==================== block 1
### Cell outlines without signal wires, block 1

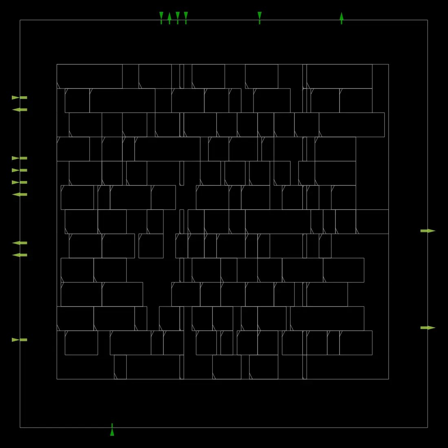

==> src/rtl/counter_pkg.sv <==
// Shared mode encoding for the waterfall position counter and its helpers.
package counter_pkg;

    typedef logic [1:0] mode_t;

    localparam mode_t MODE_UP_WRAP   = 2'd0;
    localparam mode_t MODE_DOWN_WRAP = 2'd1;
    localparam mode_t MODE_BOUNCE    = 2'd2;
    localparam mode_t MODE_ONESHOT   = 2'd3;

endpackage

==> src/rtl/counter_bounce_multi_if.sv <==
// Control and status bundle of the waterfall counter; master drives strobes/mode,
// slave (the counter core) returns position and status.
interface counter_bounce_multi_if
    import counter_pkg::*;
#(
    parameter int W = 3
) ();

    logic         tick;
    logic         stop;
    logic         load;
    logic [W-1:0] load_val;
    mode_t        mode;
    logic [W-1:0] counter;
    logic         dir;
    logic         at_lo;
    logic         at_hi;
    logic         turn;
    logic         done;

    modport master (
        output tick, stop, load, load_val, mode,
        input  counter, dir, at_lo, at_hi, turn, done
    );

    modport slave (
        input  tick, stop, load, load_val, mode,
        output counter, dir, at_lo, at_hi, turn, done
    );

endinterface

==> src/rtl/counter_bounce_multi.sv <==
// Parametrised waterfall position counter: wrap/bounce/oneshot modes, load, freeze.
// Optional endpoint dwell in BOUNCE mode is built when COUNTER_DWELL_EN is defined.
module counter_bounce_multi
    import counter_pkg::*;
#(
    parameter int W     = 3,
    parameter int LO    = 0,
    parameter int HI    = 7,
    parameter int DWELL = 2
) (
    input  logic                   clk,
    input  logic                   clr,
    counter_bounce_multi_if.slave  bus
);

    generate
        if (W < 2 || W > 16 || LO < 0 || LO >= HI || HI >= (1 << W) || DWELL < 0) begin : g_bad_param
            $error("counter_bounce_multi: illegal W/LO/HI/DWELL combination");
        end
    endgenerate

    localparam logic [W-1:0] LO_V  = W'(LO);
    localparam logic [W-1:0] HI_V  = W'(HI);
    localparam logic [W-1:0] ONE_V = W'(1);

    logic [W-1:0] cnt_q, cnt_d;
    logic         dir_q, dir_d;
    logic         turn_q, turn_d;
    logic         done_q, done_d;
    logic [W-1:0] load_c;
    logic         step;
    logic         at_end;
    logic         dwell_hold;

    function automatic logic [W-1:0] clamp(input logic [W-1:0] v);
        if (v < LO_V) return LO_V;
        if (v > HI_V) return HI_V;
        return v;
    endfunction

    assign load_c = clamp(bus.load_val);
    assign step   = bus.tick && !bus.stop;
    // Facing outward at an endpoint: the next BOUNCE step reverses (or dwells).
    assign at_end = (dir_q && cnt_q == HI_V) || (!dir_q && cnt_q == LO_V);

`ifdef COUNTER_DWELL_EN
    localparam int DW_W = (DWELL < 1) ? 1 : $clog2(DWELL + 1);
    localparam logic [DW_W-1:0] DWELL_V = DW_W'(DWELL);

    logic [DW_W-1:0] dwell_q, dwell_d, dwell_cur;
    mode_t           mode_q, mode_d;

    // A mode differing from the one used on the last step restarts the dwell.
    assign dwell_cur  = (bus.mode != mode_q) ? '0 : dwell_q;
    assign dwell_hold = at_end && (dwell_cur != DWELL_V);

    always_comb begin
        dwell_d = dwell_q;
        mode_d  = mode_q;
        if (bus.load) begin
            dwell_d = '0;
            mode_d  = bus.mode;
        end else if (step) begin
            mode_d  = bus.mode;
            dwell_d = (bus.mode == MODE_BOUNCE && dwell_hold) ? dwell_cur + DW_W'(1) : '0;
        end
    end

    always_ff @(posedge clk) begin
        if (clr) begin
            dwell_q <= '0;
            mode_q  <= bus.mode;
        end else begin
            dwell_q <= dwell_d;
            mode_q  <= mode_d;
        end
    end
`else
    assign dwell_hold = 1'b0;
`endif

    always_comb begin
        cnt_d  = cnt_q;
        dir_d  = dir_q;
        turn_d = 1'b0;
        done_d = done_q;
        if (bus.load) begin
            cnt_d  = load_c;
            dir_d  = (load_c != HI_V);
            done_d = 1'b0;
        end else if (step) begin
            done_d = 1'b0;
            case (bus.mode)
                MODE_UP_WRAP: begin
                    dir_d = 1'b1;
                    if (cnt_q == HI_V) begin
                        cnt_d  = LO_V;
                        turn_d = 1'b1;
                    end else begin
                        cnt_d = cnt_q + ONE_V;
                    end
                end
                MODE_DOWN_WRAP: begin
                    dir_d = 1'b0;
                    if (cnt_q == LO_V) begin
                        cnt_d  = HI_V;
                        turn_d = 1'b1;
                    end else begin
                        cnt_d = cnt_q - ONE_V;
                    end
                end
                MODE_BOUNCE: begin
                    if (!at_end) begin
                        cnt_d = dir_q ? cnt_q + ONE_V : cnt_q - ONE_V;
                    end else if (!dwell_hold) begin
                        dir_d  = !dir_q;
                        cnt_d  = dir_q ? cnt_q - ONE_V : cnt_q + ONE_V;
                        turn_d = 1'b1;
                    end
                end
                MODE_ONESHOT: begin
                    dir_d = 1'b1;
                    if (cnt_q == HI_V) begin
                        done_d = 1'b1;
                    end else begin
                        cnt_d  = cnt_q + ONE_V;
                        done_d = (cnt_q + ONE_V == HI_V);
                    end
                end
            endcase
        end
    end

    always_ff @(posedge clk) begin
        if (clr) begin
            cnt_q  <= LO_V;
            dir_q  <= 1'b1;
            turn_q <= 1'b0;
            done_q <= 1'b0;
        end else begin
            cnt_q  <= cnt_d;
            dir_q  <= dir_d;
            turn_q <= turn_d;
            done_q <= done_d;
        end
    end

    assign bus.counter = cnt_q;
    assign bus.dir     = dir_q;
    assign bus.turn    = turn_q;
    assign bus.done    = done_q;
    assign bus.at_lo   = (cnt_q == LO_V);
    assign bus.at_hi   = (cnt_q == HI_V);

endmodule

==> src/flat_wrapper.sv <==
// flat-port wrapper written by rule: the top's interface ports become plain ports
module counter_bounce_multi_flat import counter_pkg::*;
#(
    parameter int W     = 3,
    parameter int LO    = 0,
    parameter int HI    = 7,
    parameter int DWELL = 2
)
  (clk, clr, bus_tick, bus_stop, bus_load, bus_load_val, bus_mode, bus_counter, bus_dir, bus_at_lo, bus_at_hi, bus_turn, bus_done);
  counter_bounce_multi_if #(.W(W)) bus_i ();
  input  logic clk;
  input  logic clr;
  input wire logic [$bits(bus_i.tick)-1:0] bus_tick;
  input wire logic [$bits(bus_i.stop)-1:0] bus_stop;
  input wire logic [$bits(bus_i.load)-1:0] bus_load;
  input wire logic [$bits(bus_i.load_val)-1:0] bus_load_val;
  input wire logic [$bits(bus_i.mode)-1:0] bus_mode;
  output wire logic [$bits(bus_i.counter)-1:0] bus_counter;
  output wire logic [$bits(bus_i.dir)-1:0] bus_dir;
  output wire logic [$bits(bus_i.at_lo)-1:0] bus_at_lo;
  output wire logic [$bits(bus_i.at_hi)-1:0] bus_at_hi;
  output wire logic [$bits(bus_i.turn)-1:0] bus_turn;
  output wire logic [$bits(bus_i.done)-1:0] bus_done;
  assign bus_i.tick = bus_tick;
  assign bus_i.stop = bus_stop;
  assign bus_i.load = bus_load;
  assign bus_i.load_val = bus_load_val;
  assign bus_i.mode = bus_mode;
  assign bus_counter = bus_i.counter;
  assign bus_dir = bus_i.dir;
  assign bus_at_lo = bus_i.at_lo;
  assign bus_at_hi = bus_i.at_hi;
  assign bus_turn = bus_i.turn;
  assign bus_done = bus_i.done;
  counter_bounce_multi #(.W(W), .LO(LO), .HI(HI), .DWELL(DWELL)) u_core (.clk(clk), .clr(clr), .bus(bus_i));
endmodule
==> config.mk <==
export PLATFORM = sky130hd
export DESIGN_NAME = counter_bounce_multi_flat
export DESIGN_NICKNAME = d
export VERILOG_FILES = /design/src/rtl/counter_pkg.sv /design/src/rtl/counter_bounce_multi_if.sv /design/src/rtl/counter_bounce_multi.sv /design/src/flat_wrapper.sv
export SDC_FILE = /design/constraint.sdc
export NUM_CORES = 1
export LEC_CHECK = 0
export CORE_MARGIN = 4
export CORE_UTILIZATION = 52
export CTS_CLUSTER_SIZE = 25
export DETAILED_ROUTE_END_ITERATION = 10
export PLACE_DENSITY_LB_ADDON = 0.05
export SETUP_SLACK_MARGIN = 0.1
export SYNTH_ARGS = -nofsm -noshare
export SYNTH_HDL_FRONTEND = slang
export SYNTH_SLANG_ARGS = --single-unit
==> constraint.sdc <==
create_clock -name clk -period 5.4 [get_ports clk]
set_input_delay 0.54 -clock clk [delete_from_list [all_inputs] [get_ports clk]]
set_output_delay 0.54 -clock clk [all_outputs]
set_load 0.01 [all_outputs]
==================== block 2
## config.mk

```make
export PLATFORM = sky130hd
export DESIGN_NAME = rt_port_rx
export DESIGN_NICKNAME = d
export VERILOG_FILES = /design/src/rtl/rt_pkg.sv /design/src/rtl/rt_rx_fifo.sv /design/src/rtl/rt_port_rx.sv
export SDC_FILE = /design/constraint.sdc
export NUM_CORES = 1
export LEC_CHECK = 0
export ABC_CLOCK_PERIOD_IN_PS = 3700
export CORE_ASPECT_RATIO = 1.25
export CORE_UTILIZATION = 30
export DETAILED_ROUTE_END_ITERATION = 7
export GPL_ROUTABILITY_DRIVEN = 0
export REMOVE_ABC_BUFFERS = 1
export SYNTH_ARGS = -nofsm -noshare
export SYNTH_HDL_FRONTEND = slang
export SYNTH_HIERARCHICAL = 1
export SYNTH_SLANG_ARGS = --single-unit
```

## constraint.sdc

```tcl
create_clock -name clock -period 3.7 [get_ports clock]
set_input_delay 0.74 -clock clock [delete_from_list [all_inputs] [get_ports clock]]
set_output_delay 0.74 -clock clock [all_outputs]
set_load 0.01 [all_outputs]
```

## src/rtl/rt_pkg.sv

```systemverilog
// Shared types for the router input-port receiver: decoder states and the
// tagged byte entry handed to the switch fabric.
package rt_pkg;

  localparam int RT_ADDR_BITS = 4;

  typedef enum logic [2:0] {
    RX_IDLE,
    RX_ADDR,
    RX_PAD,
    RX_DATA,
    RX_DROP
  } rx_state_t;

  typedef struct packed {
    logic [RT_ADDR_BITS-1:0] dst;
    logic                    err;
    logic                    last;
    logic [7:0]              data;
  } rx_entry_t;

endpackage

```

## src/rtl/rt_rx_fifo.sv

```systemverilog
// Synchronous show-ahead FIFO of receiver entries; the head is held in its own
// register so consumers see a flop output rather than a RAM read path.
module rt_rx_fifo
  import rt_pkg::*;
#(
  parameter int DEPTH = 16
) (
  input  logic      clock,
  input  logic      reset,
  input  logic      push,
  input  rx_entry_t entry,
  output logic      full,
  input  logic      pop,
  output rx_entry_t head,
  output logic      empty
);

  localparam int PTR_W = $clog2(DEPTH);

  rx_entry_t        mem [DEPTH];
  rx_entry_t        head_q;
  logic [PTR_W-1:0] wr_ptr_q;
  logic [PTR_W-1:0] rd_ptr_q;
  logic [PTR_W-1:0] rd_nxt;
  logic [PTR_W:0]   count_q;
  logic             do_push;
  logic             do_pop;

  assign full    = (count_q == (PTR_W+1)'(DEPTH));
  assign empty   = (count_q == '0);
  assign do_push = push & ~full;
  assign do_pop  = pop & ~empty;
  assign rd_nxt  = rd_ptr_q + 1'b1;
  assign head    = head_q;

  always_ff @(posedge clock) begin
    if (do_push) mem[wr_ptr_q] <= entry;
  end

  always_ff @(posedge clock) begin
    if (reset) begin
      wr_ptr_q <= '0;
      rd_ptr_q <= '0;
      count_q  <= '0;
      head_q   <= '0;
    end else begin
      if (do_push) wr_ptr_q <= wr_ptr_q + 1'b1;
      if (do_pop)  rd_ptr_q <= rd_nxt;
      count_q <= count_q + (PTR_W+1)'(do_push) - (PTR_W+1)'(do_pop);
      // The incoming entry becomes head when nothing older will remain.
      if (do_push && (empty || (do_pop && count_q == (PTR_W+1)'(1))))
        head_q <= entry;
      else if (do_pop)
        head_q <= mem[rd_nxt];
    end
  end

endmodule

```

## src/rtl/rt_port_rx.sv

```systemverilog
// Router input-port receiver: decodes one serial channel (address, pad, LSB-first
// payload bytes) into tagged byte entries queued toward the switch fabric.
//   state   | meaning
//   RX_IDLE | waiting for frame_n low; that cycle carries address bit 0
//   RX_ADDR | collecting the remaining address bits
//   RX_PAD  | counting pad cycles before the first data bit
//   RX_DATA | assembling payload bytes, stalling while valid_n is high
//   RX_DROP | discarding the rest of a bad frame until frame_n rises
module rt_port_rx
  import rt_pkg::*;
#(
  parameter int ADDR_BITS  = RT_ADDR_BITS,
  parameter int PAD_CYCLES = 5,
  parameter int FIFO_DEPTH = 16
) (
  input  logic                 clock,
  input  logic                 reset,
  input  logic                 din,
  input  logic                 frame_n,
  input  logic                 valid_n,
  output logic                 m_valid,
  input  logic                 m_ready,
  output logic [7:0]           m_data,
  output logic [ADDR_BITS-1:0] m_dst,
  output logic                 m_last,
  output logic                 m_err,
  output logic                 frame_err,
  output logic                 overflow,
  output logic [15:0]          pkt_count
);

  localparam int CNT_MAX = (ADDR_BITS > PAD_CYCLES) ? ADDR_BITS : PAD_CYCLES;
  localparam int CNT_W   = $clog2(CNT_MAX + 1);

  rx_state_t            state_q, state_d;
  logic [ADDR_BITS-1:0] addr_q, addr_d;
  logic [CNT_W-1:0]     cnt_q, cnt_d;
  logic [2:0]           idx_q, idx_d;
  logic [7:0]           byte_q, byte_d;
  logic                 pushed_q, pushed_d;
  logic                 ferr_q, ferr_d;
  logic                 ovf_q, ovf_d;
  logic [15:0]          pkt_q, pkt_d;

  logic       push;
  logic       push_last;
  logic       push_err;
  logic [7:0] push_byte;
  logic [7:0] samp;
  rx_entry_t  push_entry;
  rx_entry_t  fifo_head;
  logic       fifo_full;
  logic       fifo_empty;

  always_ff @(posedge clock) begin
    if (reset) begin
      state_q  <= RX_IDLE;
      addr_q   <= '0;
      cnt_q    <= '0;
      idx_q    <= '0;
      byte_q   <= '0;
      pushed_q <= 1'b0;
      ferr_q   <= 1'b0;
      ovf_q    <= 1'b0;
      pkt_q    <= '0;
    end else begin
      state_q  <= state_d;
      addr_q   <= addr_d;
      cnt_q    <= cnt_d;
      idx_q    <= idx_d;
      byte_q   <= byte_d;
      pushed_q <= pushed_d;
      ferr_q   <= ferr_d;
      ovf_q    <= ovf_d;
      pkt_q    <= pkt_d;
    end
  end

  always_comb begin
    state_d   = state_q;
    addr_d    = addr_q;
    cnt_d     = cnt_q;
    idx_d     = idx_q;
    byte_d    = byte_q;
    pushed_d  = pushed_q;
    ferr_d    = 1'b0;
    ovf_d     = ovf_q;
    pkt_d     = pkt_q;
    push      = 1'b0;
    push_last = 1'b0;
    push_err  = 1'b0;
    push_byte = byte_q;
    samp      = byte_q;
    samp[idx_q] = din;

    unique case (state_q)
      RX_IDLE: begin
        if (!frame_n) begin
          addr_d  = ADDR_BITS'(din);
          cnt_d   = CNT_W'(1);
          state_d = RX_ADDR;
        end
      end
      RX_ADDR: begin
        if (frame_n) begin
          ferr_d  = 1'b1;
          state_d = RX_IDLE;
        end else begin
          addr_d = addr_q | (ADDR_BITS'(din) << cnt_q);
          if (cnt_q == CNT_W'(ADDR_BITS - 1)) begin
            cnt_d   = '0;
            state_d = RX_PAD;
          end else begin
            cnt_d = cnt_q + 1'b1;
          end
        end
      end
      RX_PAD: begin
        if (frame_n) begin
          ferr_d  = 1'b1;
          state_d = RX_IDLE;
        end else if (valid_n) begin
          // Saturate so a longer-than-required pad is still accepted.
          if (cnt_q != CNT_W'(PAD_CYCLES)) cnt_d = cnt_q + 1'b1;
        end else if (cnt_q == CNT_W'(PAD_CYCLES)) begin
          byte_d   = {7'b0, din};
          idx_d    = 3'd1;
          pushed_d = 1'b0;
          state_d  = RX_DATA;
        end else begin
          ferr_d  = 1'b1;
          state_d = RX_DROP;
        end
      end
      RX_DATA: begin
        if (!valid_n) begin
          if (idx_q == 3'd7) begin
            push      = 1'b1;
            push_byte = samp;
            push_last = frame_n;
            idx_d     = '0;
            byte_d    = '0;
            pushed_d  = 1'b1;
            if (frame_n) begin
              state_d = RX_IDLE;
              if (!fifo_full) pkt_d = pkt_q + 16'd1;
            end else if (fifo_full) begin
              state_d = RX_DROP;
            end
          end else if (frame_n) begin
            push      = 1'b1;
            push_byte = samp;
            push_last = 1'b1;
            push_err  = 1'b1;
            ferr_d    = 1'b1;
            state_d   = RX_IDLE;
          end else begin
            byte_d = samp;
            idx_d  = idx_q + 1'b1;
          end
        end else if (frame_n) begin
          // Ending on a byte boundary leaves nothing partial to report.
          ferr_d  = 1'b1;
          state_d = RX_IDLE;
          if (!(idx_q == 3'd0 && pushed_q)) begin
            push      = 1'b1;
            push_last = 1'b1;
            push_err  = 1'b1;
          end
        end
      end
      RX_DROP: begin
        if (frame_n) state_d = RX_IDLE;
      end
      default: state_d = RX_IDLE;
    endcase

    if (push && fifo_full) ovf_d = 1'b1;
  end

  assign push_entry = '{dst: RT_ADDR_BITS'(addr_q), err: push_err, last: push_last, data: push_byte};

  rt_rx_fifo #(
    .DEPTH (FIFO_DEPTH)
  ) u_fifo (
    .clock (clock),
    .reset (reset),
    .push  (push),
    .entry (push_entry),
    .full  (fifo_full),
    .pop   (m_ready),
    .head  (fifo_head),
    .empty (fifo_empty)
  );

  assign m_valid   = ~fifo_empty;
  assign m_data    = fifo_head.data;
  assign m_dst     = ADDR_BITS'(fifo_head.dst);
  assign m_last    = fifo_head.last;
  assign m_err     = fifo_head.err;
  assign frame_err = ferr_q;
  assign overflow  = ovf_q;
  assign pkt_count = pkt_q;

endmodule

```

==================== block 3
`src/rtl/nn_layer_seq_pkg.sv`:
```
`default_nettype none
// +-----------------------------------------------------------------------+
// | nn_layer_seq_pkg : shared constants, FSM encoding and width helpers   |
// | Revision 1.0                                                          |
// +-----------------------------------------------------------------------+
package nn_layer_seq_pkg;

  // Q6.10 fixed-point data format used on the lane datapath
  localparam int FRAC = 10;
  localparam int DW   = 16;

  localparam int ST_W = 3;
  typedef logic [ST_W-1:0] state_t;

  localparam state_t IDLE  = 3'd0;
  localparam state_t CLR   = 3'd1;
  localparam state_t MAC   = 3'd2;
  localparam state_t DRAIN = 3'd3;
  localparam state_t WRITE = 3'd4;
  localparam state_t DONE  = 3'd5;

  function automatic int ceil_div(input int a, input int b);
    return (a + b - 1) / b;
  endfunction

  // Address/count width that never collapses to zero bits
  function automatic int width_of(input int n);
    return (n <= 1) ? 1 : $clog2(n);
  endfunction

endpackage
`default_nettype wire

```
`src/rtl/nn_layer_seq_if.sv`:
```
`default_nettype none
// +-----------------------------------------------------------------------+
// | nn_layer_seq_if : layer control, RAM read and PE/output-buffer bus    |
// | Revision 1.0                                                          |
// +-----------------------------------------------------------------------+
interface nn_layer_seq_if
  import nn_layer_seq_pkg::*;
#(
  parameter int N_PE    = 4,
  parameter int MAX_IN  = 64,
  parameter int MAX_OUT = 64
);
  localparam int G_MAX = ceil_div(MAX_OUT, N_PE);
  localparam int NIW   = width_of(MAX_IN + 1);
  localparam int NOW   = width_of(MAX_OUT + 1);
  localparam int XAW   = width_of(MAX_IN);
  localparam int WAW   = width_of(MAX_IN * G_MAX);
  localparam int OAW   = width_of(G_MAX);

  logic            start;
  logic            abort;
  logic [NIW-1:0]  n_in;
  logic [NOW-1:0]  n_out;
  logic            busy;
  logic            done;
  logic [XAW-1:0]  x_addr;
  logic [WAW-1:0]  w_addr;
  logic            rd_en;
  logic [DW-1:0]   x_rdata;
  logic [DW-1:0]   pe_x;
  logic            pe_clr;
  logic            out_wr_en;
  logic [OAW-1:0]  out_addr;
  logic [N_PE-1:0] out_mask;

  modport master (
    input  start, abort, n_in, n_out, x_rdata,
    output busy, done, x_addr, w_addr, rd_en, pe_x, pe_clr,
           out_wr_en, out_addr, out_mask
  );

  modport slave (
    output start, abort, n_in, n_out, x_rdata,
    input  busy, done, x_addr, w_addr, rd_en, pe_x, pe_clr,
           out_wr_en, out_addr, out_mask
  );

endinterface
`default_nettype wire

```
`src/rtl/nn_layer_seq.sv`:
```
`default_nettype none
// +-----------------------------------------------------------------------+
// | nn_layer_seq : fully-connected layer sequencer for an N_PE MAC array  |
// | Revision 1.0                                                          |
// +-----------------------------------------------------------------------+
module nn_layer_seq
  import nn_layer_seq_pkg::*;
#(
  parameter int N_PE    = 4,
  parameter int MAX_IN  = 64,
  parameter int MAX_OUT = 64
) (
  input  logic           clk,
  input  logic           rst,
  nn_layer_seq_if.master bus
);

  localparam int G_MAX = ceil_div(MAX_OUT, N_PE);
  localparam int NIW   = width_of(MAX_IN + 1);
  localparam int NOW   = width_of(MAX_OUT + 1);
  localparam int XAW   = width_of(MAX_IN);
  localparam int WAW   = width_of(MAX_IN * G_MAX);
  localparam int OAW   = width_of(G_MAX);
  localparam int RW    = width_of(N_PE);

  state_t          state;
  state_t          state_nx;

  logic [NIW-1:0]  k;
  logic [OAW-1:0]  g;
  logic [OAW-1:0]  g_last;
  logic [RW-1:0]   rem;
  logic [XAW-1:0]  i;
  logic [WAW-1:0]  w_base;
  logic            vld_d1;

  logic [NIW-1:0]  n_in_c;
  logic [NOW-1:0]  n_out_c;
  logic [NOW:0]    groups_sum;
  logic [NOW:0]    groups;
  logic            go;
  logic            empty;
  logic            last_mac;
  logic            last_group;
  logic [N_PE-1:0] part_mask;

  assign n_in_c  = (bus.n_in  > NIW'(MAX_IN))  ? NIW'(MAX_IN)  : bus.n_in;
  assign n_out_c = (bus.n_out > NOW'(MAX_OUT)) ? NOW'(MAX_OUT) : bus.n_out;

  assign groups_sum = {1'b0, n_out_c} + (NOW+1)'(N_PE - 1);
  assign groups     = groups_sum / (NOW+1)'(N_PE);

  assign go         = (state == IDLE) && bus.start && !bus.abort;
  assign empty      = (n_in_c == '0) || (n_out_c == '0);
  assign last_mac   = (NIW'(i) == k - NIW'(1));
  assign last_group = (g == g_last);
  assign part_mask  = (N_PE'(1) << rem) - N_PE'(1);

  // ---------------- FSM: state register ----------------
  always_ff @(posedge clk or posedge rst) begin
    if (rst) begin
      state <= IDLE;
    end else begin
      state <= state_nx;
    end
  end

  // ---------------- FSM: next state ----------------
  always_comb begin
    state_nx = state;
    unique case (state)
      IDLE:    if (bus.start) state_nx = empty ? DONE : CLR;
      CLR:     state_nx = MAC;
      MAC:     if (last_mac) state_nx = DRAIN;
      DRAIN:   state_nx = WRITE;
      WRITE:   state_nx = last_group ? DONE : CLR;
      DONE:    state_nx = IDLE;
      default: state_nx = IDLE;
    endcase
    if (bus.abort) begin
      state_nx = IDLE;
    end
  end

  // ---------------- FSM: outputs ----------------
  // Abort silences every strobe in the cycle it is seen, before the state leaves.
  always_comb begin
    bus.done      = 1'b0;
    bus.rd_en     = 1'b0;
    bus.x_addr    = '0;
    bus.w_addr    = '0;
    bus.pe_clr    = 1'b0;
    bus.out_wr_en = 1'b0;
    bus.out_addr  = '0;
    bus.out_mask  = '0;
    if (!bus.abort) begin
      unique case (state)
        CLR: begin
          bus.pe_clr = 1'b1;
        end
        MAC: begin
          bus.rd_en  = 1'b1;
          bus.x_addr = i;
          bus.w_addr = w_base + WAW'(i);
        end
        WRITE: begin
          bus.out_wr_en = 1'b1;
          bus.out_addr  = g;
          bus.out_mask  = (last_group && (rem != '0)) ? part_mask : '1;
        end
        DONE: begin
          bus.done = 1'b1;
        end
        default: begin
          bus.done = 1'b0;
        end
      endcase
    end
  end

  assign bus.busy = (state != IDLE);

  // The lanes accumulate every cycle, so anything not backed by a read is forced to zero.
  assign bus.pe_x = vld_d1 ? bus.x_rdata : '0;

  // ---------------- layer counters and latched geometry ----------------
  always_ff @(posedge clk or posedge rst) begin
    if (rst) begin
      k      <= '0;
      g_last <= '0;
      rem    <= '0;
      g      <= '0;
      i      <= '0;
      w_base <= '0;
      vld_d1 <= 1'b0;
    end else begin
      vld_d1 <= bus.rd_en;
      if (go) begin
        k      <= n_in_c;
        g_last <= OAW'(groups - (NOW+1)'(1));
        rem    <= RW'(n_out_c % NOW'(N_PE));
        g      <= '0;
        w_base <= '0;
      end
      if (state == CLR) begin
        i <= '0;
      end else if (state == MAC) begin
        i <= i + XAW'(1);
      end
      // Running base replaces g*K: one add of K per finished group
      if ((state == WRITE) && !last_group && !bus.abort) begin
        g      <= g + OAW'(1);
        w_base <= w_base + WAW'(k);
      end
    end
  end

endmodule
`default_nettype wire

```
`src/flat_wrapper.sv`:
```
// flat-port wrapper written by rule: the top's interface ports become plain ports
module nn_layer_seq_flat import nn_layer_seq_pkg::*;
#(
  parameter int N_PE    = 4,
  parameter int MAX_IN  = 64,
  parameter int MAX_OUT = 64
)
  (clk, rst, bus_start, bus_abort, bus_n_in, bus_n_out, bus_x_rdata, bus_busy, bus_done, bus_x_addr, bus_w_addr, bus_rd_en, bus_pe_x, bus_pe_clr, bus_out_wr_en, bus_out_addr, bus_out_mask);
  nn_layer_seq_if #(.N_PE(N_PE), .MAX_IN(MAX_IN), .MAX_OUT(MAX_OUT)) bus_i ();
  input  logic clk;
  input  logic rst;
  input wire logic [$bits(bus_i.start)-1:0] bus_start;
  input wire logic [$bits(bus_i.abort)-1:0] bus_abort;
  input wire logic [$bits(bus_i.n_in)-1:0] bus_n_in;
  input wire logic [$bits(bus_i.n_out)-1:0] bus_n_out;
  input wire logic [$bits(bus_i.x_rdata)-1:0] bus_x_rdata;
  output wire logic [$bits(bus_i.busy)-1:0] bus_busy;
  output wire logic [$bits(bus_i.done)-1:0] bus_done;
  output wire logic [$bits(bus_i.x_addr)-1:0] bus_x_addr;
  output wire logic [$bits(bus_i.w_addr)-1:0] bus_w_addr;
  output wire logic [$bits(bus_i.rd_en)-1:0] bus_rd_en;
  output wire logic [$bits(bus_i.pe_x)-1:0] bus_pe_x;
  output wire logic [$bits(bus_i.pe_clr)-1:0] bus_pe_clr;
  output wire logic [$bits(bus_i.out_wr_en)-1:0] bus_out_wr_en;
  output wire logic [$bits(bus_i.out_addr)-1:0] bus_out_addr;
  output wire logic [$bits(bus_i.out_mask)-1:0] bus_out_mask;
  assign bus_i.start = bus_start;
  assign bus_i.abort = bus_abort;
  assign bus_i.n_in = bus_n_in;
  assign bus_i.n_out = bus_n_out;
  assign bus_i.x_rdata = bus_x_rdata;
  assign bus_busy = bus_i.busy;
  assign bus_done = bus_i.done;
  assign bus_x_addr = bus_i.x_addr;
  assign bus_w_addr = bus_i.w_addr;
  assign bus_rd_en = bus_i.rd_en;
  assign bus_pe_x = bus_i.pe_x;
  assign bus_pe_clr = bus_i.pe_clr;
  assign bus_out_wr_en = bus_i.out_wr_en;
  assign bus_out_addr = bus_i.out_addr;
  assign bus_out_mask = bus_i.out_mask;
  nn_layer_seq #(.N_PE(N_PE), .MAX_IN(MAX_IN), .MAX_OUT(MAX_OUT)) u_core (.clk(clk), .rst(rst), .bus(bus_i));
endmodule
```
`config.mk`:
```
export PLATFORM = sky130hd
export DESIGN_NAME = nn_layer_seq_flat
export DESIGN_NICKNAME = d
export VERILOG_FILES = /design/src/rtl/nn_layer_seq_pkg.sv /design/src/rtl/nn_layer_seq_if.sv /design/src/rtl/nn_layer_seq.sv /design/src/flat_wrapper.sv
export SDC_FILE = /design/constraint.sdc
export NUM_CORES = 1
export LEC_CHECK = 0
export ABC_AREA = 1
export CORE_ASPECT_RATIO = 0.75
export CORE_MARGIN = 1
export CORE_UTILIZATION = 50
export CTS_BUF_LIST = sky130_fd_sc_hd__clkbuf_16
export CTS_CLUSTER_DIAMETER = 120
export DETAILED_ROUTE_END_ITERATION = 7
export PLACE_DENSITY = 0.79
export SETUP_SLACK_MARGIN = 0.02
export SLEW_MARGIN = 10
export SYNTH_ARGS = -nofsm -noshare
export SYNTH_HDL_FRONTEND = slang
export SYNTH_SLANG_ARGS = --single-unit
```
`constraint.sdc`:
```
create_clock -name clk -period 3.4 [get_ports clk]
set_input_delay 0.34 -clock clk [delete_from_list [all_inputs] [get_ports clk]]
set_output_delay 0.34 -clock clk [all_outputs]
set_load 0.01 [all_outputs]
```
==================== block 4
===== config.mk =====
export PLATFORM = sky130hd
export DESIGN_NAME = rr_arb_mux
export DESIGN_NICKNAME = d
export VERILOG_FILES = /design/src/rtl/rr_arb_mux.sv
export SDC_FILE = /design/constraint.sdc
export NUM_CORES = 1
export LEC_CHECK = 0
export ABC_AREA = 1
export CORE_ASPECT_RATIO = 0.6
export CORE_MARGIN = 8
export CORE_UTILIZATION = 40
export CTS_CLUSTER_SIZE = 40
export DETAILED_ROUTE_END_ITERATION = 6
export PLACE_DENSITY = 0.83
export SYNTH_ARGS = -nofsm -noshare
export SYNTH_HDL_FRONTEND = slang
export SYNTH_SLANG_ARGS = --single-unit

===== constraint.sdc =====
create_clock -name clk -period 2.55 [get_ports clk]
set_clock_uncertainty 0.2 [all_clocks]
set_input_delay 0.51 -clock clk [delete_from_list [all_inputs] [get_ports clk]]
set_output_delay 0.51 -clock clk [all_outputs]
set_load 0.05 [all_outputs]

===== src/rtl/rr_arb_mux.sv =====
// rr_arb_mux: registered CH-way, N-bit multiplexer with valid/ready output handshake.
// The channel is chosen either statically (MODE=0, via S) or by round-robin arbitration
// over REQ (MODE=1). The output word is held until READY accepts it.
// Optional feature: define RR_ARB_MUX_PARITY_EN to register even parity of Y on PAR;
// when undefined PAR is tied low and no parity logic exists.
module rr_arb_mux #(
  parameter int N  = 4,
  parameter int CH = 4,
  localparam int SW = (CH > 1) ? $clog2(CH) : 1
) (
  input  logic            clk,
  input  logic            nrst,
  input  logic [CH*N-1:0] D,
  input  logic [CH-1:0]   REQ,
  input  logic            MODE,
  input  logic [SW-1:0]   S,
  input  logic            READY,
  output logic [N-1:0]    Y,
  output logic            VALID,
  output logic [CH-1:0]   GNT,
  output logic [SW-1:0]   CHN,
  output logic            PAR
);

  typedef enum logic {IDLE = 1'b0, SEND = 1'b1} state_t;

  state_t          state_q, state_d;
  logic [N-1:0]    y_q, y_d;
  logic [CH-1:0]   gnt_q, gnt_d;
  logic [SW-1:0]   chn_q, chn_d;
  logic [SW-1:0]   ptr_q, ptr_d;

  logic            eligible;
  logic [SW-1:0]   sel;
  logic [SW-1:0]   rr_idx;
  logic [N-1:0]    sel_data;
  logic            take;

  // Candidate channel and eligibility; the round-robin scan runs from the farthest
  // offset down so the nearest requester after PTR is the one left in sel.
  always_comb begin
    eligible = 1'b0;
    sel      = '0;
    rr_idx   = '0;
    if (!MODE) begin
      for (int k = 0; k < CH; k++) begin
        if (S == SW'(k) && REQ[k]) begin
          eligible = 1'b1;
          sel      = SW'(k);
        end
      end
    end else begin
      for (int i = CH; i >= 1; i--) begin
        rr_idx = SW'((int'(ptr_q) + i) % CH);
        if (REQ[rr_idx]) begin
          eligible = 1'b1;
          sel      = rr_idx;
        end
      end
    end
  end

  // Data of the candidate channel
  always_comb begin
    sel_data = '0;
    for (int k = 0; k < CH; k++) begin
      if (sel == SW'(k)) sel_data = D[k*N +: N];
    end
  end

  // A new decision is only made when the output register is free or being drained
  assign take = (state_q == IDLE) || READY;

  // Next-state logic: load on an eligible request, otherwise drop to IDLE when drained
  always_comb begin
    state_d = state_q;
    y_d     = y_q;
    gnt_d   = gnt_q;
    chn_d   = chn_q;
    ptr_d   = ptr_q;
    if (take) begin
      if (eligible) begin
        state_d = SEND;
        y_d     = sel_data;
        gnt_d   = CH'(1) << sel;
        chn_d   = sel;
        if (MODE) ptr_d = sel;
      end else begin
        state_d = IDLE;
        gnt_d   = '0;
      end
    end
  end

  // State and output registers; PTR resets to the last channel so channel 0 wins first
  always_ff @(posedge clk or negedge nrst) begin
    if (!nrst) begin
      state_q <= IDLE;
      y_q     <= '0;
      gnt_q   <= '0;
      chn_q   <= '0;
      ptr_q   <= SW'(CH - 1);
    end else begin
      state_q <= state_d;
      y_q     <= y_d;
      gnt_q   <= gnt_d;
      chn_q   <= chn_d;
      ptr_q   <= ptr_d;
    end
  end

  assign Y     = y_q;
  assign VALID = (state_q == SEND);
  assign GNT   = gnt_q;
  assign CHN   = chn_q;

`ifdef RR_ARB_MUX_PARITY_EN
  logic par_q, par_d;

  // Parity is captured alongside Y and held with it
  always_comb begin
    par_d = par_q;
    if (take && eligible) par_d = ^sel_data;
  end

  // Parity register
  always_ff @(posedge clk or negedge nrst) begin
    if (!nrst) par_q <= 1'b0;
    else       par_q <= par_d;
  end

  assign PAR = par_q;
`else
  assign PAR = 1'b0;
`endif

endmodule

### Register map, names as in the netlist, block 4

Other sequential cells in the stronger gray, the rest of the logic in the fainter gray.
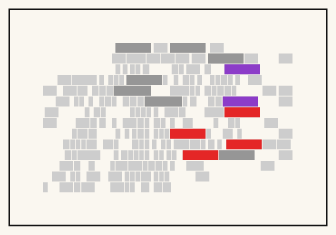
Key: purple = `CHN` [placed flops 2]; red = `GNT` [placed flops 4]
utilization of the core after routing: 59.7%
Seq/total area: 22.7%
Flop+latch power: 396 uW
combined flip-flop and latch cell area: 328 um^2

### Metal 1, block 4

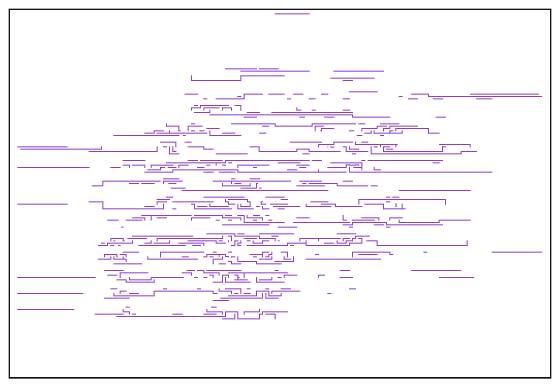
The layer carries 1300 um of wire. The wires run mostly horizontal. The longest straight run is 21.6 um.
number of vias in the routed layout: 1149
met1 track demand over resource: 16.9%
Routed WL: 3.02 mm

==> reports/results.md, block 4 <==
| Quantity | This run |
|---|---|
| Number of tap cells inserted | 32 |
| Placeable core region | 2420 um^2 |
| Maximum number of pins on one net before global-route repair | 14 |
| Area added between synthesis and finish | 46.3% |
| Final-report hold violation count | 0 |
| Count of final max-slew check failures | 0 |
| Synthesized chip area reported by yosys | 987 um^2 |
| Ys cells | 151 |
| R2R depth | 11 |
| Relative slew slack | 61.9% |
| Count of input and output buffers | 36 |
| Multi-input combinational cell count | 113 |
| Top cells by area | sky130_fd_sc_hd__dfrtp_1 (28%), sky130_fd_sc_hd__nand2_1 (22%), sky130_fd_sc_hd__nand3_1 (11%) |
| Min cycle time layout | 2.33 ns |
| Quantity of hold-fixing buffers added after cts | 0 |
| Floorplan core density | 40.8% |
| Max-cap viol count | 0 |
| Combined area of the multi-input logic cells | 552 um^2 |
| Required time of the critical path | 2.53 ns |
| Flip-flop and latch count | 13 |
| Leakage | 0.000733 uW |
| Maximum cell stage delay along the critical path | 0.55 ns |
| Terminating pin of the worst hold path | GNT[1] |
| Cell repeated most along the worst path | sky130_fd_sc_hd__nand2_1 |
| Result of the run | finished clean |
| Clk tree area frac | 3.12% |
| Number of rows created at floorplan | 14 |
| Final net count | 220 |
| Share of the synthesized area in the top cell type | 27.9% |
| Yosys warning tally | 0 |
| Sinks on the clock net | 13 |
| Quantity of gates resized following cts | 0 |
| Number of setup violations in the final report | 0 |
| Kind of cell adding the most delay to the critical path | simple AND/OR/NAND/NOR gates |
| VDD IR-drop max | 0.385 mV |
-- block 4: registers in the layout, summed over array words and instances (netlist names) --
name	cells
VALID	1
GNT	4
ptr_q	2
Y	4
CHN	2
-- block 4: layer usage --
metal / vias up / track usage (%) / wire length (um)
met5: - / 0 / 0
met4: 0 / 4.19 / 64
met3: 14 / 5.08 / 307
met2: 75 / 23.2 / 1340
met1: 493 / 16.9 / 1300
li1: 567 / - / -
-- block 4: through the flow --
stage | cells | util (%) | total power, uW | setup slack [ns] | cell area, um^2
2_1_floorplan | 151 | - | 1210 | 0.599 | 987
3_3_place_gp | 221 | 57.9 | 1500 | 0.106 | 1400
3_5_place_dp | 221 | 57.9 | 1560 | 0.0325 | 1400
4_1_cts | 225 | 59.7 | 1740 | 0.283 | 1440
5_1_grt | 225 | 59.7 | 1870 | 0.0408 | 1440
6_report | 225 | 59.7 | 1750 | 0.224 | 1440
-- block 4: power breakdown --
group | internal [uW] | switching [uW] | leakage [uW] | total [uW]
sequential | 313 | 83.5 | 0.000157 | 396
combinational | 389 | 784 | 0.000553 | 1170
clock | 110 | 70.1 | 0.0000228 | 180
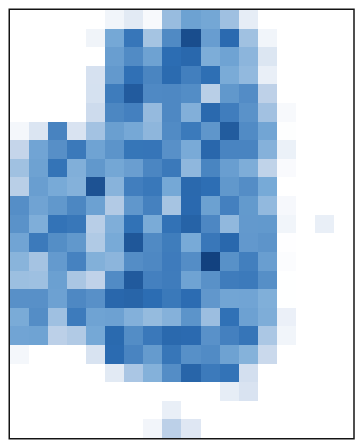
*Cell area per tile, block 2*
The die is cut into 18 by 23 equal tiles; white is low, dark blue is high, 0 to 100% covered.
The mean over all tiles is 33%. The fullest tile reaches 93%. The emptiest ninth of the die: south-east. 38% of the tiles are nearly empty.
placeable core region: 40300 um^2
floorplan core density: 30.5%
utilization of the core after routing: 35.5%

==> reports/results.md, block 2 <==
| Quantity | This run |
|---|---|
| Result of the run | finished clean |
| Remaining design rule violation count | 0 |
| Stages on worst setup path | 16 |
| Die area | 41800 um^2 |
| Total half-perimeter wirelength after legalization and detailed placement | 17.5 mm |
| Log Warnings | 32 |
| Proportion of synthesized flip-flops having asynchronous set or reset | 0% |
| Number of distinct library cell variants in the gate-level netlist after synthesis | 66 |
| Placed cell count | 1438 |
| Critical path fanouts, max | 7 |
| R2R depth | 16 |
| Seq/total area | 56.3% |
| Power in combinational cells | 1900 uW |
| Flop+latch power | 3650 uW |
| Type of origin of the critical path | flip-flop |
| Terminating pin of the worst hold path | byte_q[4] |
| Total global routing track utilization | 12.9% |
| Total number of H-tree levels | 1 |
| Net switching power | 2270 uW |
| Reg-to-Reg End | u_fifo/count_q[4] |
| Yosys warning tally | 6 |
| Slowest CP cell | sky130_fd_sc_hd__dfxtp_1 |
| Tightest Pin Transition | 1.23 ns |
| Kind of cell adding the most delay to the critical path | adder cells |
| Layout Skew | 0.0173 ns |
| Setup Slack @ Placement | 0.267 ns |
| Most common cell after layout, fill and taps aside | sky130_fd_sc_hd__edfxtp_1 |
| Fraction of standard cell area in multi-input logic | 27.2% |
| Number of vias in the routed layout | 7380 |
| Pwr dens | 575 nW/um^2 |
| Drt first-iter violations | 469 |
| Clk tree area frac | 5.89% |
| Number of synthesized register bits | 291 |
| Final-report hold violation count | 0 |
| Setup TNS after final layout | 0 ns |
| Multi-input combinational cell count | 487 |
| Register area share after synthesis | 65.5% |
| Element type at the critical path end | flip-flop |
| Cell at the root of the clock tree | sky130_fd_sc_hd__clkbuf_16 |
| Ys cells | 864 |
| Min cycle time layout | 3.08 ns |
block 2: routing by layer:
metal / vias to the layer above / routed length (um) / track usage (%)
met5: - / 0 / 0
met2: 160 / 13900 / 23.1
met3: 44 / 935 / 1.64
met4: 0 / 592 / 3.88
li1: 3475 / - / -
met1: 3701 / 11100 / 15.9
block 2: how the worst max path moves through the flow:
stage	slack (ns)	end	startpoint
after floorplan	-1.28	u_fifo/head[12]	u_fifo/rd_ptr_q[0]
after global placement	0.31	u_fifo/count_q[4]	valid_n
after detailed placement	0.27	u_fifo/count_q[4]	valid_n
after CTS	0.58	u_fifo/count_q[4]	idx_q[1]
after global routing	0.34	u_fifo/count_q[4]	idx_q[0]
final	0.62	u_fifo/count_q[4]	idx_q[0]
block 2: flip-flops by register name, indices dropped and copies added (netlist names):
signal           cells
u_fifo/rd_ptr_q      4
cnt_q                3
u_fifo/wr_ptr_q      4
addr_q               4
pushed_q             1
byte_q               8
u_fifo/head         14
pkt_count           16
overflow             1
idx_q                3
frame_err            1
u_fifo/mem         224
u_fifo/count_q       5
state_q              3
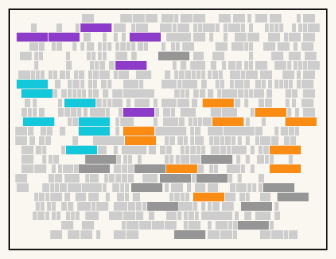
*Register map, names as in the netlist, block 3*
Other sequential cells in the stronger gray, the rest of the logic in the fainter gray.
Key: cyan = `u_core.k` [placed flops 7, where west]; orange = `u_core.w_base` [placed flops 10]; purple = `u_core.i` [placed flops 6]
Another 14 sequential cells are not colored.
Flop+latch power: 614 uW
utilization of the core after routing: 69.1%
combined flip-flop and latch cell area: 926 um^2

==> reports/results.md, block 3 <==
| Quantity | This run |
|---|---|
| Top cells by area | sky130_fd_sc_hd__dfrtp_1 (31%), sky130_fd_sc_hd__nand2_1 (14%), sky130_fd_sc_hd__inv_1 (8.1%) |
| Non-clock inverters | 72 |
| Worst r2r src | u_core.k[0] |
| Internal power contribution | 1030 uW |
| Max FFs per register | 10 |
| CP Cell Sequence | ha_1 -> inv_1 -> fa_1 -> inv_1 -> nand3_1 -> nand2_1 -> nand2_1 -> inv_1 -> o21ai_0 -> nand2_1 -> nor2_1 -> nor2_1 -> clkdlybuf4s50_1 |
| Average detailed-routed wire length per instance | 13.8 um |
| Total half-perimeter wirelength after legalization and detailed placement | 6.50 mm |
| Clk tree area frac | 3.56% |
| Global-route wire length before repair | 13.7 mm |
| Log Warnings | 26 |
| Number of vias in the routed layout | 3169 |
| Cell at the root of the clock tree | sky130_fd_sc_hd__clkbuf_16 |
| Layout Skew | 0.00351 ns |
| Count of final max-slew check failures | 0 |
| Share of cell area taken by muxes after synthesis | 0% |
| Result of the run | finished clean |
| HP Class | in -> async |
| Maximum number of pins on one net before global-route repair | 38 |
| Post-CTS setup buffer count | 0 |
| Final net count | 574 |
| AND/OR/NAND/NOR Cells, Area Fraction | 34.5% |
| Commonest cells in the netlist | sky130_fd_sc_hd__nand2_1 (110), sky130_fd_sc_hd__inv_1 (65), sky130_fd_sc_hd__nor2_1 (48) |
| Combined area of the multi-input logic cells | 1760 um^2 |
| Final period util | 89.0% |
| Area-dominant cell class after layout | logic gates |
| Die boundary width | 91.4 um |
| Remaining design rule violation count | 0 |
| Global-route track usage on met3 | 6.29% |
| Number of synthesized register bits | 37 |
| Setup TNS after final layout | 0 ns |
| Number of distinct library cell variants in the gate-level netlist after synthesis | 34 |
| Met3 WL post-DR | 612 um |
==> block 3: worst max path at each step <==
stage           startpoint             to  slack (ns)  cells past startpoint
3_3_place_gp   u_core.i[0]  bus_w_addr[6]        0.75                     13
2_1_floorplan  u_core.i[0]  bus_w_addr[6]        1.36                     12
6_report       u_core.i[0]  bus_w_addr[6]        0.37                     13
3_5_place_dp   u_core.i[0]  bus_w_addr[6]        0.69                     13
4_1_cts        u_core.i[0]  bus_w_addr[6]        0.38                     13
5_1_grt        u_core.i[0]  bus_w_addr[6]        0.15                     13
==> block 3: through the flow <==
step,setup WS (ns),hold slack (ns),area (um^2),power (uW),util (%)
6_report,0.374,0.459,4000,1690,69.1
3_5_place_dp,0.690,0.496,3860,1210,66.6
2_1_floorplan,1.36,0.467,3000,1010,-
4_1_cts,0.380,0.484,4000,1680,69.1
3_3_place_gp,0.748,0.490,3860,1190,66.6
5_1_grt,0.152,0.509,4000,1790,69.1
==> block 3: power groups by stage <==
stage	Combinational, uW	Sequential, uW	Clock, uW
5_1_grt	684	624	483
6_report	614	614	459
4_1_cts	608	611	462
3_5_place_dp	594	619	0
3_3_place_gp	574	613	0
2_1_floorplan	427	583	0
### Cell area per tile, block 1

The die is cut into 9 by 9 equal tiles; white is low, dark blue is high, 0 to 100% covered.
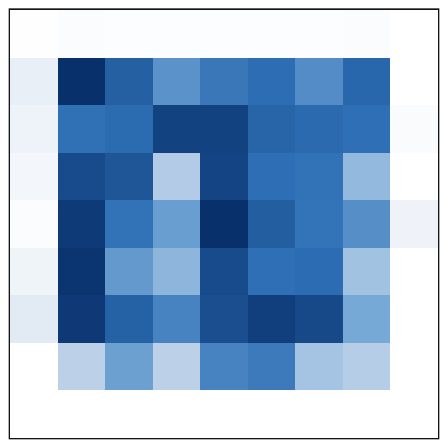
28% of the tiles are over 75% full. The fullest tile reaches 100%. The densest ninth of the die: center. The emptiest ninth of the die: south-east.

Notes on 'Cell outlines without signal wires' of block 1 above:
Seq/total area: 12.9%
number of tap cells inserted: 15
tally of non-filler cells in the final layout: 125
number of fillers in the final layout: 113
number of rows created at floorplan: 13

==> reports/results.md, block 1 <==
| Quantity | This run |
|---|---|
| Die boundary width | 45.8 um |
| Most common cell after layout, fill and taps aside | sky130_fd_sc_hd__clkdlybuf4s50_1 |
| Worst path setup slack after routing | 2.98 ns |
| Number of synthesized register bits | 6 |
| Remaining design rule violation count | 0 |
| CP Cell Sequence | ha_1 -> nand2_1 -> inv_1 -> clkdlybuf4s50_1 |
| Result of the run | finished clean |
| Type of origin of the critical path | flip-flop |
| AND/OR/NAND/NOR Cells, Area Fraction | 29.3% |
| Start point of the worst min-delay path | u_core.bus.done |
| Post-placement cell area | 912 um^2 |
| Largest combinational cell category by area | simple AND/OR/NAND/NOR gates |
| R2R depth | 6 |
| Share of cell area taken by muxes after synthesis | 4.55% |
| VDD IR-drop max | 0.172 mV |
| Count of final max-slew check failures | 0 |
| Clock slew at the register clock pins of the worst setup and hold paths | 0.05 ns |
| Hold Path Stages | 2 |
| Slowest CP cell | sky130_fd_sc_hd__clkdlybuf4s50_1 |
| Number of setup violations in the final report | 0 |
| # diodes | 0 |
| Vias in the first global route | 694 |
| Min cycle time layout | 2.42 ns |
| Count of input and output buffers | 17 |
## block 1: worst max-delay path by stage
stage                               start               endpoint  slack [ns]
CTS                 u_core.bus.counter[0]              bus_at_hi        2.99
global route        u_core.bus.counter[0]              bus_at_hi        2.82
finish              u_core.bus.counter[0]              bus_at_hi        2.98
detailed placement            bus_mode[0]  u_core.bus.counter[2]        3.05
global placement              bus_mode[0]  u_core.bus.counter[2]        3.12
floorplan           u_core.bus.counter[0]  u_core.bus.counter[2]        3.53
## block 1: report_power, final
part | internal, uW | switching [uW]
Sequential | 46.8 | 6.39
Clock | 25.1 | 16.3
Combinational | 30.4 | 27.5
Total | 102 | 50.2
## block 1: final cells by class
class                   count  area [um^2]
inverters                   9         33.8
fillers                   113          383
flip-flops and latches      6          120
multi-input cells          75          569
well taps                  15         18.8
repair buffers             17          170
clock buffers               3         22.5
## block 1: flip-flops by register name (all words and copies together) (netlist names)
name                flops
u_core.bus.counter      3
u_core.bus.dir          1
u_core.bus.done         1
u_core.bus.turn         1
## block 1: routing by layer
layer,vias up,part of all wire [%],GRT usage (%),routed length (um)
li1,377,-,-,-
met1,363,42,25.2,770
met5,-,0,0,0
met4,0,0,2.27,0
met2,33,51,33.7,922
met3,0,6.9,8.70,125

==================== block 5
### Cell area per tile, block 5

The die is cut into 10 by 12 equal tiles; white is low, dark blue is high, 0 to 100% covered.
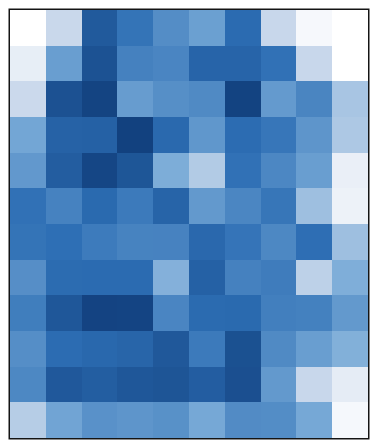

$ cat src/rtl/ram_march_bist.sv
// March C- BIST controller for a single-port synchronous RAM.
// The controller drives we/addr/din directly and checks dout one cycle after each read.
// Results are sticky: a pass/fail flag, a saturating error count and the details of the first failure.
module ram_march_bist #(
  parameter int                 DATA_W  = 32,
  parameter int                 ADDR_W  = 11,
  parameter int                 DEPTH   = 1024,
  parameter logic [DATA_W-1:0]  PATTERN = '0
) (
  input  logic              clk,
  input  logic              rst,
  input  logic              start,
  output logic              busy,
  output logic              done,
  output logic              fail,
  output logic [15:0]       err_cnt,
  output logic [ADDR_W-1:0] fail_addr,
  output logic [2:0]        fail_elem,
  output logic [DATA_W-1:0] fail_exp,
  output logic [DATA_W-1:0] fail_act,
  output logic              ram_we,
  output logic [ADDR_W-1:0] ram_addr,
  output logic [DATA_W-1:0] ram_din,
  input  logic [DATA_W-1:0] ram_dout
);

  typedef enum logic [1:0] {IDLE, RUN, DONE} state_t;

  localparam logic [ADDR_W-1:0] LAST = ADDR_W'(DEPTH - 1);

  state_t              state_q, state_d;
  logic [2:0]          elem_q, elem_d;
  logic [ADDR_W-1:0]   addr_q, addr_d;
  logic                ph_q, ph_d;        // 0 = cycle A (read), 1 = cycle B (compare/write)
  logic                busy_q, busy_d;
  logic                done_q, done_d;
  logic                fail_q, fail_d;
  logic [15:0]         err_cnt_q, err_cnt_d;
  logic [ADDR_W-1:0]   fail_addr_q, fail_addr_d;
  logic [2:0]          fail_elem_q, fail_elem_d;
  logic [DATA_W-1:0]   fail_exp_q, fail_exp_d;
  logic [DATA_W-1:0]   fail_act_q, fail_act_d;
  logic                ram_we_q, ram_we_d;
  logic [ADDR_W-1:0]   ram_addr_q, ram_addr_d;
  logic [DATA_W-1:0]   ram_din_q, ram_din_d;
  logic                cmp, mism, last;
  logic [DATA_W-1:0]   exp_w;

  // E3 and E4 walk the address space downwards.
  function automatic logic is_desc(input logic [2:0] e);
    return (e == 3'd3) || (e == 3'd4);
  endfunction

  // Word expected on a read: E2 and E4 read the "1" background.
  function automatic logic [DATA_W-1:0] rd_word(input logic [2:0] e);
    return ((e == 3'd2) || (e == 3'd4)) ? ~PATTERN : PATTERN;
  endfunction

  // Word written: E1 and E3 write the "1" background, E0/E2/E4 write "0".
  function automatic logic [DATA_W-1:0] wr_word(input logic [2:0] e);
    return ((e == 3'd1) || (e == 3'd3)) ? ~PATTERN : PATTERN;
  endfunction

  // Next-state, march sequencing, compare/capture and RAM-port decode.
  always_comb begin
    state_d     = state_q;
    elem_d      = elem_q;
    addr_d      = addr_q;
    ph_d        = ph_q;
    done_d      = done_q;
    fail_d      = fail_q;
    err_cnt_d   = err_cnt_q;
    fail_addr_d = fail_addr_q;
    fail_elem_d = fail_elem_q;
    fail_exp_d  = fail_exp_q;
    fail_act_d  = fail_act_q;
    exp_w       = rd_word(elem_q);
    cmp         = (state_q == RUN) && (elem_q != 3'd0) && ph_q;
    // Case inequality so that an X on dout is flagged as a mismatch in simulation.
    mism        = cmp && (ram_dout !== exp_w);
    last        = is_desc(elem_q) ? (addr_q == '0) : (addr_q == LAST);

    case (state_q)
      IDLE, DONE: begin
        if (start) begin
          state_d     = RUN;
          elem_d      = 3'd0;
          addr_d      = '0;
          ph_d        = 1'b0;
          done_d      = 1'b0;
          fail_d      = 1'b0;
          err_cnt_d   = '0;
          fail_addr_d = '0;
          fail_elem_d = '0;
          fail_exp_d  = '0;
          fail_act_d  = '0;
        end
      end
      RUN: begin
        if (elem_q == 3'd0) begin
          if (addr_q == LAST) begin
            elem_d = 3'd1;
            addr_d = '0;
          end else begin
            addr_d = addr_q + 1'b1;
          end
        end else if (!ph_q) begin
          ph_d = 1'b1;
        end else begin
          ph_d = 1'b0;
          if (last) begin
            if (elem_q == 3'd5) begin
              state_d = DONE;
              done_d  = 1'b1;
            end else begin
              elem_d = elem_q + 3'd1;
              addr_d = is_desc(elem_q + 3'd1) ? LAST : '0;
            end
          end else begin
            addr_d = is_desc(elem_q) ? addr_q - 1'b1 : addr_q + 1'b1;
          end
        end
        if (mism) begin
          fail_d = 1'b1;
          if (err_cnt_q != 16'hFFFF) err_cnt_d = err_cnt_q + 16'd1;
          if (!fail_q) begin
            fail_addr_d = addr_q;
            fail_elem_d = elem_q;
            fail_exp_d  = exp_w;
            fail_act_d  = ram_dout;
          end
        end
      end
      default: state_d = IDLE;
    endcase

    // RAM port outputs are registered, so decode them from the next state.
    busy_d     = (state_d == RUN);
    ram_we_d   = (state_d == RUN) && ((elem_d == 3'd0) || (ph_d && (elem_d != 3'd5)));
    ram_addr_d = (state_d == RUN) ? addr_d : '0;
    ram_din_d  = ram_we_d ? wr_word(elem_d) : '0;
  end

  // State and registered outputs; reset forces everything low immediately.
  always_ff @(posedge clk or posedge rst) begin
    if (rst) begin
      state_q     <= IDLE;
      elem_q      <= '0;
      addr_q      <= '0;
      ph_q        <= 1'b0;
      busy_q      <= 1'b0;
      done_q      <= 1'b0;
      fail_q      <= 1'b0;
      err_cnt_q   <= '0;
      fail_addr_q <= '0;
      fail_elem_q <= '0;
      fail_exp_q  <= '0;
      fail_act_q  <= '0;
      ram_we_q    <= 1'b0;
      ram_addr_q  <= '0;
      ram_din_q   <= '0;
    end else begin
      state_q     <= state_d;
      elem_q      <= elem_d;
      addr_q      <= addr_d;
      ph_q        <= ph_d;
      busy_q      <= busy_d;
      done_q      <= done_d;
      fail_q      <= fail_d;
      err_cnt_q   <= err_cnt_d;
      fail_addr_q <= fail_addr_d;
      fail_elem_q <= fail_elem_d;
      fail_exp_q  <= fail_exp_d;
      fail_act_q  <= fail_act_d;
      ram_we_q    <= ram_we_d;
      ram_addr_q  <= ram_addr_d;
      ram_din_q   <= ram_din_d;
    end
  end

  assign busy      = busy_q;
  assign done      = done_q;
  assign fail      = fail_q;
  assign err_cnt   = err_cnt_q;
  assign fail_addr = fail_addr_q;
  assign fail_elem = fail_elem_q;
  assign fail_exp  = fail_exp_q;
  assign fail_act  = fail_act_q;
  assign ram_we    = ram_we_q;
  assign ram_addr  = ram_addr_q;
  assign ram_din   = ram_din_q;

endmodule

$ cat config.mk
export PLATFORM = sky130hd
export DESIGN_NAME = ram_march_bist
export DESIGN_NICKNAME = d
export VERILOG_FILES = /design/src/rtl/ram_march_bist.sv
export SDC_FILE = /design/constraint.sdc
export NUM_CORES = 1
export LEC_CHECK = 0
export ABC_CLOCK_PERIOD_IN_PS = 9000
export CORE_ASPECT_RATIO = 1.2
export CORE_UTILIZATION = 50
export DETAILED_ROUTE_END_ITERATION = 10
export PLACE_DENSITY = 0.86
export SLEW_MARGIN = 5
export SYNTH_ARGS = -nofsm -noshare
export SYNTH_HDL_FRONTEND = slang
export SYNTH_SLANG_ARGS = --single-unit
$ cat constraint.sdc
create_clock -name clk -period 9 [get_ports clk]
set_input_delay 1.8 -clock clk [delete_from_list [all_inputs] [get_ports clk]]
set_output_delay 1.8 -clock clk [all_outputs]
set_load 0.02 [all_outputs]
==================== block 6
## src/rtl/syn_fifo_fwft_if.sv

```systemverilog
// Handshake/data bundle between a producer/consumer pair and syn_fifo_fwft.
// The master side drives writes, reads and error clear; the slave (the FIFO)
// returns read data, status flags and the fill count.
interface syn_fifo_fwft_if #(
  parameter int DATA_WIDTH = 64,
  parameter int ADDR_WIDTH = 4
);
  logic                  wr_en;
  logic [DATA_WIDTH-1:0] data_in;
  logic                  rd_en;
  logic                  clr_err;
  logic [DATA_WIDTH-1:0] data_out;
  logic                  valid;
  logic                  empty;
  logic                  full;
  logic                  almost_full;
  logic                  almost_empty;
  logic [ADDR_WIDTH:0]   count;
  logic                  overflow;
  logic                  underflow;

  modport master (
    output wr_en, data_in, rd_en, clr_err,
    input  data_out, valid, empty, full, almost_full, almost_empty,
           count, overflow, underflow
  );

  modport slave (
    input  wr_en, data_in, rd_en, clr_err,
    output data_out, valid, empty, full, almost_full, almost_empty,
           count, overflow, underflow
  );
endinterface

```

## src/rtl/syn_fifo_fwft.sv

```systemverilog
// Single-clock FIFO with true full (all DEPTH entries usable), optional
// first-word-fall-through output, fill count, almost flags and sticky
// overflow/underflow error flags.
module syn_fifo_fwft #(
  parameter int DATA_WIDTH = 64,
  parameter int ADDR_WIDTH = 4,
  parameter int DEPTH      = 1 << ADDR_WIDTH,
  parameter bit FWFT       = 1'b0,
  parameter int AF_THRESH  = DEPTH - 2,
  parameter int AE_THRESH  = 2
) (
  input  logic            clk,
  input  logic            rst,
  syn_fifo_fwft_if.slave  bus
);

  localparam int CNT_W = ADDR_WIDTH + 1;
  localparam logic [CNT_W-1:0] DEPTH_C = CNT_W'(DEPTH);
  localparam logic [CNT_W-1:0] AF_C    = CNT_W'(AF_THRESH);
  localparam logic [CNT_W-1:0] AE_C    = CNT_W'(AE_THRESH);

  // Reject configurations whose thresholds or depth cannot work.
  generate
    if (DEPTH != (1 << ADDR_WIDTH)) begin : g_bad_depth
      $error("syn_fifo_fwft: DEPTH must equal 1 << ADDR_WIDTH");
    end
    if (!((AE_THRESH > 0) && (AE_THRESH < AF_THRESH) && (AF_THRESH <= DEPTH))) begin : g_bad_thresh
      $error("syn_fifo_fwft: need 0 < AE_THRESH < AF_THRESH <= DEPTH");
    end
  endgenerate

  // Storage; no reset so it maps onto block RAM.
  logic [DATA_WIDTH-1:0] mem [DEPTH];

  logic [ADDR_WIDTH-1:0] wr_ptr_q, wr_ptr_d;
  logic [ADDR_WIDTH-1:0] rd_ptr_q, rd_ptr_d;
  logic [CNT_W-1:0]      count_q, count_d;
  logic [DATA_WIDTH-1:0] data_out_q, data_out_d;
  logic                  valid_q, valid_d;
  logic                  overflow_q, overflow_d;
  logic                  underflow_q, underflow_d;

  logic             full;
  logic             empty;
  logic             wr_acc;   // write accepted this cycle
  logic             rd_acc;   // read/pop accepted this cycle (decrements count)
  logic             mem_rd;   // word moves from memory into the output register
  logic [CNT_W-1:0] mem_cnt;  // words still in memory (excludes output register)

  // Acceptance decode: who moves this cycle, derived from registered state only.
  always_comb begin
    full   = (count_q == DEPTH_C);
    empty  = FWFT ? !valid_q : (count_q == '0);
    wr_acc = bus.wr_en && !full;
    if (FWFT) begin
      // The output register holds one of the counted words while valid.
      mem_cnt = count_q - CNT_W'(valid_q);
      rd_acc  = bus.rd_en && valid_q;
      // Prefetch whenever the output register is free or being freed.
      mem_rd  = (!valid_q || rd_acc) && (mem_cnt != '0);
    end else begin
      mem_cnt = count_q;
      rd_acc  = bus.rd_en && !empty;
      mem_rd  = rd_acc;
    end
  end

  // Next-state computation for pointers, count, output register and error flags.
  always_comb begin
    wr_ptr_d = wr_acc ? wr_ptr_q + ADDR_WIDTH'(1) : wr_ptr_q;
    rd_ptr_d = mem_rd ? rd_ptr_q + ADDR_WIDTH'(1) : rd_ptr_q;

    case ({wr_acc, rd_acc})
      2'b10:   count_d = count_q + CNT_W'(1);
      2'b01:   count_d = count_q - CNT_W'(1);
      default: count_d = count_q;
    endcase

    // data_out keeps its last word when nothing new is loaded.
    data_out_d = mem_rd ? mem[rd_ptr_q] : data_out_q;

    if (FWFT) begin
      if (mem_rd)      valid_d = 1'b1;
      else if (rd_acc) valid_d = 1'b0;
      else             valid_d = valid_q;
    end else begin
      valid_d = mem_rd;
    end

    // A new error event takes priority over a clear in the same cycle.
    if (bus.wr_en && full)  overflow_d = 1'b1;
    else if (bus.clr_err)   overflow_d = 1'b0;
    else                    overflow_d = overflow_q;

    if (bus.rd_en && empty) underflow_d = 1'b1;
    else if (bus.clr_err)   underflow_d = 1'b0;
    else                    underflow_d = underflow_q;
  end

  // State registers with asynchronous reset.
  always_ff @(posedge clk or posedge rst) begin
    if (rst) begin
      wr_ptr_q    <= '0;
      rd_ptr_q    <= '0;
      count_q     <= '0;
      data_out_q  <= '0;
      valid_q     <= 1'b0;
      overflow_q  <= 1'b0;
      underflow_q <= 1'b0;
    end else begin
      wr_ptr_q    <= wr_ptr_d;
      rd_ptr_q    <= rd_ptr_d;
      count_q     <= count_d;
      data_out_q  <= data_out_d;
      valid_q     <= valid_d;
      overflow_q  <= overflow_d;
      underflow_q <= underflow_d;
    end
  end

  // Synchronous memory write port.
  always_ff @(posedge clk) begin
    if (wr_acc) begin
      mem[wr_ptr_q] <= bus.data_in;
    end
  end

  assign bus.data_out     = data_out_q;
  assign bus.valid        = valid_q;
  assign bus.empty        = empty;
  assign bus.full         = full;
  assign bus.almost_full  = (count_q >= AF_C);
  assign bus.almost_empty = (count_q <= AE_C);
  assign bus.count        = count_q;
  assign bus.overflow     = overflow_q;
  assign bus.underflow    = underflow_q;

endmodule

```

## src/flat_wrapper.sv

```systemverilog
// flat-port wrapper written by rule: the top's interface ports become plain ports
module syn_fifo_fwft_flat 
#(
  parameter int DATA_WIDTH = 64,
  parameter int ADDR_WIDTH = 4,
  parameter int DEPTH      = 1 << ADDR_WIDTH,
  parameter bit FWFT       = 1'b0,
  parameter int AF_THRESH  = DEPTH - 2,
  parameter int AE_THRESH  = 2
)
  (clk, rst, bus_wr_en, bus_data_in, bus_rd_en, bus_clr_err, bus_data_out, bus_valid, bus_empty, bus_full, bus_almost_full, bus_almost_empty, bus_count, bus_overflow, bus_underflow);
  syn_fifo_fwft_if #(.DATA_WIDTH(DATA_WIDTH), .ADDR_WIDTH(ADDR_WIDTH)) bus_i ();
  input  logic clk;
  input  logic rst;
  input wire logic [$bits(bus_i.wr_en)-1:0] bus_wr_en;
  input wire logic [$bits(bus_i.data_in)-1:0] bus_data_in;
  input wire logic [$bits(bus_i.rd_en)-1:0] bus_rd_en;
  input wire logic [$bits(bus_i.clr_err)-1:0] bus_clr_err;
  output wire logic [$bits(bus_i.data_out)-1:0] bus_data_out;
  output wire logic [$bits(bus_i.valid)-1:0] bus_valid;
  output wire logic [$bits(bus_i.empty)-1:0] bus_empty;
  output wire logic [$bits(bus_i.full)-1:0] bus_full;
  output wire logic [$bits(bus_i.almost_full)-1:0] bus_almost_full;
  output wire logic [$bits(bus_i.almost_empty)-1:0] bus_almost_empty;
  output wire logic [$bits(bus_i.count)-1:0] bus_count;
  output wire logic [$bits(bus_i.overflow)-1:0] bus_overflow;
  output wire logic [$bits(bus_i.underflow)-1:0] bus_underflow;
  assign bus_i.wr_en = bus_wr_en;
  assign bus_i.data_in = bus_data_in;
  assign bus_i.rd_en = bus_rd_en;
  assign bus_i.clr_err = bus_clr_err;
  assign bus_data_out = bus_i.data_out;
  assign bus_valid = bus_i.valid;
  assign bus_empty = bus_i.empty;
  assign bus_full = bus_i.full;
  assign bus_almost_full = bus_i.almost_full;
  assign bus_almost_empty = bus_i.almost_empty;
  assign bus_count = bus_i.count;
  assign bus_overflow = bus_i.overflow;
  assign bus_underflow = bus_i.underflow;
  syn_fifo_fwft #(.DATA_WIDTH(DATA_WIDTH), .ADDR_WIDTH(ADDR_WIDTH), .DEPTH(DEPTH), .FWFT(FWFT), .AF_THRESH(AF_THRESH), .AE_THRESH(AE_THRESH)) u_core (.clk(clk), .rst(rst), .bus(bus_i));
endmodule
```

## config.mk

```make
export PLATFORM = sky130hd
export DESIGN_NAME = syn_fifo_fwft_flat
export DESIGN_NICKNAME = d
export VERILOG_FILES = /design/src/rtl/syn_fifo_fwft_if.sv /design/src/rtl/syn_fifo_fwft.sv /design/src/flat_wrapper.sv
export SDC_FILE = /design/constraint.sdc
export NUM_CORES = 1
export LEC_CHECK = 0
export ABC_AREA = 0
export CAP_MARGIN = 15
export CORE_ASPECT_RATIO = 1.1
export CORE_MARGIN = 3
export CORE_UTILIZATION = 60
export CTS_CLUSTER_SIZE = 28
export DETAILED_ROUTE_END_ITERATION = 12
export PLACE_DENSITY = 0.78
export REMOVE_ABC_BUFFERS = 1
export SLEW_MARGIN = 40
export SYNTH_ARGS = -nofsm -noshare
export SYNTH_HDL_FRONTEND = slang
export SYNTH_SLANG_ARGS = --single-unit
```

## constraint.sdc

```tcl
create_clock -name clk -period 19.46 [get_ports clk]
set_input_delay 3.892 -clock clk [delete_from_list [all_inputs] [get_ports clk]]
set_output_delay 3.892 -clock clk [all_outputs]
set_load 0.01 [all_outputs]
```

==================== block 7
<file path="src/rtl/ps2_host_tx.sv">
// ps2_host_tx: PS/2 host-to-device byte transmitter with glitch-filtered line sampling,
// device ACK check and inter-edge watchdog.
module ps2_host_tx #(
  parameter int INHIBIT_CYCLES = 10000,
  parameter int SETUP_CYCLES = 100,
  parameter int TIMEOUT_CYCLES = 1500000
) (
  input  logic       clk,
  input  logic       clr_n,
  input  logic [7:0] tx_data,
  input  logic       tx_valid,
  output logic       tx_ready,
  output logic       busy,
  output logic       done,
  output logic       ack_error,
  output logic       timeout,
  input  logic       ps2_clk_in,
  input  logic       ps2_data_in,
  output logic       ps2_clk_oe,
  output logic       ps2_data_oe
);
  typedef enum logic [2:0] {IDLE, INHIBIT, SETUP, SEND, ACK, WAIT_IDLE} state_t;
  state_t state, stateNext;
  logic [7:0] clkSr, dataSr;
  logic clkF, dataF, clkPrev;
  logic [10:0] sh, shNext;
  logic [3:0] bitCnt, bitCntNext;
  logic [31:0] cnt, cntNext;
  logic fall, edgeSeen;
  assign fall = clkPrev & ~clkF;
  assign edgeSeen = clkPrev ^ clkF;
  assign tx_ready = state == IDLE;
  assign busy = state != IDLE;
  assign ps2_clk_oe = state == INHIBIT || state == SETUP;
  // sh[0] is the bit currently on the wire: start bit first, stop bit last
  assign ps2_data_oe = (state == SETUP || state == SEND) && !sh[0];
  always_ff @(posedge clk or negedge clr_n) begin
    if (!clr_n) begin
      clkSr <= '1;
      dataSr <= '1;
      clkF <= 1'b1;
      dataF <= 1'b1;
      clkPrev <= 1'b1;
      state <= IDLE;
      sh <= '0;
      bitCnt <= '0;
      cnt <= '0;
    end else begin
      clkSr <= {clkSr[6:0], ps2_clk_in};
      dataSr <= {dataSr[6:0], ps2_data_in};
      clkF <= &clkSr ? 1'b1 : (|clkSr ? clkF : 1'b0);
      dataF <= &dataSr ? 1'b1 : (|dataSr ? dataF : 1'b0);
      clkPrev <= clkF;
      state <= stateNext;
      sh <= shNext;
      bitCnt <= bitCntNext;
      cnt <= cntNext;
    end
  end
  always_comb begin
    stateNext = state;
    shNext = sh;
    bitCntNext = bitCnt;
    cntNext = cnt + 32'd1;
    done = 1'b0;
    ack_error = 1'b0;
    timeout = 1'b0;
    case (state)
      IDLE: begin
        cntNext = '0;
        if (tx_valid) begin
          shNext = {1'b1, ~^tx_data, tx_data, 1'b0};
          bitCntNext = '0;
          stateNext = INHIBIT;
        end
      end
      INHIBIT: if (cnt == INHIBIT_CYCLES - 1) begin
        cntNext = '0;
        stateNext = SETUP;
      end
      SETUP: if (cnt == SETUP_CYCLES - 1) begin
        cntNext = '0;
        stateNext = SEND;
      end
      default: begin
        if (edgeSeen) cntNext = '0;
        if (state == SEND && fall) begin
          shNext = {1'b1, sh[10:1]};
          bitCntNext = bitCnt + 4'd1;
          stateNext = bitCnt == 4'd9 ? ACK : SEND;
        end else if (state == ACK && fall) begin
          ack_error = dataF;
          stateNext = dataF ? IDLE : WAIT_IDLE;
        end else if (state == WAIT_IDLE && clkF && dataF) begin
          done = 1'b1;
          stateNext = IDLE;
        end else if (!edgeSeen && cnt == TIMEOUT_CYCLES - 1) begin
          timeout = 1'b1;
          stateNext = IDLE;
        end
      end
    endcase
  end
endmodule

</file>
<file path="config.mk">
export PLATFORM = sky130hd
export DESIGN_NAME = ps2_host_tx
export DESIGN_NICKNAME = d
export VERILOG_FILES = /design/src/rtl/ps2_host_tx.sv
export SDC_FILE = /design/constraint.sdc
export NUM_CORES = 1
export LEC_CHECK = 0
export ABC_CLOCK_PERIOD_IN_PS = 5560
export CORE_MARGIN = 4
export CORE_UTILIZATION = 35
export DETAILED_ROUTE_END_ITERATION = 6
export PLACE_DENSITY = 0.49
export SYNTH_ARGS = -nofsm -noshare
export SYNTH_HDL_FRONTEND = slang
export SYNTH_SLANG_ARGS = --single-unit
export TNS_END_PERCENT = 5
</file>
<file path="constraint.sdc">
create_clock -name clk -period 5.56 [get_ports clk]
set_input_delay 1.112 -clock clk [delete_from_list [all_inputs] [get_ports clk]]
set_output_delay 1.112 -clock clk [all_outputs]
set_load 0.1 [all_outputs]
</file>
==================== block 8
--- src/rtl/booth_divider_seq.sv ---
// booth_divider_seq: signed restoring divider, one quotient bit per clock, sign fix-up at the end.
// Result = {remainder, quotient}; divide-by-zero gives {dividend, all ones} and raises div_by_zero.
`timescale 1ns/1ps
module booth_divider_seq #(
    parameter int WIDTH = 32
) (
    input  logic                 clock,
    input  logic                 clear_n,
    input  logic                 start,
    input  logic [WIDTH-1:0]     dividend,
    input  logic [WIDTH-1:0]     divisor,
    output logic [2*WIDTH-1:0]   Result,
    output logic                 busy,
    output logic                 done,
    output logic                 div_by_zero
);
    localparam int CW = $clog2(WIDTH);

    typedef enum logic [1:0] {IDLE, RUN, FIXUP} state_t;

    state_t               state_q, state_d;
    logic                 sgn_quo_q, sgn_quo_d;
    logic                 sgn_rem_q, sgn_rem_d;
    logic                 zero_q, zero_d;
    logic [WIDTH-1:0]     dvd_q, dvd_d;
    logic [WIDTH:0]       dvs_q, dvs_d;
    logic [WIDTH-1:0]     rem_q, rem_d;
    logic [WIDTH-1:0]     quo_q, quo_d;
    logic [CW-1:0]        cnt_q, cnt_d;
    logic [2*WIDTH-1:0]   result_q, result_d;
    logic                 busy_q, busy_d;
    logic                 done_q, done_d;
    logic                 dbz_q, dbz_d;

    logic [WIDTH:0]       dvs_ext, dvs_mag, shifted;
    logic [WIDTH-1:0]     dvd_mag, quo_fix, rem_fix;
    logic                 ge;

    // Divisor magnitude is W+1 bits so |0x80000000| stays exact.
    assign dvs_ext = {divisor[WIDTH-1], divisor};
    assign dvs_mag = dvs_ext[WIDTH] ? -dvs_ext : dvs_ext;
    assign dvd_mag = dividend[WIDTH-1] ? -dividend : dividend;
    assign shifted = {rem_q, quo_q[WIDTH-1]};
    assign ge      = shifted >= dvs_q;
    assign quo_fix = sgn_quo_q ? -quo_q : quo_q;
    assign rem_fix = sgn_rem_q ? -rem_q : rem_q;

    always_comb begin
        state_d   = state_q;
        sgn_quo_d = sgn_quo_q;
        sgn_rem_d = sgn_rem_q;
        zero_d    = zero_q;
        dvd_d     = dvd_q;
        dvs_d     = dvs_q;
        rem_d     = rem_q;
        quo_d     = quo_q;
        cnt_d     = cnt_q;
        result_d  = result_q;
        busy_d    = busy_q;
        done_d    = 1'b0;
        dbz_d     = dbz_q;
        case (state_q)
            IDLE: if (start) begin
                sgn_quo_d = dividend[WIDTH-1] ^ divisor[WIDTH-1];
                sgn_rem_d = dividend[WIDTH-1];
                zero_d    = divisor == '0;
                dvd_d     = dividend;
                dvs_d     = dvs_mag;
                quo_d     = dvd_mag;
                rem_d     = '0;
                cnt_d     = '0;
                busy_d    = 1'b1;
                state_d   = RUN;
            end
            RUN: begin
                rem_d   = ge ? WIDTH'(shifted - dvs_q) : shifted[WIDTH-1:0];
                quo_d   = {quo_q[WIDTH-2:0], ge};
                cnt_d   = cnt_q + 1'b1;
                state_d = (cnt_q == CW'(WIDTH-1)) ? FIXUP : RUN;
            end
            FIXUP: begin
                result_d = zero_q ? {dvd_q, {WIDTH{1'b1}}} : {rem_fix, quo_fix};
                dbz_d    = zero_q;
                done_d   = 1'b1;
                busy_d   = 1'b0;
                state_d  = IDLE;
            end
            default: state_d = IDLE;
        endcase
    end

    always_ff @(posedge clock or negedge clear_n) begin
        if (!clear_n) begin
            state_q   <= IDLE;
            sgn_quo_q <= 1'b0;
            sgn_rem_q <= 1'b0;
            zero_q    <= 1'b0;
            dvd_q     <= '0;
            dvs_q     <= '0;
            rem_q     <= '0;
            quo_q     <= '0;
            cnt_q     <= '0;
            result_q  <= '0;
            busy_q    <= 1'b0;
            done_q    <= 1'b0;
            dbz_q     <= 1'b0;
        end else begin
            state_q   <= state_d;
            sgn_quo_q <= sgn_quo_d;
            sgn_rem_q <= sgn_rem_d;
            zero_q    <= zero_d;
            dvd_q     <= dvd_d;
            dvs_q     <= dvs_d;
            rem_q     <= rem_d;
            quo_q     <= quo_d;
            cnt_q     <= cnt_d;
            result_q  <= result_d;
            busy_q    <= busy_d;
            done_q    <= done_d;
            dbz_q     <= dbz_d;
        end
    end

    assign Result      = result_q;
    assign busy        = busy_q;
    assign done        = done_q;
    assign div_by_zero = dbz_q;
endmodule

--- config.mk ---
export PLATFORM = sky130hd
export DESIGN_NAME = booth_divider_seq
export DESIGN_NICKNAME = d
export VERILOG_FILES = /design/src/rtl/booth_divider_seq.sv
export SDC_FILE = /design/constraint.sdc
export NUM_CORES = 1
export LEC_CHECK = 0
export CAP_MARGIN = 20
export CORE_UTILIZATION = 35
export CTS_CLUSTER_SIZE = 10
export DETAILED_ROUTE_END_ITERATION = 8
export GPL_ROUTABILITY_DRIVEN = 0
export HOLD_SLACK_MARGIN = 0.05
export PLACE_DENSITY = 0.62
export SLEW_MARGIN = 20
export SYNTH_ARGS = -nofsm -noshare
export SYNTH_HDL_FRONTEND = slang
export SYNTH_SLANG_ARGS = --single-unit
--- constraint.sdc ---
create_clock -name clock -period 2.4 [get_ports clock]
set_input_delay 0.36 -clock clock [delete_from_list [all_inputs] [get_ports clock]]
set_output_delay 0.36 -clock clock [all_outputs]
set_load 0.02 [all_outputs]
### Cell outlines without signal wires, block 5

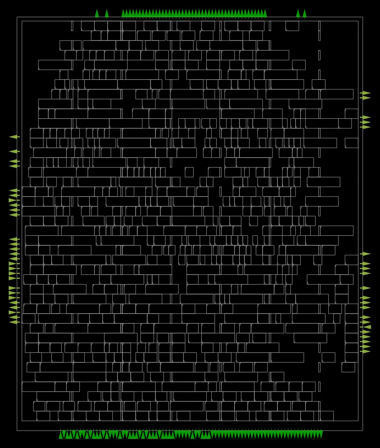
placeable core region: 10500 um^2
Seq/total area: 34.3%

### Metal 1, block 5

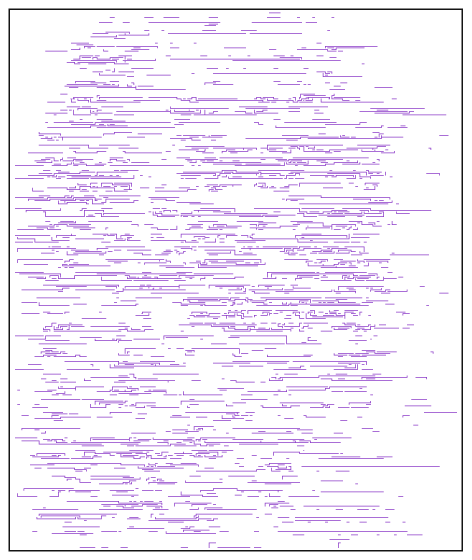
The longest straight run is 29.4 um. The wires run mostly horizontal. 614 nets have wire on it.

## Picture notes: 'Cell area per tile' of block 5
The emptiest ninth of the die: north-east. The fullest tile reaches 93%. 2.5% of the tiles are nearly empty. The mean over all tiles is 61%. 33% of the tiles are over 75% full.
floorplan core density: 51.2%
utilization of the core after routing: 66.8%

==> reports/results.md, block 5 <==
| Quantity | This run |
|---|---|
| Stages on worst setup path | 6 |
| NonClk Buf Share | 25.4% |
| Remaining design rule violation count | 0 |
| Cell with the most instances after synthesis | sky130_fd_sc_hd__dfrtp_1 |
| Ao+oa area frac | 20.7% |
| Max-cap viol count | 0 |
| Min cycle time layout | 4.40 ns |
| Routed WL | 15.1 mm |
| Non-clock inverters | 10 |
| Critical path fanouts, max | 47 |
| Flop pwr share | 34.8% |
| Result of the run | finished clean |
| Top routing layer in use | met4 |
| Detailed-routing iteration count for the pre-antenna-repair pass | 5 |
| AND/OR/NAND/NOR Cells, Area Fraction | 17.4% |
| Leakage | 0.00287 uW |
| Count of input and output buffers | 175 |
| Number of flops mapped to enable cells by yosys | 0 |
[block 5: state kept, by name (all words and copies together), names as in the netlist, 2 cells and up]
register,count
fail_elem,3
elem_q,3
fail_addr,11
ram_addr,11
state_q,2
err_cnt,16
addr_q,11
fail_act,32
[block 5: metrics by stage]
step / cells / worst slack (ns) / util (%) / total power (uW)
finish: 785 / 4.60 / 66.8 / 2100
floorplan: 557 / 4.69 / - / 1340
global placement: 769 / 4.30 / 64.1 / 1700
CTS: 785 / 4.59 / 66.8 / 2100
global route: 785 / 4.39 / 66.8 / 2210
detailed placement: 769 / 4.25 / 64.1 / 1730
[block 5: power groups by stage]
| stage | sequential (uW) | combinational [uW] | clock, uW |
|---|---|---|---|
| 2_1_floorplan | 791 | 551 | 0 |
| 3_3_place_gp | 728 | 976 | 0 |
| 3_5_place_dp | 732 | 1000 | 0 |
| 4_1_cts | 728 | 1010 | 369 |
| 5_1_grt | 753 | 1070 | 389 |
| 6_report | 730 | 1000 | 365 |
[block 5: per-layer routing]
layer | GRT usage (%) | up-vias
met5 | 0 | -
met2 | 47.6 | 221
met3 | 4.23 | 36
li1 | - | 2183
met1 | 34.9 | 2369
met4 | 13.4 | 0
### Register map, names as in the netlist, block 6

Other sequential cells in the stronger gray, the rest of the logic in the fainter gray.
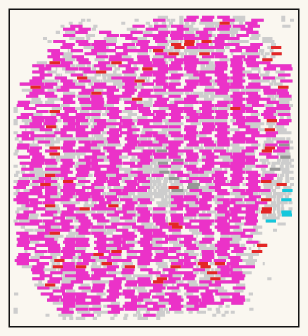
Key: cyan = `u_core.bus.count` [placed flops 5]; magenta = `u_core.mem` [placed flops 1024, where spread over the die]; red = `u_core.bus.data_out` [placed flops 64, where spread over the die]
Another 11 sequential cells are not colored.
Seq/total area: 68.3%
Flop+latch power: 3080 uW

==> reports/results.md, block 6 <==
| Quantity | This run |
|---|---|
| Result of the run | finished clean |
| Achievable Freq | 0.147 GHz |
| Number of tap cells inserted | 918 |
| Stages on worst setup path | 11 |
| Post-route total power | 6960 uW |
| Final net count | 2089 |
| Tightest Pin Transition | 0.835 ns |
| Cell at the root of the clock tree | sky130_fd_sc_hd__clkbuf_16 |
| Post-synth top flop | sky130_fd_sc_hd__edfxtp_1 |
| Floorplan core density | 61.1% |
| Flip-flop and latch count | 1104 |
| Clock power frac | 29.1% |
| Post-placement cell area | 44500 um^2 |
| Vertical die size | 282 um |
| Share of final-layout standard cells stronger than drive strength 1 | 26.3% |
| Leakage | 0.0154 uW |
| Die area | 72700 um^2 |
| Unrepaired setup endpoints after global routing | no |
| Capturing instance or port of the critical path | u_core.bus.count[4] |
| Relative slew slack | 44.4% |
| Required time of the critical path | 19.99 ns |
| Setup Slack @ Placement | 12.06 ns |
| Detailed-routing iteration count for the pre-antenna-repair pass | 6 |
| Ys cells | 1815 |
| Placed cell count | 2824 |
| Insertion delay of the later-clocked pin in the worst-skew pair | 0.65 ns |
| R2R depth | 11 |
| Number of fillers in the final layout | 3792 |
| Max-cap viol count | 0 |
| Gate power share | 26.7% |
| Vias per cell | 6.58 |
| Final period util | 35.0% |
| Post-route cell area | 48000 um^2 |
| Net switching power | 1990 uW |
| Final-report hold violation count | 0 |
| Share of cell area taken by muxes after synthesis | 16.2% |
| Routed WL | 91.7 mm |
| Post-Synthesis Cell Area | 41700 um^2 |
| Ao+oa area frac | 2.72% |
| Number of buffers added by the clock tree synthesis step | 102 |
| Cell with the most instances after synthesis | sky130_fd_sc_hd__edfxtp_1 |
| Type of origin of the critical path | input port |
| Placeable core region | 68200 um^2 |
| Total I/O pin count | 145 |
| Number of synthesized register bits | 1104 |
==> block 6: worst min-delay path by stage <==
stage	from	to	slack [ns]	cells after the start
final	u_core.bus.underflow	u_core.bus.underflow	0.51	1
after global placement	u_core.bus.overflow	u_core.bus.overflow	0.48	1
after floorplan	u_core.bus.overflow	u_core.bus.overflow	0.52	1
after detailed placement	u_core.bus.overflow	u_core.bus.overflow	0.50	1
after CTS	u_core.bus.overflow	u_core.bus.overflow	0.51	1
after global routing	u_core.bus.underflow	u_core.bus.underflow	0.53	1
==> block 6: state kept, by name, summed over array words and instances, names as in the netlist <==
register / count
u_core.bus.count: 5
u_core.rd_ptr_q: 4
u_core.bus.underflow: 1
u_core.bus.overflow: 1
u_core.bus.valid: 1
u_core.mem: 1024
u_core.bus.data_out: 64
u_core.wr_ptr_q: 4
==> block 6: layer usage <==
metal	GRT usage, %	vias to the layer above	wire length [um]	part of all wire, %
met4	10.0	0	3130	3.4
met1	34.4	10500	34100	37
met3	4.23	213	6830	7.4
li1	-	8073	-	-
met2	44.0	1002	47700	52
met5	0	-	0	0
### Cell area per tile, block 8

The die is cut into 19 by 19 equal tiles; white is low, dark blue is high, 0 to 100% covered.
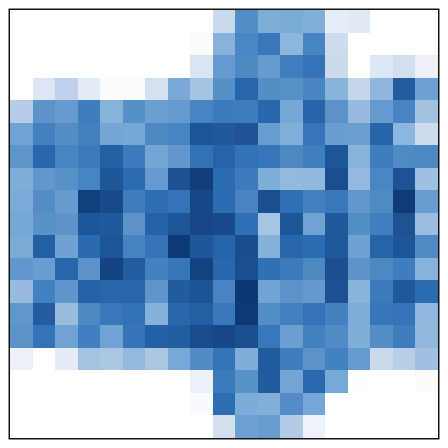
The mean over all tiles is 49%. 21% of the tiles are over 75% full. 20% of the tiles are nearly empty. The fullest tile reaches 97%.
floorplan core density: 35.6%
placeable core region: 35700 um^2
utilization of the core after routing: 52.0%

==> reports/results.md, block 8 <==
| Quantity | This run |
|---|---|
| Result of the run | finished, violations left |
| Number of setup violations in the final report | 44 |
| Met3 WL post-DR | 1.85 mm |
| Worst path setup slack after routing | -0.396 ns |
| Gate power share | 66.5% |
| Die boundary width | 192 um |
| Kind of cell adding the most delay to the critical path | AND-OR/OR-AND gates |
| Vias in the first global route | 12200 |
| Pwr dens | 1530 nW/um^2 |
| Maximum cell stage delay along the critical path | 0.46 ns |
| Violated checks | design-rule violations, negative setup slack |
| Proportion of synthesized flip-flops having asynchronous set or reset | 100% |
| Share of cell area taken by muxes after synthesis | 0.650% |
| Number of rows created at floorplan | 69 |
| AND/OR/NAND/NOR Cells, Area Fraction | 18.7% |
| Met1 track demand over resource | 28.0% |
| Register area share after synthesis | 40.4% |
| Post-placement cell area | 16500 um^2 |
| Detailed-routing iteration count for the pre-antenna-repair pass | 7 |
| Top routing layer in use | met4 |
| TritonCTS clock tree | built |
| Cell with the most instances after synthesis | sky130_fd_sc_hd__nand2_1 |
| Quantity of gates resized following cts | 98 |
| Cell repeated most along the worst path | sky130_fd_sc_hd__buf_4 |
| Endpoint arrival time on the critical path | 3.21 ns |
| Ys cells | 1497 |
| Post-CTS setup buffer count | 23 |
| Detailed-routed wire length on met2 | 17.8 mm |
| Leakage | 0.00807 uW |
| Tally of non-filler cells in the final layout | 2346 |
| Quantity of hold-fixing buffers added after cts | 1 |
| Clock Buffer Count | 34 |
| Remaining design rule violation count | 26 |
| Layout Skew | 0.0116 ns |
| Net Sw Frac | 42.8% |
| Sinks on the clock net | 205 |
| Non-clock inverters | 50 |
| Area-dominant cell class after layout | logic gates |
## block 8: placed cells by master (no fill, tap or decap), drive strengths merged, types with 7 or more instances in the layout
cell / count
o31ai: 33
or4: 12
nand2b: 14
and3: 13
clkbuf: 35
nor2: 88
o21ai: 162
inv: 49
ha: 39
or2: 8
or3: 23
clkdlybuf4s50: 129
and2: 9
a22oi: 10
xor2: 93
o22ai: 35
dfrtp: 205
nand3: 31
a21o: 9
o41ai: 15
a21oi: 127
o311ai: 14
nor4: 7
nand4: 14
buf: 308
nand2: 260
a32oi: 11
xnor2: 51
nor3: 12
## block 8: final timing paths
path	from	to	cells past startpoint
setup reg to reg	rem_q[8]	rem_q[28]	13
hold / removal	dividend[10]	dvd_q[10]	4
setup / recovery	rem_q[8]	rem_q[28]	13
hold reg to reg	dvd_q[4]	dvd_q[4]	2
max in group asynchronous	clear_n	rem_q[9]	3
min in group asynchronous	clear_n	Result[4]	2
## block 8: tightest hold or removal path, cell delays in order
cell,delay [ns]
sky130_fd_sc_hd__dlymetal6s2s_1,0.16
sky130_fd_sc_hd__buf_4,0.17
sky130_fd_sc_hd__nand2_1,0.05
sky130_fd_sc_hd__nand2_1,0.04
### M2 wires, block 7

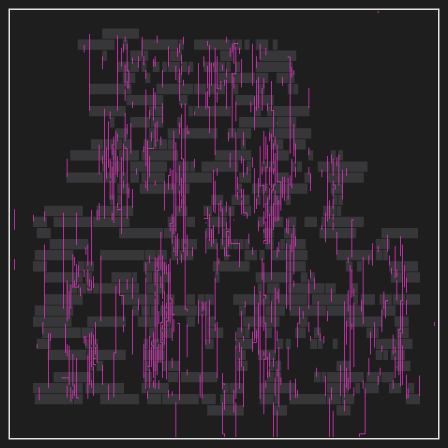
The wires run mostly vertical. The layer carries 2840 um of wire. 303 nets have wire on it.
Routed WL: 6.55 mm
GR met2 Demand/Resource: 18.5%
number of vias in the routed layout: 2360

==> reports/results.md, block 7 <==
| Quantity | This run |
|---|---|
| Global-route track usage on met3 | 3.40% |
| Count of final max-slew check failures | 0 |
| Type of origin of the critical path | flip-flop |
| Log Warnings | 27 |
| Routed length on met1 | 3.44 mm |
| Vias per cell | 5.03 |
| Multi-input combinational cell count | 244 |
| Number of setup violations in the final report | 0 |
| Number of synthesized register bits | 69 |
| Total I/O pin count | 20 |
| Maximum number of pins on one net before global-route repair | 45 |
| Register area share after synthesis | 53.1% |
| Cell with the most instances after synthesis | sky130_fd_sc_hd__nor2_1 |
| TritonCTS clock tree | built |
| Setup CP Type | reg -> out |
| Start point of the worst min-delay path | dataSr[5] |
| Top routing layer in use | met4 |
| Total number of H-tree levels | 3 |
| Result of the run | finished clean |
| Worst r2r src | clkF |
| Final period util | 81.5% |
| Ys cells | 331 |
| Commonest non-fill, non-tap cells in the layout | sky130_fd_sc_hd__nor2_1 (51), sky130_fd_sc_hd__dfrtp_1 (50), sky130_fd_sc_hd__nand2_1 (32) |
| Cell at the root of the clock tree | sky130_fd_sc_hd__clkbuf_8 |
| Post-CTS setup buffer count | 0 |
| # diodes | 0 |
| Count of input and output buffers | 19 |
| Hold Path Stages | 0 |
| Final net count | 370 |
| Synthesized chip area reported by yosys | 3300 um^2 |
| Global-route wire length before repair | 11.5 mm |
| Number of nets still failing antenna checks after routing | 0 |
| Yosys warning tally | 0 |
| Register-to-register path setup slack | 3.16 ns |
| Terminating pin of the worst hold path | dataSr[6] |
| Number of flops mapped to enable cells by yosys | 0 |
| Post-Synthesis Cell Area | 3300 um^2 |
[block 7: registers in the layout (all words and copies together), names as in the netlist]
register,cells
bitCnt,4
clkF,1
clkPrev,1
clkSr,8
cnt,32
dataF,1
dataSr,8
sh,11
state,3
[block 7: per-stage QoR]
stage	total power, uW	setup slack, ns	instances	cell area, um^2	hold slack (ns)
6_report	1620	1.03	469	3860	0.368
5_1_grt	1720	0.895	469	3860	0.369
2_1_floorplan	1000	1.27	331	3300	0.352
3_3_place_gp	1120	1.36	453	3600	0.358
3_5_place_dp	1120	1.35	453	3600	0.360
4_1_cts	1650	0.966	469	3860	0.370
[block 7: worst max-delay path by stage]
stage | slack (ns) | cells past startpoint | startpoint | to
after floorplan | 1.27 | 6 | clkF | timeout
after global placement | 1.36 | 7 | clkF | timeout
after detailed placement | 1.35 | 7 | clkF | timeout
after CTS | 0.97 | 7 | clkF | timeout
after global routing | 0.90 | 7 | clkF | timeout
final | 1.03 | 7 | clkF | timeout
[block 7: where the power goes]
group	total [uW]	internal [uW]	switching, uW
logic	490	160	330
clock network	513	319	194
registers	617	561	55.6


==> gallery <==
Cell area per tile.
image #1
The die is cut into 8 by 5 equal tiles; white is low, dark blue is high, 0 to 100% covered.
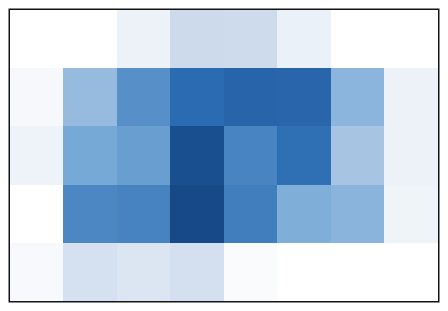
image #2
The die is cut into 11 by 11 equal tiles; white is low, dark blue is high, 0 to 100% covered.
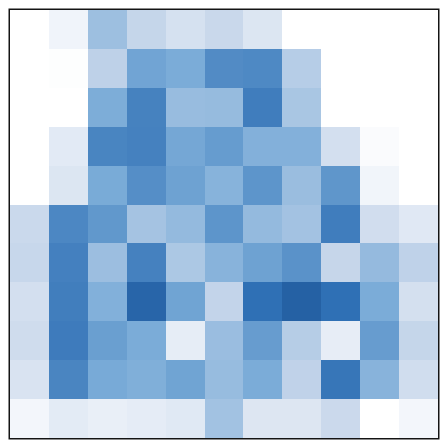
image #3
The die is cut into 26 by 28 equal tiles; white is low, dark blue is high, 0 to 100% covered.
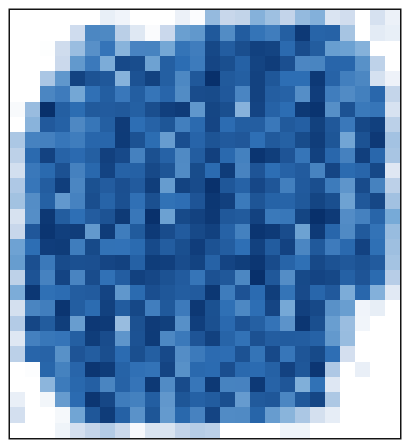
image #4
The die is cut into 9 by 7 equal tiles; white is low, dark blue is high, 0 to 100% covered.
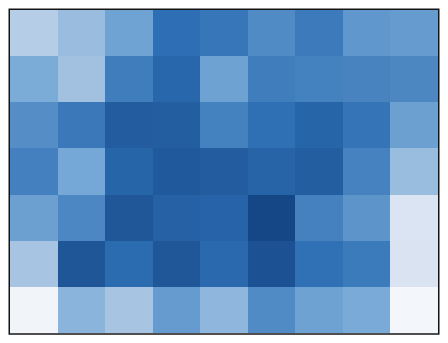
- lowest utilization: image #2
For block 4, see image #1.
For block 3, see image #4.
For block 7, see image #2.
For block 6, see image #3.


==> screenshots <==
Cell outlines without signal wires.
Plate I
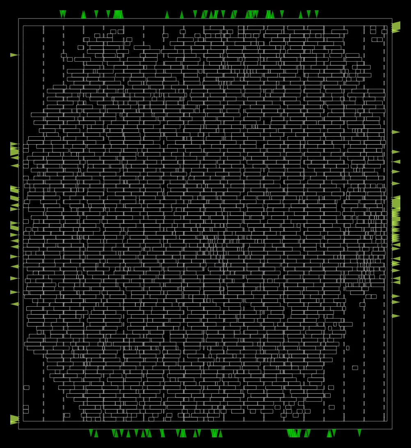
Plate II
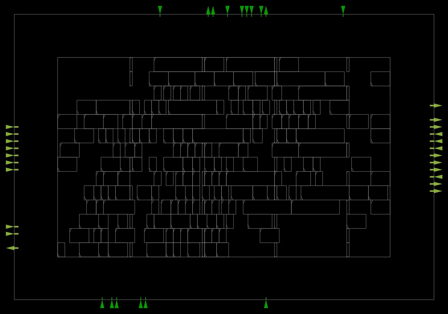
Plate III
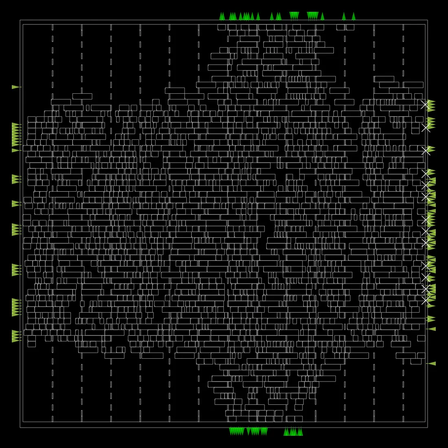
Plate IV
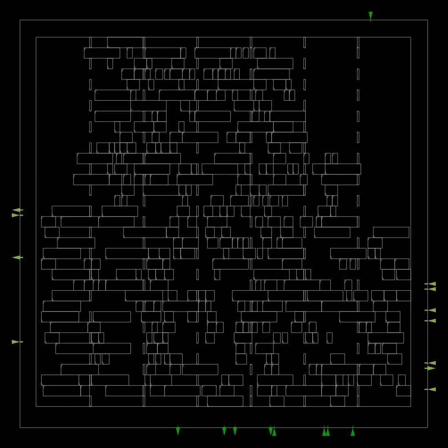
Plate V
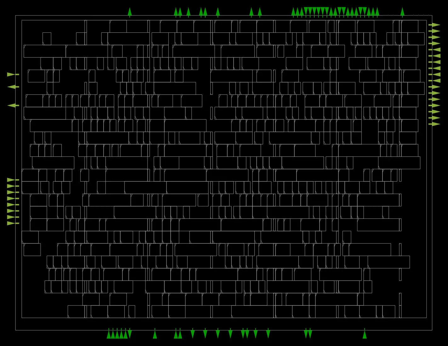
Plate VI
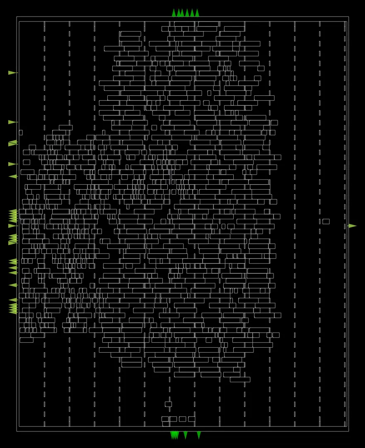
Plate I is block 6.
Plate III is block 8.
Plate IV is block 7.
Plate V is block 3.
Plate II is block 4.
Plate VI is block 2.
Of these, fewest cells: Plate II

Power is estimated from default activity; no workload was simulated.
